######## block 1 ########
Figure 1. Sequential cells coloured by netlist name (block 1).
(1.5 px per um) Other sequential cells in the stronger grey, the rest of the logic in the fainter grey.
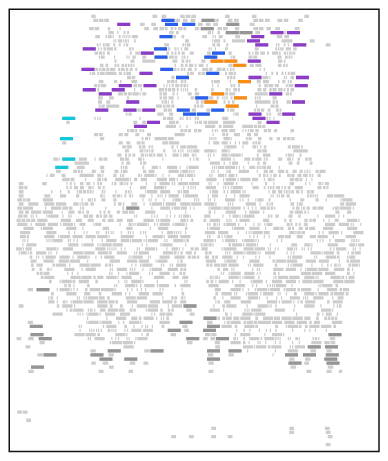

[src/rtl/hit_receiver_pkg.sv]
// Shared definitions for the defender-side hit receiver: attack word layout,
// damage table, FSM states and knockback/velocity vector field positions.
package hit_receiver_pkg;

    // Attack status word bit positions
    localparam int HIT     = 0;
    localparam int SMASH_U = 1;
    localparam int SMASH_D = 2;
    localparam int SMASH_L = 3;
    localparam int SMASH_R = 4;
    localparam int JAB     = 5;
    localparam int SPEC_U  = 6;
    localparam int SPEC_D  = 7;
    localparam int SPEC_L  = 8;
    localparam int SPEC_R  = 9;
    localparam int SPEC_N  = 10;
    localparam int ANY     = 11;

    // Damage applied per attack type
    localparam logic [3:0] DMG_SMASH    = 4'd15;
    localparam logic [3:0] DMG_JAB      = 4'd3;
    localparam logic [3:0] DMG_SPEC_DIR = 4'd10;
    localparam logic [3:0] DMG_SPEC_N   = 4'd8;
    localparam logic [3:0] DMG_NONE     = 4'd1;

    // Receiver FSM states
    typedef enum logic [1:0] {
        IDLE = 2'd0,
        CALC = 2'd1,
        STUN = 2'd2
    } rxState_t;

    // Vector field slices: X in the upper half, Y in the lower half
    localparam int X_MSB = 31;
    localparam int X_LSB = 16;
    localparam int Y_MSB = 15;
    localparam int Y_LSB = 0;

    // Damage table lookup; the groups are contiguous and ascending, so testing
    // them in order gives "lowest set type bit wins".
    function automatic logic [3:0] damageAmount(input logic [SPEC_N:SMASH_U] typeBits);
        if (|typeBits[SMASH_R:SMASH_U])     return DMG_SMASH;
        else if (typeBits[JAB])             return DMG_JAB;
        else if (|typeBits[SPEC_R:SPEC_U])  return DMG_SPEC_DIR;
        else if (typeBits[SPEC_N])          return DMG_SPEC_N;
        else                                return DMG_NONE;
    endfunction

endpackage

[src/rtl/hit_receiver_kb_scale.sv]
// Damage-scaled knockback for one vector component:
// vel = sat16((kb * (64 + dmg)) >>> 6), floor shift, saturating to int16.
module kb_scale
    import hit_receiver_pkg::*;
(
    input  logic signed [15:0] kb,
    input  logic        [9:0]  dmg,
    output logic signed [15:0] vel
);

    logic signed [11:0] scale;
    logic signed [27:0] product;
    logic signed [27:0] shifted;

    // 64 + dmg is at most 1087, so it is always positive in 12 signed bits
    assign scale   = $signed({2'b00, dmg} + 12'd64);
    assign product = 28'(kb) * 28'(scale);
    assign shifted = product >>> 6;

    // Clamp the scaled value into the signed 16-bit velocity range
    always_comb begin
        if (shifted > 28'sd32767)
            vel = 16'sh7FFF;
        else if (shifted < -28'sd32768)
            vel = 16'sh8000;
        else
            vel = shifted[15:0];
    end

endmodule

[src/rtl/hit_receiver.sv]
// Defender hit receiver: registers one hit per landed attack, accumulates
// damage, launches with damage-scaled velocity and holds hitstun while the
// velocity decays toward zero on frame ticks.
module hit_receiver
    import hit_receiver_pkg::*;
#(
    parameter int STUN_BASE = 8,
    parameter int DECAY     = 16,
    parameter int DMG_MAX   = 999
) (
    input  logic        clock,
    input  logic        reset,
    input  logic [31:0] attack,
    input  logic [31:0] knockback,
    input  logic        tick,
    input  logic        respawn,
    output logic [15:0] damage,
    output logic [31:0] velocity,
    output logic        hitstun,
    output logic        hit_ack
);

    rxState_t           state;
    rxState_t           nextState;
    logic               prevHit;
    logic               hitEdge;
    logic [3:0]         amtLatch;
    logic [31:0]        kbLatch;
    logic [7:0]         stunCnt;
    logic [15:0]        sumDamage;
    logic [15:0]        newDamage;
    logic [7:0]         newStun;
    logic signed [15:0] velX;
    logic signed [15:0] velY;
    logic               unusedAttackBits;

    // The status flags above the type field are not needed here
    assign unusedAttackBits = ^attack[31:ANY];

    // Move one velocity component toward zero by DECAY without crossing zero
    function automatic logic [15:0] decayToward0(input logic signed [15:0] v);
        logic signed [16:0] wide;
        logic signed [16:0] step;
        wide = 17'(v);
        step = 17'(DECAY);
        if (wide > step)
            return 16'(wide - step);
        else if (wide < -step)
            return 16'(wide + step);
        else
            return 16'd0;
    endfunction

    assign hitEdge   = attack[HIT] & ~prevHit;
    assign sumDamage = damage + {12'd0, amtLatch};
    assign newDamage = (sumDamage > 16'(DMG_MAX)) ? 16'(DMG_MAX) : sumDamage;
    assign newStun   = 8'(STUN_BASE) + newDamage[11:4];

    kb_scale u_scaleX (
        .kb  (kbLatch[X_MSB:X_LSB]),
        .dmg (newDamage[9:0]),
        .vel (velX)
    );

    kb_scale u_scaleY (
        .kb  (kbLatch[Y_MSB:Y_LSB]),
        .dmg (newDamage[9:0]),
        .vel (velY)
    );

    // Previous attack[0] sample for rising-edge hit detection
    // NOTE: sequential state uses non-blocking assignments so every flop samples pre-edge values.
    always_ff @(posedge clock or negedge reset) begin
        if (!reset) prevHit <= 1'b0;
        else        prevHit <= attack[HIT];
    end

    // FSM state register
    always_ff @(posedge clock or negedge reset) begin
        if (!reset) state <= IDLE;
        else        state <= nextState;
    end

    // Next-state logic; respawn wins over hits and ticks, hits during CALC/STUN are dropped
    // NOTE: the default assignment first keeps this block free of inferred latches.
    always_comb begin
        nextState = state;
        if (respawn) begin
            nextState = IDLE;
        end else begin
            unique case (state)
                IDLE:    if (hitEdge) nextState = CALC;
                CALC:    nextState = STUN;
                STUN:    if (tick && stunCnt == 8'd1) nextState = IDLE;
                default: nextState = IDLE;
            endcase
        end
    end

    // Hit latch, damage/velocity/stun update and registered status outputs
    always_ff @(posedge clock or negedge reset) begin
        if (!reset) begin
            damage   <= '0;
            velocity <= '0;
            stunCnt  <= '0;
            hit_ack  <= 1'b0;
            hitstun  <= 1'b0;
            amtLatch <= '0;
            kbLatch  <= '0;
        end else begin
            hit_ack <= 1'b0;
            hitstun <= (nextState == STUN);
            if (respawn) begin
                damage   <= '0;
                velocity <= '0;
                stunCnt  <= '0;
            end else begin
                unique case (state)
                    IDLE: begin
                        if (hitEdge) begin
                            amtLatch <= damageAmount(attack[SPEC_N:SMASH_U]);
                            kbLatch  <= knockback;
                        end
                    end
                    CALC: begin
                        damage   <= newDamage;
                        velocity <= {velX, velY};
                        stunCnt  <= newStun;
                        hit_ack  <= 1'b1;
                    end
                    STUN: begin
                        if (tick) begin
                            stunCnt <= stunCnt - 8'd1;
                            if (stunCnt == 8'd1)
                                velocity <= '0;
                            else
                                velocity <= {decayToward0($signed(velocity[X_MSB:X_LSB])),
                                             decayToward0($signed(velocity[Y_MSB:Y_LSB]))};
                        end
                    end
                    default: ;
                endcase
            end
        end
    end

endmodule
[config.mk]
export PLATFORM = sky130hd
export DESIGN_NAME = hit_receiver
export DESIGN_NICKNAME = d
export VERILOG_FILES = /design/src/rtl/hit_receiver_pkg.sv /design/src/rtl/hit_receiver_kb_scale.sv /design/src/rtl/hit_receiver.sv
export SDC_FILE = /design/constraint.sdc
export NUM_CORES = 1
export LEC_CHECK = 0
export ABC_CLOCK_PERIOD_IN_PS = 23000
export CAP_MARGIN = 10
export CORE_ASPECT_RATIO = 1.2
export CORE_MARGIN = 2
export CORE_UTILIZATION = 28
export DETAILED_ROUTE_END_ITERATION = 12
export HOLD_SLACK_MARGIN = 0.08
export PLACE_DENSITY = 0.53
export SLEW_MARGIN = 20
export SYNTH_ARGS = -nofsm -noshare
export SYNTH_HDL_FRONTEND = slang
export SYNTH_HIERARCHICAL = 1
export SYNTH_SLANG_ARGS = --single-unit
[constraint.sdc]
create_clock -name clock -period 23 [get_ports clock]
set_input_delay 4.6 -clock clock [delete_from_list [all_inputs] [get_ports clock]]
set_output_delay 4.6 -clock clock [all_outputs]
set_load 0.02 [all_outputs]
######## block 2 ########
## src/rtl/bnn_pkg.sv

```systemverilog
// Shared BNN datapath definitions: top-level sequencing states, the
// layer-local state encoding, kernel geometry and the popcount helper.
package bnn_pkg;

    typedef enum logic [2:0] {
        s_IDLE,
        s_LOAD,
        s_LAYER_1,
        s_LAYER_2,
        s_LAYER_3
    } state_t;

    typedef enum logic [1:0] {
        L_IDLE,
        L_RUN,
        L_FLUSH
    } layer_state_t;

    localparam int KERNEL = 3;
    localparam int POP_W  = 4;

    // Number of set bits in a flattened 3x3 window (0..9).
    function automatic logic [POP_W-1:0] popcount9(input logic [KERNEL*KERNEL-1:0] v);
        logic [POP_W-1:0] cnt;
        cnt = '0;
        for (int unsigned i = 0; i < KERNEL*KERNEL; i++) begin
            cnt = cnt + POP_W'(v[i]);
        end
        return cnt;
    endfunction

endpackage

```

## src/rtl/bnn_xnor_pop3x3.sv

```systemverilog
// 3x3 binary match counter: popcount of XNOR between a pixel window and a kernel.
module bnn_xnor_pop3x3
    import bnn_pkg::*;
(
    input  logic [KERNEL-1:0][KERNEL-1:0] window,
    input  logic [KERNEL-1:0][KERNEL-1:0] kernel,
    output logic [POP_W-1:0]              match
);

    // A tap matches when pixel and weight agree.
    always_comb begin
        match = popcount9(~(window ^ kernel));
    end

endmodule

```

## src/rtl/bnn_conv_pool_layer.sv

```systemverilog
// Binary 3x3 convolution layer with per-channel threshold and optional 2x2
// OR-pool, streaming one activation bit per handshake.
// Build option: define BNN_POOL_EN to enable 2x2 pooling (OUT_DIM = IMG_DIM/2).
module bnn_conv_pool_layer
    import bnn_pkg::*;
#(
    parameter int IMG_DIM = 28,
    parameter int NUM_CH  = 8,
`ifdef BNN_POOL_EN
    localparam int OUT_DIM = IMG_DIM / 2
`else
    localparam int OUT_DIM = IMG_DIM
`endif
) (
    input  logic                                   clk,
    input  logic                                   rst,
    input  logic                                   start,
    input  logic [IMG_DIM-1:0][IMG_DIM-1:0]        pixels,
    input  logic [NUM_CH-1:0][KERNEL-1:0][KERNEL-1:0] weights,
    input  logic [NUM_CH-1:0][3:0]                 thresholds,
    output logic                                   busy,
    output logic                                   out_valid,
    input  logic                                   out_ready,
    output logic                                   out_bit,
    output logic [$clog2(NUM_CH)-1:0]              out_ch,
    output logic [$clog2(OUT_DIM)-1:0]             out_row,
    output logic [$clog2(OUT_DIM)-1:0]             out_col,
    output logic                                   done
);

    localparam int CH_W = $clog2(NUM_CH);
    localparam int RC_W = $clog2(OUT_DIM);
    localparam int PAD  = IMG_DIM + 2;
    localparam int PW   = $clog2(PAD);
`ifdef BNN_POOL_EN
    localparam int NPOS = 4;
    localparam int STEP = 2;
`else
    localparam int NPOS = 1;
    localparam int STEP = 1;
`endif

    layer_state_t state_q, state_d;
    logic [IMG_DIM-1:0][IMG_DIM-1:0]           pix_q, pix_d;
    logic [NUM_CH-1:0][KERNEL-1:0][KERNEL-1:0] wgt_q, wgt_d;
    logic [NUM_CH-1:0][3:0]                    thr_q, thr_d;
    logic [CH_W-1:0] ch_q, ch_d;
    logic [RC_W-1:0] row_q, row_d, col_q, col_d;
    logic            busy_q, busy_d, out_valid_q, out_valid_d, out_bit_q, out_bit_d, done_q, done_d;
    logic [CH_W-1:0] out_ch_q, out_ch_d;
    logic [RC_W-1:0] out_row_q, out_row_d, out_col_q, out_col_d;

    logic [PAD-1:0][PAD-1:0]                 pad;
    logic [NPOS-1:0][KERNEL-1:0][KERNEL-1:0] win;
    logic [NPOS-1:0][POP_W-1:0]              match;
    logic [NPOS-1:0]                         act;
    logic [KERNEL-1:0][KERNEL-1:0]           kern;
    logic [3:0]                              thr_cur;
    logic                                    result;

    // Zero border around the snapshot so edge windows read out-of-image taps as 0.
    always_comb begin
        pad = '0;
        for (int unsigned r = 0; r < IMG_DIM; r++) begin
            pad[r+1] = {1'b0, pix_q[r], 1'b0};
        end
    end

    // Gather the 3x3 window(s) for the current output coordinate.
    // Pad row/col y+k holds image row/col y+k-1, so tap (kr,kc) sits at pad[y+kr][x+kc].
    always_comb begin
        win = '0;
        for (int unsigned p = 0; p < NPOS; p++) begin
            for (int unsigned kr = 0; kr < KERNEL; kr++) begin
                for (int unsigned kc = 0; kc < KERNEL; kc++) begin
                    win[p][kr][kc] = pad[PW'(32'(row_q) * STEP + p / 2 + kr)]
                                        [PW'(32'(col_q) * STEP + p % 2 + kc)];
                end
            end
        end
    end

    for (genvar p = 0; p < NPOS; p++) begin : g_pop
        bnn_xnor_pop3x3 u_pop (
            .window (win[p]),
            .kernel (kern),
            .match  (match[p])
        );
    end

    // Threshold each window and OR them together (a single term without pooling).
    always_comb begin
        kern    = wgt_q[ch_q];
        thr_cur = thr_q[ch_q];
        for (int unsigned p = 0; p < NPOS; p++) begin
            act[p] = (match[p] >= thr_cur);
        end
        result = |act;
    end

    // Layer sequencing: snapshot on start, walk col/row/ch, drain the last result.
    always_comb begin
        state_d     = state_q;
        pix_d       = pix_q;
        wgt_d       = wgt_q;
        thr_d       = thr_q;
        ch_d        = ch_q;
        row_d       = row_q;
        col_d       = col_q;
        busy_d      = busy_q;
        out_valid_d = out_valid_q;
        out_bit_d   = out_bit_q;
        out_ch_d    = out_ch_q;
        out_row_d   = out_row_q;
        out_col_d   = out_col_q;
        done_d      = 1'b0;
        case (state_q)
            L_IDLE: begin
                // done_q high means the previous pass ended this cycle; a start now is dropped.
                if (start && !done_q) begin
                    pix_d   = pixels;
                    wgt_d   = weights;
                    thr_d   = thresholds;
                    ch_d    = '0;
                    row_d   = '0;
                    col_d   = '0;
                    busy_d  = 1'b1;
                    state_d = L_RUN;
                end
            end
            L_RUN: begin
                if (!out_valid_q || out_ready) begin
                    out_valid_d = 1'b1;
                    out_bit_d   = result;
                    out_ch_d    = ch_q;
                    out_row_d   = row_q;
                    out_col_d   = col_q;
                    if (col_q == RC_W'(OUT_DIM - 1)) begin
                        col_d = '0;
                        if (row_q == RC_W'(OUT_DIM - 1)) begin
                            row_d = '0;
                            if (ch_q == CH_W'(NUM_CH - 1)) begin
                                state_d = L_FLUSH;
                            end else begin
                                ch_d = ch_q + 1'b1;
                            end
                        end else begin
                            row_d = row_q + 1'b1;
                        end
                    end else begin
                        col_d = col_q + 1'b1;
                    end
                end
            end
            L_FLUSH: begin
                if (out_ready) begin
                    out_valid_d = 1'b0;
                    done_d      = 1'b1;
                    busy_d      = 1'b0;
                    state_d     = L_IDLE;
                end
            end
            default: state_d = L_IDLE;
        endcase
    end

    // State and output registers; reset aborts any pass in progress.
    always_ff @(posedge clk) begin
        if (rst) begin
            state_q     <= L_IDLE;
            pix_q       <= '0;
            wgt_q       <= '0;
            thr_q       <= '0;
            ch_q        <= '0;
            row_q       <= '0;
            col_q       <= '0;
            busy_q      <= 1'b0;
            out_valid_q <= 1'b0;
            out_bit_q   <= 1'b0;
            out_ch_q    <= '0;
            out_row_q   <= '0;
            out_col_q   <= '0;
            done_q      <= 1'b0;
        end else begin
            state_q     <= state_d;
            pix_q       <= pix_d;
            wgt_q       <= wgt_d;
            thr_q       <= thr_d;
            ch_q        <= ch_d;
            row_q       <= row_d;
            col_q       <= col_d;
            busy_q      <= busy_d;
            out_valid_q <= out_valid_d;
            out_bit_q   <= out_bit_d;
            out_ch_q    <= out_ch_d;
            out_row_q   <= out_row_d;
            out_col_q   <= out_col_d;
            done_q      <= done_d;
        end
    end

    assign busy      = busy_q;
    assign out_valid = out_valid_q;
    assign out_bit   = out_bit_q;
    assign out_ch    = out_ch_q;
    assign out_row   = out_row_q;
    assign out_col   = out_col_q;
    assign done      = done_q;

endmodule

```

## config.mk

```make
export PLATFORM = sky130hd
export DESIGN_NAME = bnn_conv_pool_layer
export DESIGN_NICKNAME = d
export VERILOG_FILES = /design/src/rtl/bnn_pkg.sv /design/src/rtl/bnn_xnor_pop3x3.sv /design/src/rtl/bnn_conv_pool_layer.sv
export SDC_FILE = /design/constraint.sdc
export NUM_CORES = 2
export LEC_CHECK = 0
export ABC_AREA = 1
export CAP_MARGIN = 25
export CORE_MARGIN = 3
export CORE_UTILIZATION = 40
export CTS_CLUSTER_SIZE = 14
export DETAILED_ROUTE_END_ITERATION = 10
export SLEW_MARGIN = 25
export SYNTH_ARGS = -nofsm -noshare
export SYNTH_HDL_FRONTEND = slang
export SYNTH_HIERARCHICAL = 1
export SYNTH_SLANG_ARGS = --single-unit
export TNS_END_PERCENT = 30
```

## constraint.sdc

```tcl
create_clock -name clk -period 7.6 [get_ports clk]
set_input_delay 2.28 -clock clk [delete_from_list [all_inputs] [get_ports clk]]
set_output_delay 2.28 -clock clk [all_outputs]
set_load 0.005 [all_outputs]
```

Figure 2. Clock wiring as the flow saved it (block 1).
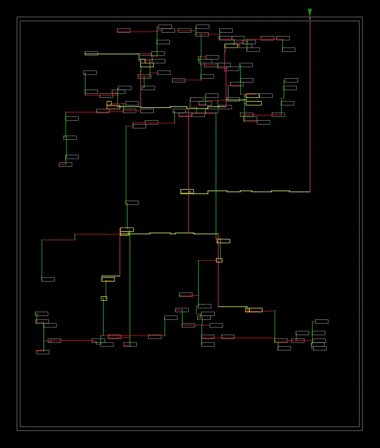
largest clock skew in the final design: 0.0199 ns
number of buffers inserted during clock tree synthesis: 9
count of clock-net buffers in the final layout: 9
count of sequential standard cells: 97

Notes on Figure 1 above:
Key: amtLatch = cyan [placed flops 4]; stunCnt = orange [placed flops 8, where top centre]; velocity = purple [placed flops 32]; damage = blue [placed flops 16, where top centre]
Another 37 sequential cells are not coloured.
sequential share of cell area: 11.2%
register area: 2430 sq um
share of the core filled with cells: 31.2%

==> out/notes.md, block 1 <==
The run finished with clean final reports. Derived from the worst setup path, the maximum achievable clock frequency is 0.0949 GHz. During tapcell insertion the tool placed 918 well taps.

With the die width at 246 um, the tally of OpenROAD warnings is 54. The run gives 45.8% for the part of the cycle the worst path needs. Most numerous cell on the critical path: sky130_fd_sc_hd__fa_1.

The most frequent logic cell in the layout is sky130_fd_sc_hd__inv_1. Looking at the cell usage after synthesis, the top flip-flop cell is sky130_fd_sc_hd__dfrtp_1. The timing report lists the critical path depth as 31 cells. The synthesis run identifies the leading combinational cell family as adder cells. The report lists the number of cells resized after CTS as 0.

The run gives 69.0% for the combinational fraction of the cell area. met1 track demand over resource after global routing is 16.3%. For reference, compound AND-OR and OR-AND cells occupy 12.6% of the area reported after synthesis. For this run, the final setup violation count is recorded as 0. The number of H-tree branching levels was 3.

The actual transition at the worst max-transition pin came out at 1.05 ns. For this run, the number of standard cells in the final layout without fillers is 3169. For the sequential cell area fraction in the yosys report, the log shows 12.4%. Measured in cells, the most critical reg-to-reg path has a length of 31. Yosys reports that the most numerous cell types are sky130_fd_sc_hd__inv_1, sky130_fd_sc_hd__fa_1, sky130_fd_sc_hd__nand2_1. STA puts the critical path data required time at 23.26 ns. The reported max-cap violation count is 0.

Per the placement log, port buffering inserted 96 buffers. The run gives 17.3% for the share of synthesized cell area in and, or, nand and nor gates. The cell type that accounts for the most area after synthesis is sky130_fd_sc_hd__fa_1.
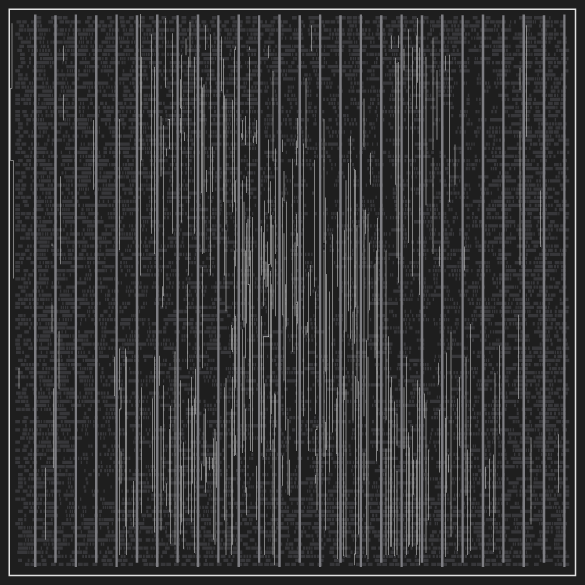
Figure 3: block 2, met4 routing.
(1.5 px per um) Supply wires on this layer in grey. Cells faint in the background.
The layer carries 17600 um of wire. The wires run mostly vertical.
detailed-route wire length: 291000 um
number of vias after detailed routing: 65300

==> out/notes.md, block 2 <==
The flow ran to the end, and the final reports show no timing, DRC or antenna violations. The worst path uses 93.5% of the clock period. Entering global routing, the biggest net connects 219 pins.

The tools report the placed instance area as 64900 sq um. The routed design uses 28700 um of met3 wire. After detailed routing, no signal wire sits above met5. The run gives 0 as the global route total overflow. The count of library flops with an enable pin came out at 0.

The count of hold-fix buffers inserted at cts was 0; the non-clock buffer count in the final layout was 1108. The max-slew check reports its worst relative slack as 23.6%. The area growth from synthesis to layout is 25.0%. Number of hold violations in the final report: 0.

The run gives 37 for the number of different library cells in the post-synthesis netlist. The leading area contributor after synthesis is sky130_fd_sc_hd__dfxtp_1. The sequential cell area fraction in the yosys report is 33.6%.

The area figure in the yosys stat output came out at 54900 sq um. The H-tree generated during clock tree synthesis spans 3 levels. The logs give 909 for the number of placed I/O pins and 8 for the iteration tally of the first detailed-router pass. Number of global-route vias before repair: 58300. The synthesis log from Yosys contains 6 warnings.

The remaining number of nets flagged by the antenna check after routing was 0. On the critical path the largest part of the delay comes from adder cells. Endpoints with negative setup slack in the final report add up to 0.

Summed over all nets, the half-perimeter wirelength after detailed placement is 220000 um. The worst slack at placement is 0.714 ns. The tally of OpenROAD warnings works out to 74. According to the cell report, flip-flops and latches in the layout number 920.

The combinational fraction of the cell area is 45.6%, and the proportion of final cell area spent on non-clock buffers is 16.4%. Of all nets on the critical path, the largest fanout is 179. TritonCTS built the clock tree. After layout, the worst setup slack is 0.493 ns. The floorplan step records an initial core utilization of 40.4%. The layout contains a multi-input combinational cell count of 6839.

Looking at the setup timing report, the critical path kind is reg -> reg. Before any placement, the netlist area is recorded as 54900 sq um. Per the OpenROAD floorplan log, the area of the die is 142000 sq um.

## Gallery

Placement density heat map.
image #1
(1 px per um) The die is cut into 38 by 38 equal tiles; white is low, dark blue is high, 0 to 100% covered.
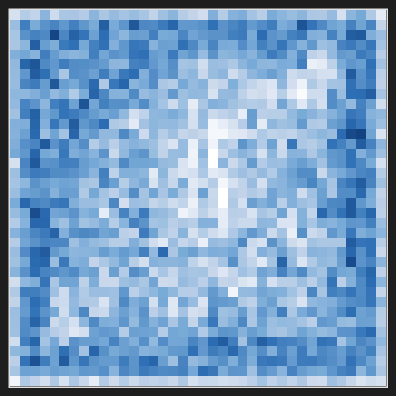
image #2
(1 px per um) The die is cut into 25 by 29 equal tiles; white is low, dark blue is high, 0 to 100% covered.
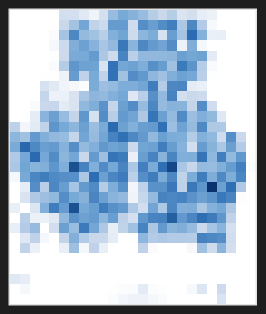
Of these, largest die: image #1
Image #2 is block 1.
Image #1 is block 2.


######## block 3 ########
Figure 4. Placement density heat map (block 3).
(6 px per um) The die is cut into 11 by 10 equal tiles; white is low, dark blue is high, 0 to 100% covered.
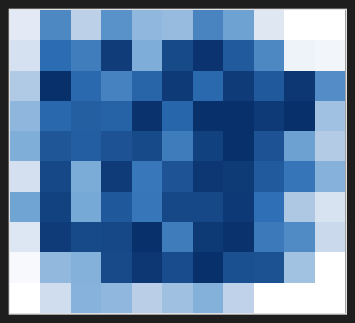

### src/rtl/c2sm_arbiter_if.sv
// rtl/c2sm_arbiter_if.sv - requester, result and status signals of the c2sm_arbiter
// master = operand producers / result consumer side, slave = the arbiter itself.
interface c2sm_arbiter_if #(
  parameter int W     = 4,
  parameter int CNT_W = 8
);
  logic             req0;
  logic [W-1:0]     data0;
  logic             ack0;
  logic             req1;
  logic [W-1:0]     data1;
  logic             ack1;
  logic             out_valid;
  logic             out_ready;
  logic [W:0]       out_data;
  logic             out_src;
  logic             busy;
  logic [CNT_W-1:0] done_cnt;

  modport master (
    output req0, data0, req1, data1, out_ready,
    input  ack0, ack1, out_valid, out_data, out_src, busy, done_cnt
  );

  modport slave (
    input  req0, data0, req1, data1, out_ready,
    output ack0, ack1, out_valid, out_data, out_src, busy, done_cnt
  );
endinterface

### src/rtl/c2sm_arbiter.sv
// rtl/c2sm_arbiter.sv - round-robin shared two's-complement to sign-magnitude converter
// One operand in flight at a time: IDLE grants and captures, CONV converts, OUT waits for accept.
module c2sm_arbiter #(
  parameter int W     = 4,
  parameter int CNT_W = 8
) (
  input  logic          clk,
  input  logic          rst,
  c2sm_arbiter_if.slave bus
);

  typedef enum logic [1:0] {
    S_IDLE = 2'd0,
    S_CONV = 2'd1,
    S_OUT  = 2'd2
  } state_t;

  state_t           state_q, state_d;
  logic             last_q, last_d;
  logic             src_q, src_d;
  logic [W-1:0]     opnd_q, opnd_d;
  logic             ack0_q, ack0_d;
  logic             ack1_q, ack1_d;
  logic             valid_q, valid_d;
  logic [W:0]       data_q, data_d;
  logic             osrc_q, osrc_d;
  logic [CNT_W-1:0] cnt_q, cnt_d;

  logic gnt_any;
  logic gnt_idx;
  logic accept;

  // Minimum negative value negates to itself, which is exactly the 2^(W-1) magnitude wanted.
  function automatic logic [W:0] to_sm(input logic [W-1:0] x);
    logic [W-1:0] mag;
    mag = x[W-1] ? (~x + W'(1)) : x;
    return {x[W-1], mag};
  endfunction

  always_comb begin
    gnt_any = bus.req0 | bus.req1;
    if (bus.req0 && bus.req1) begin
      gnt_idx = ~last_q;
    end else begin
      gnt_idx = bus.req1;
    end
  end

  assign accept = valid_q & bus.out_ready;

  always_ff @(posedge clk) begin
    if (rst) begin
      state_q <= S_IDLE;
    end else begin
      state_q <= state_d;
    end
  end

  always_comb begin
    state_d = state_q;
    case (state_q)
      S_IDLE: if (gnt_any) state_d = S_CONV;
      S_CONV: state_d = S_OUT;
      S_OUT:  if (accept) state_d = S_IDLE;
      default: state_d = S_IDLE;
    endcase
  end

  always_comb begin
    last_d  = last_q;
    src_d   = src_q;
    opnd_d  = opnd_q;
    ack0_d  = 1'b0;
    ack1_d  = 1'b0;
    valid_d = valid_q;
    data_d  = data_q;
    osrc_d  = osrc_q;
    cnt_d   = cnt_q;
    case (state_q)
      S_IDLE: begin
        if (gnt_any) begin
          src_d  = gnt_idx;
          opnd_d = gnt_idx ? bus.data1 : bus.data0;
          last_d = gnt_idx;
          ack0_d = ~gnt_idx;
          ack1_d = gnt_idx;
        end
      end
      S_CONV: begin
        data_d  = to_sm(opnd_q);
        osrc_d  = src_q;
        valid_d = 1'b1;
      end
      S_OUT: begin
        if (accept) begin
          valid_d = 1'b0;
          cnt_d   = cnt_q + CNT_W'(1);
        end
      end
      default: begin
        valid_d = 1'b0;
      end
    endcase
  end

  always_ff @(posedge clk) begin
    if (rst) begin
      last_q  <= 1'b1;
      src_q   <= 1'b0;
      opnd_q  <= '0;
      ack0_q  <= 1'b0;
      ack1_q  <= 1'b0;
      valid_q <= 1'b0;
      data_q  <= '0;
      osrc_q  <= 1'b0;
      cnt_q   <= '0;
    end else begin
      last_q  <= last_d;
      src_q   <= src_d;
      opnd_q  <= opnd_d;
      ack0_q  <= ack0_d;
      ack1_q  <= ack1_d;
      valid_q <= valid_d;
      data_q  <= data_d;
      osrc_q  <= osrc_d;
      cnt_q   <= cnt_d;
    end
  end

  assign bus.ack0      = ack0_q;
  assign bus.ack1      = ack1_q;
  assign bus.out_valid = valid_q;
  assign bus.out_data  = data_q;
  assign bus.out_src   = osrc_q;
  assign bus.busy      = (state_q != S_IDLE);
  assign bus.done_cnt  = cnt_q;

endmodule

### src/flat_wrapper.sv
// flat-port wrapper written by rule: the top's interface ports become plain ports
module c2sm_arbiter_flat 
#(
  parameter int W     = 4,
  parameter int CNT_W = 8
)
  (clk, rst, bus_req0, bus_data0, bus_req1, bus_data1, bus_out_ready, bus_ack0, bus_ack1, bus_out_valid, bus_out_data, bus_out_src, bus_busy, bus_done_cnt);
  c2sm_arbiter_if #(.W(W), .CNT_W(CNT_W)) bus_i ();
  input  logic clk;
  input  logic rst;
  input wire logic [$bits(bus_i.req0)-1:0] bus_req0;
  input wire logic [$bits(bus_i.data0)-1:0] bus_data0;
  input wire logic [$bits(bus_i.req1)-1:0] bus_req1;
  input wire logic [$bits(bus_i.data1)-1:0] bus_data1;
  input wire logic [$bits(bus_i.out_ready)-1:0] bus_out_ready;
  output wire logic [$bits(bus_i.ack0)-1:0] bus_ack0;
  output wire logic [$bits(bus_i.ack1)-1:0] bus_ack1;
  output wire logic [$bits(bus_i.out_valid)-1:0] bus_out_valid;
  output wire logic [$bits(bus_i.out_data)-1:0] bus_out_data;
  output wire logic [$bits(bus_i.out_src)-1:0] bus_out_src;
  output wire logic [$bits(bus_i.busy)-1:0] bus_busy;
  output wire logic [$bits(bus_i.done_cnt)-1:0] bus_done_cnt;
  assign bus_i.req0 = bus_req0;
  assign bus_i.data0 = bus_data0;
  assign bus_i.req1 = bus_req1;
  assign bus_i.data1 = bus_data1;
  assign bus_i.out_ready = bus_out_ready;
  assign bus_ack0 = bus_i.ack0;
  assign bus_ack1 = bus_i.ack1;
  assign bus_out_valid = bus_i.out_valid;
  assign bus_out_data = bus_i.out_data;
  assign bus_out_src = bus_i.out_src;
  assign bus_busy = bus_i.busy;
  assign bus_done_cnt = bus_i.done_cnt;
  c2sm_arbiter #(.W(W), .CNT_W(CNT_W)) u_core (.clk(clk), .rst(rst), .bus(bus_i));
endmodule
### config.mk
export PLATFORM = sky130hd
export DESIGN_NAME = c2sm_arbiter_flat
export DESIGN_NICKNAME = d
export VERILOG_FILES = /design/src/rtl/c2sm_arbiter_if.sv /design/src/rtl/c2sm_arbiter.sv /design/src/flat_wrapper.sv
export SDC_FILE = /design/constraint.sdc
export NUM_CORES = 1
export LEC_CHECK = 0
export ABC_AREA = 0
export ABC_CLOCK_PERIOD_IN_PS = 1300
export CORE_ASPECT_RATIO = 0.9
export CORE_UTILIZATION = 41
export CTS_CLUSTER_SIZE = 20
export DETAILED_ROUTE_END_ITERATION = 16
export GPL_ROUTABILITY_DRIVEN = 0
export PLACE_DENSITY = 0.73
export SYNTH_ARGS = -nofsm -noshare
export SYNTH_HDL_FRONTEND = slang
export SYNTH_SLANG_ARGS = --single-unit
### constraint.sdc
create_clock -name clk -period 1.3 [get_ports clk]
set_input_delay 0.325 -clock clk [delete_from_list [all_inputs] [get_ports clk]]
set_output_delay 0.325 -clock clk [all_outputs]
set_load 0.05 [all_outputs]
######## block 4 ########
[src/rtl/pito_apb_timer.sv]
// pito_apb_timer: APB completer with a 32-bit prescaled up-counter,
// compare match / overflow sticky flags and a level interrupt.
// Zero-wait-state slave; read data is captured on the setup-phase edge.
module pito_apb_timer #(
    parameter int ADDR_WIDTH = 32,
    parameter int DATA_WIDTH = 32
) (
    input  logic                  clk,
    input  logic                  rst_n,
    input  logic                  psel,
    input  logic                  penable,
    input  logic                  pwrite,
    input  logic [ADDR_WIDTH-1:0] paddr,
    input  logic [DATA_WIDTH-1:0] pwdata,
    output logic [DATA_WIDTH-1:0] prdata,
    output logic                  pready,
    output logic                  pslverr,
    output logic                  irq_o
);

    localparam logic [4:0] OFF_CTRL     = 5'h00;
    localparam logic [4:0] OFF_PRESCALE = 5'h04;
    localparam logic [4:0] OFF_COUNT    = 5'h08;
    localparam logic [4:0] OFF_COMPARE  = 5'h0C;
    localparam logic [4:0] OFF_STATUS   = 5'h10;

    logic [4:0]            offset;
    logic                  bad_addr;
    logic                  wr_en;
    logic                  rd_setup;
    logic                  wr_ctrl;
    logic                  wr_prescale;
    logic                  wr_count;
    logic                  wr_compare;
    logic                  wr_status;

    logic                  ctrl_en;
    logic                  ctrl_auto;
    logic                  ctrl_irq_en;
    logic [15:0]           prescale;
    logic [15:0]           pcnt;
    logic [DATA_WIDTH-1:0] count;
    logic [DATA_WIDTH-1:0] compare;
    logic                  st_match;
    logic                  st_ovf;

    logic                  tick;
    logic                  tick_eff;
    logic                  cmp_hit;
    logic                  at_max;
    logic                  match_set;
    logic                  ovf_set;
    logic [DATA_WIDTH-1:0] rd_mux;

    // Only the low five address bits are decoded; the rest are don't-care.
    logic                  unused_paddr;
    assign unused_paddr = ^paddr[ADDR_WIDTH-1:5];

    assign offset   = paddr[4:0];
    assign bad_addr = (offset[1:0] != 2'b00) || (offset > OFF_STATUS);
    assign wr_en    = psel & penable & pwrite & ~bad_addr;
    assign rd_setup = psel & ~penable & ~pwrite;

    assign wr_ctrl     = wr_en && (offset == OFF_CTRL);
    assign wr_prescale = wr_en && (offset == OFF_PRESCALE);
    assign wr_count    = wr_en && (offset == OFF_COUNT);
    assign wr_compare  = wr_en && (offset == OFF_COMPARE);
    assign wr_status   = wr_en && (offset == OFF_STATUS);

    assign pready  = 1'b1;
    assign pslverr = psel & penable & bad_addr;
    assign irq_o   = ctrl_irq_en & (st_match | st_ovf);

    // A software write to COUNT overrides the tick completely, flags included.
    assign tick      = ctrl_en && (pcnt == prescale);
    assign tick_eff  = tick & ~wr_count;
    assign cmp_hit   = (count == compare);
    assign at_max    = (count == '1);
    assign match_set = tick_eff & cmp_hit;
    // Wrapping past all-ones is an overflow unless a reload to 0 took over.
    assign ovf_set   = tick_eff & at_max & ~(cmp_hit & ctrl_auto);

    // Control register bits.
    always_ff @(posedge clk or negedge rst_n) begin
        if (!rst_n) begin
            ctrl_en     <= 1'b0;
            ctrl_auto   <= 1'b0;
            ctrl_irq_en <= 1'b0;
        end else if (wr_ctrl) begin
            ctrl_en     <= pwdata[0];
            ctrl_auto   <= pwdata[1];
            ctrl_irq_en <= pwdata[2];
        end
    end

    // Prescale reload value and compare value.
    always_ff @(posedge clk or negedge rst_n) begin
        if (!rst_n) begin
            prescale <= '0;
            compare  <= '0;
        end else begin
            if (wr_prescale) prescale <= pwdata[15:0];
            if (wr_compare)  compare  <= pwdata;
        end
    end

    // Prescaler: restarts on COUNT/PRESCALE writes, freezes while disabled.
    always_ff @(posedge clk or negedge rst_n) begin
        if (!rst_n) begin
            pcnt <= '0;
        end else if (wr_count || wr_prescale) begin
            pcnt <= '0;
        end else if (ctrl_en) begin
            pcnt <= (pcnt == prescale) ? 16'h0000 : pcnt + 16'h0001;
        end
    end

    // Main counter: increment wraps to 0 naturally at all-ones.
    always_ff @(posedge clk or negedge rst_n) begin
        if (!rst_n) begin
            count <= '0;
        end else if (wr_count) begin
            count <= pwdata;
        end else if (tick_eff) begin
            if (cmp_hit && ctrl_auto) count <= '0;
            else                      count <= count + 1'b1;
        end
    end

    // Sticky flags; a hardware set on the same edge beats a W1C.
    always_ff @(posedge clk or negedge rst_n) begin
        if (!rst_n) begin
            st_match <= 1'b0;
            st_ovf   <= 1'b0;
        end else begin
            st_match <= match_set | (st_match & ~(wr_status & pwdata[0]));
            st_ovf   <= ovf_set   | (st_ovf   & ~(wr_status & pwdata[1]));
        end
    end

    // Read mux; unmapped or misaligned offsets return zero.
    always_comb begin
        rd_mux = '0;
        if (!bad_addr) begin
            case (offset)
                OFF_CTRL:     rd_mux[2:0]  = {ctrl_irq_en, ctrl_auto, ctrl_en};
                OFF_PRESCALE: rd_mux[15:0] = prescale;
                OFF_COUNT:    rd_mux       = count;
                OFF_COMPARE:  rd_mux       = compare;
                OFF_STATUS:   rd_mux[1:0]  = {st_ovf, st_match};
                default:      rd_mux       = '0;
            endcase
        end
    end

    // Read data is captured at setup and held until the next read setup.
    always_ff @(posedge clk or negedge rst_n) begin
        if (!rst_n) begin
            prdata <= '0;
        end else if (rd_setup) begin
            prdata <= rd_mux;
        end
    end

endmodule

[config.mk]
export PLATFORM = sky130hd
export DESIGN_NAME = pito_apb_timer
export DESIGN_NICKNAME = d
export VERILOG_FILES = /design/src/rtl/pito_apb_timer.sv
export SDC_FILE = /design/constraint.sdc
export NUM_CORES = 1
export LEC_CHECK = 0
export ABC_CLOCK_PERIOD_IN_PS = 7700
export CORE_ASPECT_RATIO = 0.6
export CORE_MARGIN = 4
export CORE_UTILIZATION = 61
export DETAILED_ROUTE_END_ITERATION = 16
export DONT_BUFFER_PORTS = 1
export GPL_TIMING_DRIVEN = 0
export PLACE_DENSITY = 0.77
export REMOVE_ABC_BUFFERS = 1
export SLEW_MARGIN = 10
export SYNTH_ARGS = -nofsm -noshare
export SYNTH_HDL_FRONTEND = slang
export SYNTH_SLANG_ARGS = --single-unit
[constraint.sdc]
create_clock -name clk -period 7.7 [get_ports clk]
set_clock_uncertainty 0.2 [all_clocks]
set_input_delay 1.54 -clock clk [delete_from_list [all_inputs] [get_ports clk]]
set_output_delay 1.54 -clock clk [all_outputs]
set_load 0.005 [all_outputs]
######## block 5 ########
==> config.mk <==
export PLATFORM = sky130hd
export DESIGN_NAME = projectile_launcher
export DESIGN_NICKNAME = d
export VERILOG_FILES = /design/src/rtl/projectile_launcher.sv
export SDC_FILE = /design/constraint.sdc
export NUM_CORES = 1
export LEC_CHECK = 0
export CAP_MARGIN = 20
export CORE_UTILIZATION = 40
export DETAILED_ROUTE_END_ITERATION = 6
export HOLD_SLACK_MARGIN = 0.12
export PLACE_DENSITY_LB_ADDON = 0.15
export SETUP_SLACK_MARGIN = 0.3
export SLEW_MARGIN = 20
export SYNTH_ARGS = -nofsm -noshare
export SYNTH_HDL_FRONTEND = slang
export SYNTH_SLANG_ARGS = --single-unit
==> constraint.sdc <==
create_clock -name Clk -period 2.45 [get_ports Clk]
set_input_delay 0.49 -clock Clk [delete_from_list [all_inputs] [get_ports Clk]]
set_output_delay 0.49 -clock Clk [all_outputs]
set_load 0.02 [all_outputs]
==> src/rtl/projectile_launcher.sv <==
// Single-projectile launcher: spawns at the player, advances once per frame tick,
// drives centre/radius to the hitbox comparator and enforces a reload cooldown.
module projectile_launcher #(
    parameter int SPEED    = 4,
    parameter int RADIUS   = 4,
    parameter int COOLDOWN = 30,
    parameter int X_MAX    = 639
) (
    input  logic       Clk,
    input  logic       Reset,
    input  logic       frame_clk,
    input  logic       fire,
    input  logic       facing_left,
    input  logic [9:0] Player_X,
    input  logic [9:0] Player_Y,
    input  logic       contact,
    output logic [9:0] Proj_X,
    output logic [9:0] Proj_Y,
    output logic [9:0] Coverage,
    output logic       active,
    output logic       hit,
    output logic       ready
);

    localparam int CNT_W = (COOLDOWN > 0) ? $clog2(COOLDOWN + 1) : 1;

    typedef enum logic [1:0] {
        ST_IDLE,
        ST_FLIGHT,
        ST_COOLDOWN
    } state_t;

    state_t     state, state_next;
    logic       frame_q, frame_prev;
    logic       frame_tick;
    logic       dir_left, dir_left_next;
    logic [CNT_W-1:0] cool_cnt, cool_cnt_next;
    logic [9:0] proj_x_next, proj_y_next, coverage_next;
    logic       active_next, hit_next, ready_next;
    logic [10:0] right_sum;

    assign frame_tick = frame_q & ~frame_prev;
    assign right_sum  = {1'b0, Proj_X} + 11'(SPEED);

    // Next-state and next-output logic; every output is registered below.
    always_comb begin
        state_next    = state;
        dir_left_next = dir_left;
        cool_cnt_next = cool_cnt;
        proj_x_next   = Proj_X;
        proj_y_next   = Proj_Y;
        coverage_next = Coverage;
        active_next   = active;
        hit_next      = 1'b0;
        ready_next    = ready;

        case (state)
            ST_IDLE: begin
                ready_next = 1'b1;
                if (fire) begin
                    proj_x_next   = Player_X;
                    proj_y_next   = Player_Y;
                    dir_left_next = facing_left;
                    active_next   = 1'b1;
                    coverage_next = 10'(RADIUS);
                    ready_next    = 1'b0;
                    state_next    = ST_FLIGHT;
                end
            end
            ST_FLIGHT: begin
                // A contact outranks the frame tick, so a hit never moves the projectile.
                if (contact) begin
                    hit_next      = 1'b1;
                    active_next   = 1'b0;
                    coverage_next = '0;
                    cool_cnt_next = CNT_W'(COOLDOWN);
                    state_next    = ST_COOLDOWN;
                end else if (frame_tick) begin
                    if ((!dir_left && (right_sum > 11'(X_MAX))) ||
                        (dir_left && (Proj_X < 10'(SPEED)))) begin
                        active_next   = 1'b0;
                        coverage_next = '0;
                        cool_cnt_next = CNT_W'(COOLDOWN);
                        state_next    = ST_COOLDOWN;
                    end else if (dir_left) begin
                        proj_x_next = Proj_X - 10'(SPEED);
                    end else begin
                        proj_x_next = Proj_X + 10'(SPEED);
                    end
                end
            end
            ST_COOLDOWN: begin
                if (cool_cnt == '0) begin
                    ready_next = 1'b1;
                    state_next = ST_IDLE;
                end else if (frame_tick) begin
                    cool_cnt_next = cool_cnt - 1'b1;
                end
            end
            default: begin
                state_next = ST_IDLE;
            end
        endcase
    end

    always_ff @(posedge Clk) begin
        if (Reset) begin
            state      <= ST_IDLE;
            frame_q    <= 1'b0;
            frame_prev <= 1'b0;
            dir_left   <= 1'b0;
            cool_cnt   <= '0;
            Proj_X     <= '0;
            Proj_Y     <= '0;
            Coverage   <= '0;
            active     <= 1'b0;
            hit        <= 1'b0;
            ready      <= 1'b1;
        end else begin
            state      <= state_next;
            frame_q    <= frame_clk;
            frame_prev <= frame_q;
            dir_left   <= dir_left_next;
            cool_cnt   <= cool_cnt_next;
            Proj_X     <= proj_x_next;
            Proj_Y     <= proj_y_next;
            Coverage   <= coverage_next;
            active     <= active_next;
            hit        <= hit_next;
            ready      <= ready_next;
        end
    end

endmodule
######## block 6 ########
## src/rtl/spi_seq.sv

```systemverilog
// spi_seq -- upstream command sequencer for the spi bus-register block.
//
// Takes one transfer request (size + up to 32 bits of TX data) and walks the
// spi block through DATASIZE / DATA_IN / CTRL writes on the 34-bit ibus.
// It then polls STATUS for TxDone, reads DATA_OUT back (one or two words) and
// returns the result on a valid/ready response port.
//
// Ports:
//   clk, rst        clock; asynchronous active-low reset
//   req_*           request handshake (ready only in IDLE), size, tx data
//   rsp_*           response handshake, rx data, timeout error flag
//   ibus            {clk, bwr, baddr[15:0], bwrdata[15:0]}
//   rd_data         spi readback (DATA_OUT or STATUS, selected by baddr)
//   busy            high whenever not IDLE
//
// Optional feature macro: SPI_SEQ_TIMEOUT_EN
//   When defined, WAIT_BUSY / WAIT_DONE give up after TIMEOUT_CYC cycles.
//   The sequencer then issues CTRL=RST, CTRL=CLEAR and answers with rsp_err=1.
//   When undefined, the waits are unbounded and rsp_err is constant 0.
module spi_seq #(
  parameter logic [15:0] BASE_ADDR   = 16'h2000,
  parameter int          HOLD_CYC    = 8,
  parameter int          TXDONE_BIT  = 12,
  parameter int          TIMEOUT_CYC = 4096
) (
  input  logic        clk,
  input  logic        rst,
  input  logic        req_valid,
  output logic        req_ready,
  input  logic [5:0]  req_size,
  input  logic [31:0] req_data,
  output logic        rsp_valid,
  input  logic        rsp_ready,
  output logic [31:0] rsp_data,
  output logic        rsp_err,
  output logic [33:0] ibus,
  input  logic [15:0] rd_data,
  output logic        busy
);

  localparam logic [15:0] A_CTRL = BASE_ADDR;          // CTRL / DATA_OUT
  localparam logic [15:0] A_SIZE = BASE_ADDR + 16'd1;
  localparam logic [15:0] A_DIN  = BASE_ADDR + 16'd2;
  localparam logic [15:0] A_STAT = BASE_ADDR + 16'd3;
  localparam logic [15:0] HOLD_N = (HOLD_CYC < 1) ? 16'd1 : 16'(HOLD_CYC);

  typedef enum logic [3:0] {
    S_IDLE, S_W_SIZE, S_W_LO, S_W_HI, S_C_WR, S_C_CLR, S_C_START, S_C_RD,
    S_C_RST, S_HOLD, S_WAIT_BUSY, S_WAIT_DONE, S_RSP
  } state_e;

  state_e      state_q, state_d;
  state_e      ret_q, ret_d;        // where HOLD goes when it expires
  logic        ph_q, ph_d;          // data writes: 0 = bwr pulse, 1 = idle gap
  logic [15:0] hold_q, hold_d;
  logic [5:0]  size_q, size_d;
  logic [31:0] data_q, data_d;
  logic        wide_q, wide_d;      // size >= 24: two 16-bit words each way
  logic        hi_sent_q, hi_sent_d;
  logic        rx_q, rx_d;          // START issued: C_CLR now leads to reads
  logic        cap_q, cap_d;        // current HOLD follows a READ command
  logic [1:0]  rd_cnt_q, rd_cnt_d;
  logic [31:0] rsp_data_q, rsp_data_d;
  logic        err_flag;

  logic        bwr;
  logic [15:0] baddr, bwrdata;
  logic        txdone, size_ok;

  assign txdone  = rd_data[TXDONE_BIT];
  assign size_ok = (req_size == 6'd8) || (req_size == 6'd16) ||
                   (req_size == 6'd24) || (req_size == 6'd32);

`ifdef SPI_SEQ_TIMEOUT_EN
  localparam logic [15:0] TO_LAST = 16'(TIMEOUT_CYC - 1);
  logic        err_q, err_d;
  logic [15:0] to_q, to_d;
  assign err_flag = err_q;
`else
  logic unused_cfg;
  assign unused_cfg = |TIMEOUT_CYC;
  assign err_flag   = 1'b0;
`endif

  // State register
  always_ff @(posedge clk or negedge rst) begin
    if (!rst) begin
      state_q    <= S_IDLE;
      ret_q      <= S_IDLE;
      ph_q       <= 1'b0;
      hold_q     <= '0;
      size_q     <= '0;
      data_q     <= '0;
      wide_q     <= 1'b0;
      hi_sent_q  <= 1'b0;
      rx_q       <= 1'b0;
      cap_q      <= 1'b0;
      rd_cnt_q   <= '0;
      rsp_data_q <= '0;
`ifdef SPI_SEQ_TIMEOUT_EN
      err_q      <= 1'b0;
      to_q       <= '0;
`endif
    end else begin
      state_q    <= state_d;
      ret_q      <= ret_d;
      ph_q       <= ph_d;
      hold_q     <= hold_d;
      size_q     <= size_d;
      data_q     <= data_d;
      wide_q     <= wide_d;
      hi_sent_q  <= hi_sent_d;
      rx_q       <= rx_d;
      cap_q      <= cap_d;
      rd_cnt_q   <= rd_cnt_d;
      rsp_data_q <= rsp_data_d;
`ifdef SPI_SEQ_TIMEOUT_EN
      err_q      <= err_d;
      to_q       <= to_d;
`endif
    end
  end

  // Next-state
  always_comb begin
    state_d    = state_q;
    ret_d      = ret_q;
    ph_d       = 1'b0;
    hold_d     = hold_q;
    size_d     = size_q;
    data_d     = data_q;
    wide_d     = wide_q;
    hi_sent_d  = hi_sent_q;
    rx_d       = rx_q;
    cap_d      = cap_q;
    rd_cnt_d   = rd_cnt_q;
    rsp_data_d = rsp_data_q;
`ifdef SPI_SEQ_TIMEOUT_EN
    err_d      = err_q;
`endif
    case (state_q)
      S_IDLE: if (req_valid) begin
        state_d    = S_W_SIZE;
        size_d     = size_ok ? req_size : 6'd8;
        data_d     = req_data;
        wide_d     = size_ok && (req_size >= 6'd24);
        hi_sent_d  = 1'b0;
        rx_d       = 1'b0;
        cap_d      = 1'b0;
        rd_cnt_d   = '0;
        rsp_data_d = '0;
`ifdef SPI_SEQ_TIMEOUT_EN
        err_d      = 1'b0;
`endif
      end
      // Data writes take two cycles so consecutive bwr pulses never touch.
      S_W_SIZE: begin ph_d = ~ph_q; if (ph_q) state_d = S_W_LO; end
      S_W_LO:   begin ph_d = ~ph_q; if (ph_q) state_d = S_C_WR; end
      S_W_HI:   begin
        ph_d = ~ph_q;
        if (ph_q) begin state_d = S_C_WR; hi_sent_d = 1'b1; end
      end
      S_C_WR, S_C_RST: begin
        state_d = S_HOLD; ret_d = S_C_CLR; hold_d = HOLD_N;
      end
      S_C_RD: begin
        state_d = S_HOLD; ret_d = S_C_CLR; hold_d = HOLD_N; cap_d = 1'b1;
      end
      // CLEAR is the hinge of the sequence: what follows depends on progress.
      S_C_CLR: begin
        if (err_flag || rd_cnt_q == (wide_q ? 2'd2 : 2'd1)) begin
          state_d = S_RSP;
        end else begin
          state_d = S_HOLD;
          hold_d  = HOLD_N;
          if (rx_q)                       ret_d = S_C_RD;
          else if (wide_q && !hi_sent_q)  ret_d = S_W_HI;
          else                            ret_d = S_C_START;
        end
      end
      S_C_START:   begin state_d = S_WAIT_BUSY; rx_d = 1'b1; end
      S_WAIT_BUSY: if (txdone)  state_d = S_WAIT_DONE;
      S_WAIT_DONE: if (!txdone) state_d = S_C_CLR;
      S_HOLD: begin
        if (hold_q <= 16'd1) begin
          state_d = ret_q;
          if (cap_q) begin
            if (rd_cnt_q == 2'd0) rsp_data_d[15:0]  = rd_data;
            else                  rsp_data_d[31:16] = rd_data;
            rd_cnt_d = rd_cnt_q + 2'd1;
          end
          cap_d = 1'b0;
        end else begin
          hold_d = hold_q - 16'd1;
        end
      end
      S_RSP:   if (rsp_ready) state_d = S_IDLE;
      default: state_d = S_IDLE;
    endcase
`ifdef SPI_SEQ_TIMEOUT_EN
    // Counter restarts on every entry into a wait state.
    if ((state_q == S_WAIT_BUSY || state_q == S_WAIT_DONE) &&
        state_d == state_q && to_q == TO_LAST) begin
      state_d    = S_C_RST;
      err_d      = 1'b1;
      rsp_data_d = '0;
    end
    to_d = ((state_q == S_WAIT_BUSY || state_q == S_WAIT_DONE) &&
            state_d == state_q) ? to_q + 16'd1 : 16'd0;
`endif
  end

  // Outputs
  always_comb begin
    bwr     = 1'b0;
    baddr   = '0;
    bwrdata = '0;
    case (state_q)
      S_W_SIZE:  begin bwr = ~ph_q; baddr = A_SIZE; bwrdata = {10'd0, size_q}; end
      S_W_LO:    begin bwr = ~ph_q; baddr = A_DIN;  bwrdata = data_q[15:0];    end
      S_W_HI:    begin bwr = ~ph_q; baddr = A_DIN;  bwrdata = data_q[31:16];   end
      S_C_WR:    begin bwr = 1'b1;  baddr = A_CTRL; bwrdata = 16'd1; end
      S_C_RD:    begin bwr = 1'b1;  baddr = A_CTRL; bwrdata = 16'd2; end
      S_C_START: begin bwr = 1'b1;  baddr = A_CTRL; bwrdata = 16'd3; end
      S_C_CLR:   begin bwr = 1'b1;  baddr = A_CTRL; bwrdata = 16'd4; end
      S_C_RST:   begin bwr = 1'b1;  baddr = A_CTRL; bwrdata = 16'd5; end
      S_HOLD:    baddr = A_CTRL;    // also DATA_OUT: read capture happens here
      S_WAIT_BUSY, S_WAIT_DONE: baddr = A_STAT;
      default: ;
    endcase
  end

  assign ibus      = {clk, bwr, baddr, bwrdata};
  assign req_ready = (state_q == S_IDLE);
  assign busy      = (state_q != S_IDLE);
  assign rsp_valid = (state_q == S_RSP);
  assign rsp_data  = rsp_data_q;
  assign rsp_err   = err_flag;

endmodule

```

## config.mk

```make
export PLATFORM = sky130hd
export DESIGN_NAME = spi_seq
export DESIGN_NICKNAME = d
export VERILOG_FILES = /design/src/rtl/spi_seq.sv
export SDC_FILE = /design/constraint.sdc
export NUM_CORES = 1
export LEC_CHECK = 0
export CAP_MARGIN = 10
export CORE_MARGIN = 8
export CORE_UTILIZATION = 40
export CTS_BUF_LIST = sky130_fd_sc_hd__clkbuf_2
export DETAILED_ROUTE_END_ITERATION = 10
export PLACE_DENSITY = 0.68
export REMOVE_ABC_BUFFERS = 1
export SLEW_MARGIN = 15
export SYNTH_ARGS = -nofsm -noshare
export SYNTH_HDL_FRONTEND = slang
export SYNTH_SLANG_ARGS = --single-unit
```

## constraint.sdc

```tcl
create_clock -name clk -period 2.48 [get_ports clk]
set_input_delay 0.372 -clock clk [delete_from_list [all_inputs] [get_ports clk]]
set_output_delay 0.372 -clock clk [all_outputs]
set_load 0.1 [all_outputs]
```

Figure 5. Sequential cells coloured by netlist name (block 5).
(6 px per um) Other sequential cells in the stronger grey, the rest of the logic in the fainter grey.
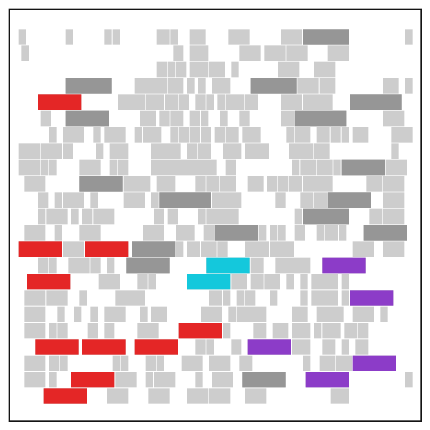
Key: cool_cnt = purple [placed flops 5, where lower right]; state = cyan [placed flops 2]; Proj_Y = red [placed flops 10, where lower left]
Another 16 sequential cells are not coloured.
share of the core filled with cells: 60.4%
sequential share of cell area: 27.3%
register area: 677 sq um

==> out/notes.md, block 5 <==
The flow ran to the end, and the final reports show no timing, DRC or antenna violations. The run gives 6 for the largest fanout on the critical path. In this run the critical register-to-register path is captured at cool_cnt[0]$_SDFFE_PP0P_. Flop count: 33.

In the layout the tool counted multi-input logic cells amounting to 176. Count of standard-cell rows: 23. For the worst flop-to-flop path, the logic depth is 6.

TritonCTS built the clock tree. Power group with the highest consumption: registers. STA puts the critical path data arrival time at 2.41 ns. Post-CTS timing repair inserted 3 buffers for setup. The run gives 0 as the number of hold violations in the final report.

OpenSTA lists the critical path endpoint as cool_cnt[0]$_SDFFE_PP0P_. The data required time reported for the critical path is 2.63 ns. The non-clock buffer count in the final layout was 61. The sequential cell area fraction in the yosys report is 37.4%, and the total of clock buffers placed in the layout is 7. Routing resource usage on met2 recorded by global route was 33.8%. The routed design has 4410 um of wire.

Largest cell class by area: logic gates. The kind of cell adding the most delay to the critical path was simple AND/OR/NAND/NOR gates. For this run, the detailed router's first-pass iteration total came to 4. The run gives 4680 sq um for the floorplan die area.

The die width came out at 68.4 um. The run gives 25.7% for the share of synthesized cell area in and, or, nand and nor gates. The path type of the worst setup path was reg -> reg.

Summed over all nets, wire length on met3 after detailed routing comes to 358 um. The total power was 1.58 mW. The synthesized netlist was found by Yosys to have 225 cells. Of the combinational cells, the family taking the most area is simple AND/OR/NAND/NOR gates. The layout report lists the clock-cell share of area as 4.69%.

The synthesized netlist devotes 21.3% of its cell area to compound gates. In this run the layout overhead on the synthesized area is reported as 40.8%.
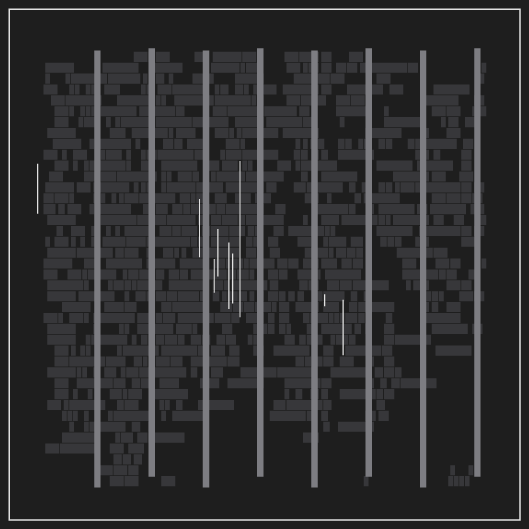
Figure 6: block 6, met4 routing.
(4 px per um) Supply wires on this layer in grey. Cells faint in the background.
The wires run mostly vertical. The longest straight run is 38.8 um. 8 nets have wire on it. The layer carries 130 um of wire.
detailed-route wire length: 14300 um
number of vias after detailed routing: 4528

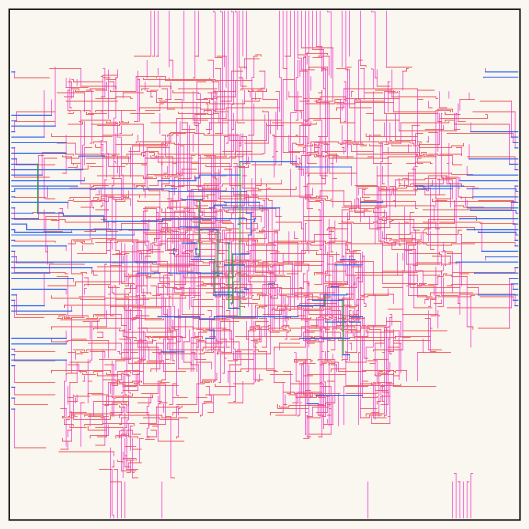
Figure 7: block 6, signal wires by layer.
(4 px per um)
Key: M1 = red [wire length 6130 um]; M4 = green [wire length 130 um]; M3 = blue [wire length 1070 um]; M2 = magenta [wire length 6950 um]
wire length per cell: 16.8 um
global-route usage over all layers: 17.0%

==> out/notes.md, block 6 <==
The flow ran to the end, but the final reports show violations. The final reports fail on setup timing. At the end of the flow the core is filled with cells to 59.1%. The sequential group share of total power came out at 27.8%. The number of setup buffers added after CTS was 14.

With the total power at 8.42 mW, the clock latency of the later-clocked register in the worst-skew pair is 0.67 ns. The power density of the placed cells was 1180 nW/um^2. Per the final report, max-transition violations number 0. The sequential cell area fraction in the yosys report is 50.5%. The most common logic cell in the final layout is sky130_fd_sc_hd__nand2_1. The kind of end point of the critical path was an output pin.

In the final design database the tool counted 746 nets. On the worst setup and hold paths after CTS, the clock-pin slew comes to 0.30 ns. For this configuration, the core starts out at a cell density of 41.1%. With fillers left out, the area of the finished cells amounts to 7130 sq um. Final critical-path setup slack: -0.125 ns.

The min-delay analysis places its worst path in the category in -> reg. In this run the most critical hold path is launched from req_data[17]. The vertical die size was 127 um.

The run gives 36.5% as the worst relative slew slack. The worst-case vdd ir drop was 1490 uV; the synthesized-area fraction occupied by ao, oa, aoi and oai cells was 16.6%. The count of endpoints failing setup in the final report is 9.
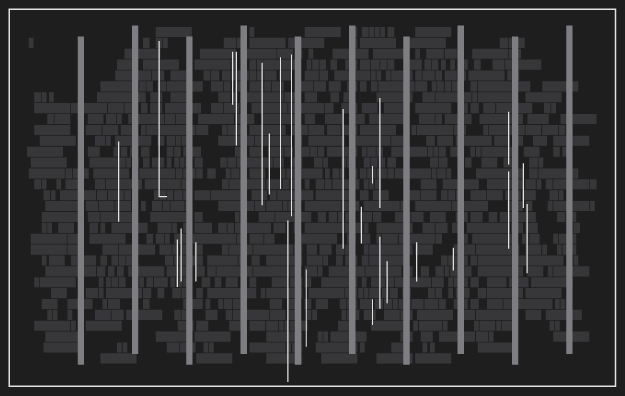
Figure 8: block 4, met4 routing.
(4 px per um) Supply wires on this layer in grey. Cells faint in the background.
The layer carries 496 um of wire. 18 nets have wire on it.
number of vias after detailed routing: 6357
detailed-route wire length: 21100 um

==> out/notes.md, block 4 <==
Number of stages on the worst hold path: 2. STA shows the worst reg2reg path with a cell count of 7. The final weighted congestion recorded by global placement is 0.941. The global routing stage identified its most utilized layer as met1. Summing the areas of all and, or, nand and nor instances in the mapped netlist gives 19.6% of the synthesized area. The worst slack at placement came out at 2.90 ns.

The clock-net power was 0.860 mW; the number of hold violations in the final report was 0. The run gives 26 for the largest fanout on the critical path. The run gives 0.220 GHz for the top achievable clock speed. The flow ran to the end, and the final reports show no timing, DRC or antenna violations.

The tools report the worst-case hold path end point as prdata[5]$_DFFE_PN0P_. In this run, synthesis inferred 0 flip-flops with an integrated enable. Met2 routed wirelength: 9000 um. CTS placed an instance of sky130_fd_sc_hd__clkbuf_16 at the clock tree root.

The leading area contributor after synthesis is sky130_fd_sc_hd__dfrtp_1. Buffers added to address setup during post-CTS repair amount to 0. The global route stage reports its total congestion overflow as 0. The script logs the ratio of routed vias to standard cells as 6.85. The total internal power was 1.45 mW; the post-synthesis sequential element count was 133. Highest routed metal layer: met4. The post-route netlist has 17.2% of its cells at a drive strength greater than 1. With the number of design-rule violations left by the first detailed-router iteration at 826, the final design utilization is 68.0%. The most common logic cell in the final layout is sky130_fd_sc_hd__dfrtp_1. For reference, the critical path is captured by count[24]$_DFFE_PN0P_. Non-clock inverters in the final layout number 6. The synthesized netlist contains 55 unique library cells. The synthesized netlist handed to floorplanning was reported with a cell count of 795.

Total power: 1.96 mW. The startpoint identified for the worst hold timing path is prdata[5]$_DFFE_PN0P_. For the number of antenna violations at the first check in global routing, the log shows 0. The clock latency of the later-clocked register in the worst-skew pair was 0.42 ns. In the final layout, the fill cell count is 908.

The number of max-slew violations in the final report was 0; the worst-case vdd ir drop was 167 uV. With the fraction of met3 tracks used by global routing at 9.11%, the synthesized area is 7500 sq um. The logs give 0 for the number of diodes added for antenna fixing and 133 for the CTS sink count. The number of global-route vias before repair is 6151.
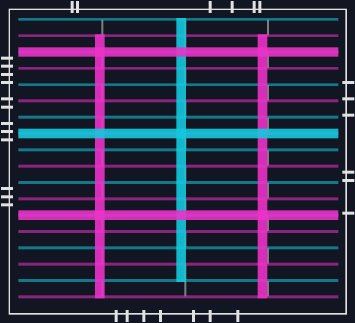
Figure 9: block 3, supply network.
(6 px per um) Pins as bars on the die edge. Tap cells in grey.
Key: VDD = cyan; VSS = magenta
The core has 17 rows. 3 straps on met4. 3 straps on met5. 31 signal pins sit on the boundary. 28 tap cells.
largest vdd supply drop: 698 uV
Die Span X: 55.9 um

About Figure 4:
The densest ninth of the die: centre. 6.4% of the tiles are nearly empty. 47% of the tiles are over 75% full. The fullest tile reaches 100%. The mean over all tiles is 63%.
share of the core filled with cells: 73.4%
effective utilization at floorplan: 43.5%
core outline area: 2470 sq um

==> out/notes.md, block 3 <==
The run finished, with violations left. The checks that failed: setup timing. The largest cell class by area was logic gates.

The synthesized netlist contains 30 unique library cells. With the combinational fraction of the cell area at 33.4%, the count of endpoints failing setup in the final report is 4. The layout report lists the non-clock buffer share of cell area as 33.1%.

TritonCTS built the clock tree. The synthesis log from Yosys contains 0 warnings. The global routing usage summed across all routing layers was 17.0%. Once placement completed, the tool counted placed cells totaling 183. The largest net degree at the start of global routing is 18. The classification of the worst-slack hold path was reg -> reg. For the sequential group, total power comes out at 0.857 mW.

The synthesis stat section lists a flop and latch total of 25. The routed design could run at a clock period as short as 1.42 ns. The logs give -0.121 ns for the final critical-path setup slack and 1.67 mW for the total power.

The top cell type by instance count after synthesis was sky130_fd_sc_hd__dfxtp_1. For reference, the final report shows the hold violation count at 0. The longest clock path from root to sink contains 2 buffers. The run gives 46.7% as the sequential cell area fraction in the yosys report.


==> notes/layouts.md <==
Pictures saved along the way, in no particular order.

Clock wiring as the flow saved it.
Plate I
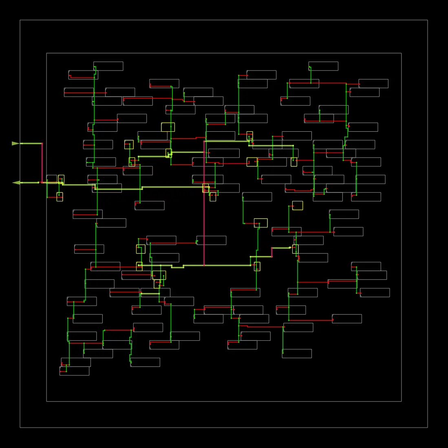
Plate II
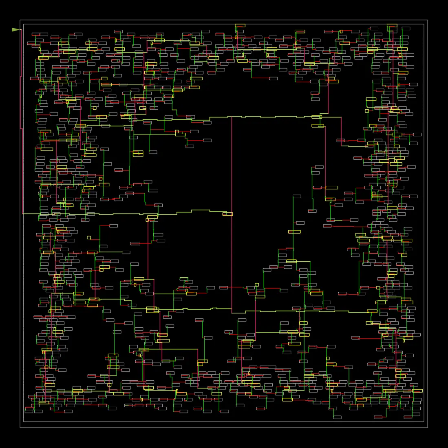
Plate III
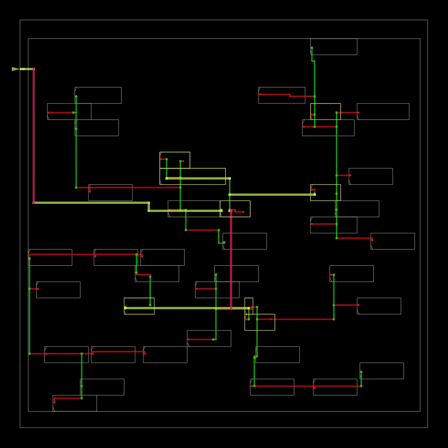
Plate IV
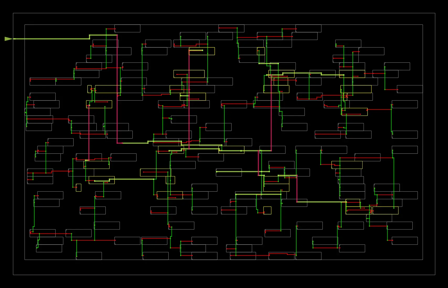
Plate V
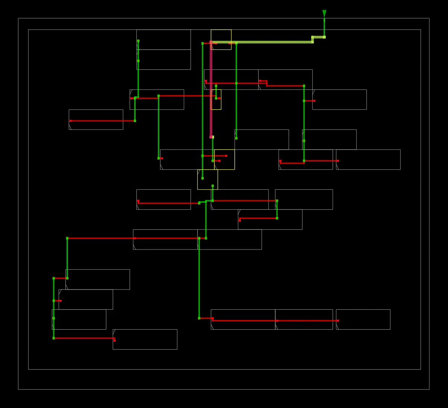
- Plate V = block 3
- Plate III = block 5
- Plate IV = block 4
- Plate II = block 2
- Plate I = block 6


==> gallery <==
Signal wires by layer.
panel A
(8 px per um)
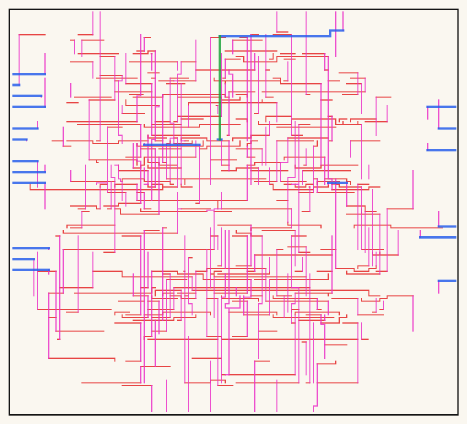
panel B
(4 px per um)
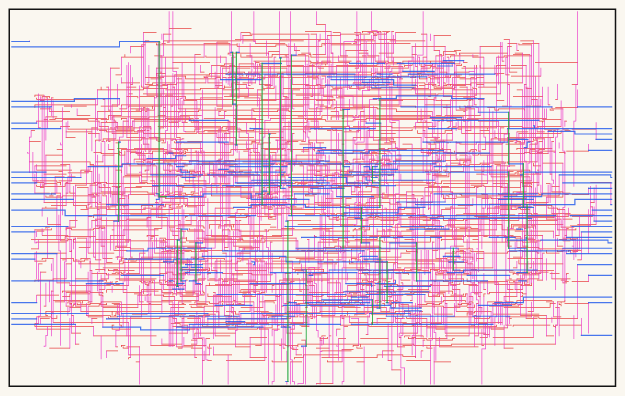
panel C
(1.5 px per um)
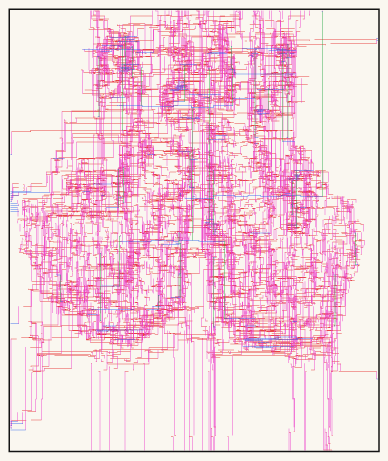
panel D
(1 px per um)
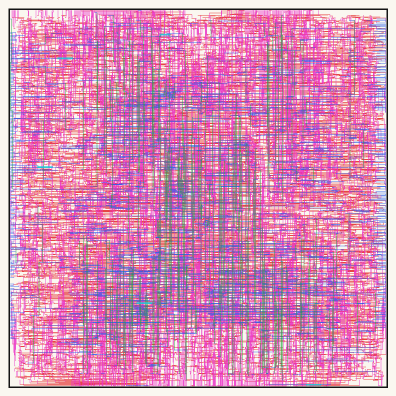
panel E
(6 px per um)
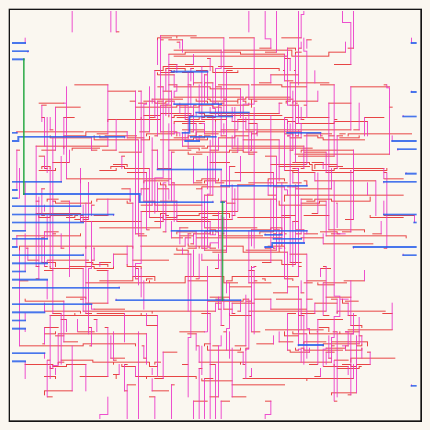
Panel D is block 2.
Panel C is block 1.
Panel B is block 4.
Panel A is block 3.
Panel E is block 5.

Power is estimated from default activity; no workload was simulated.
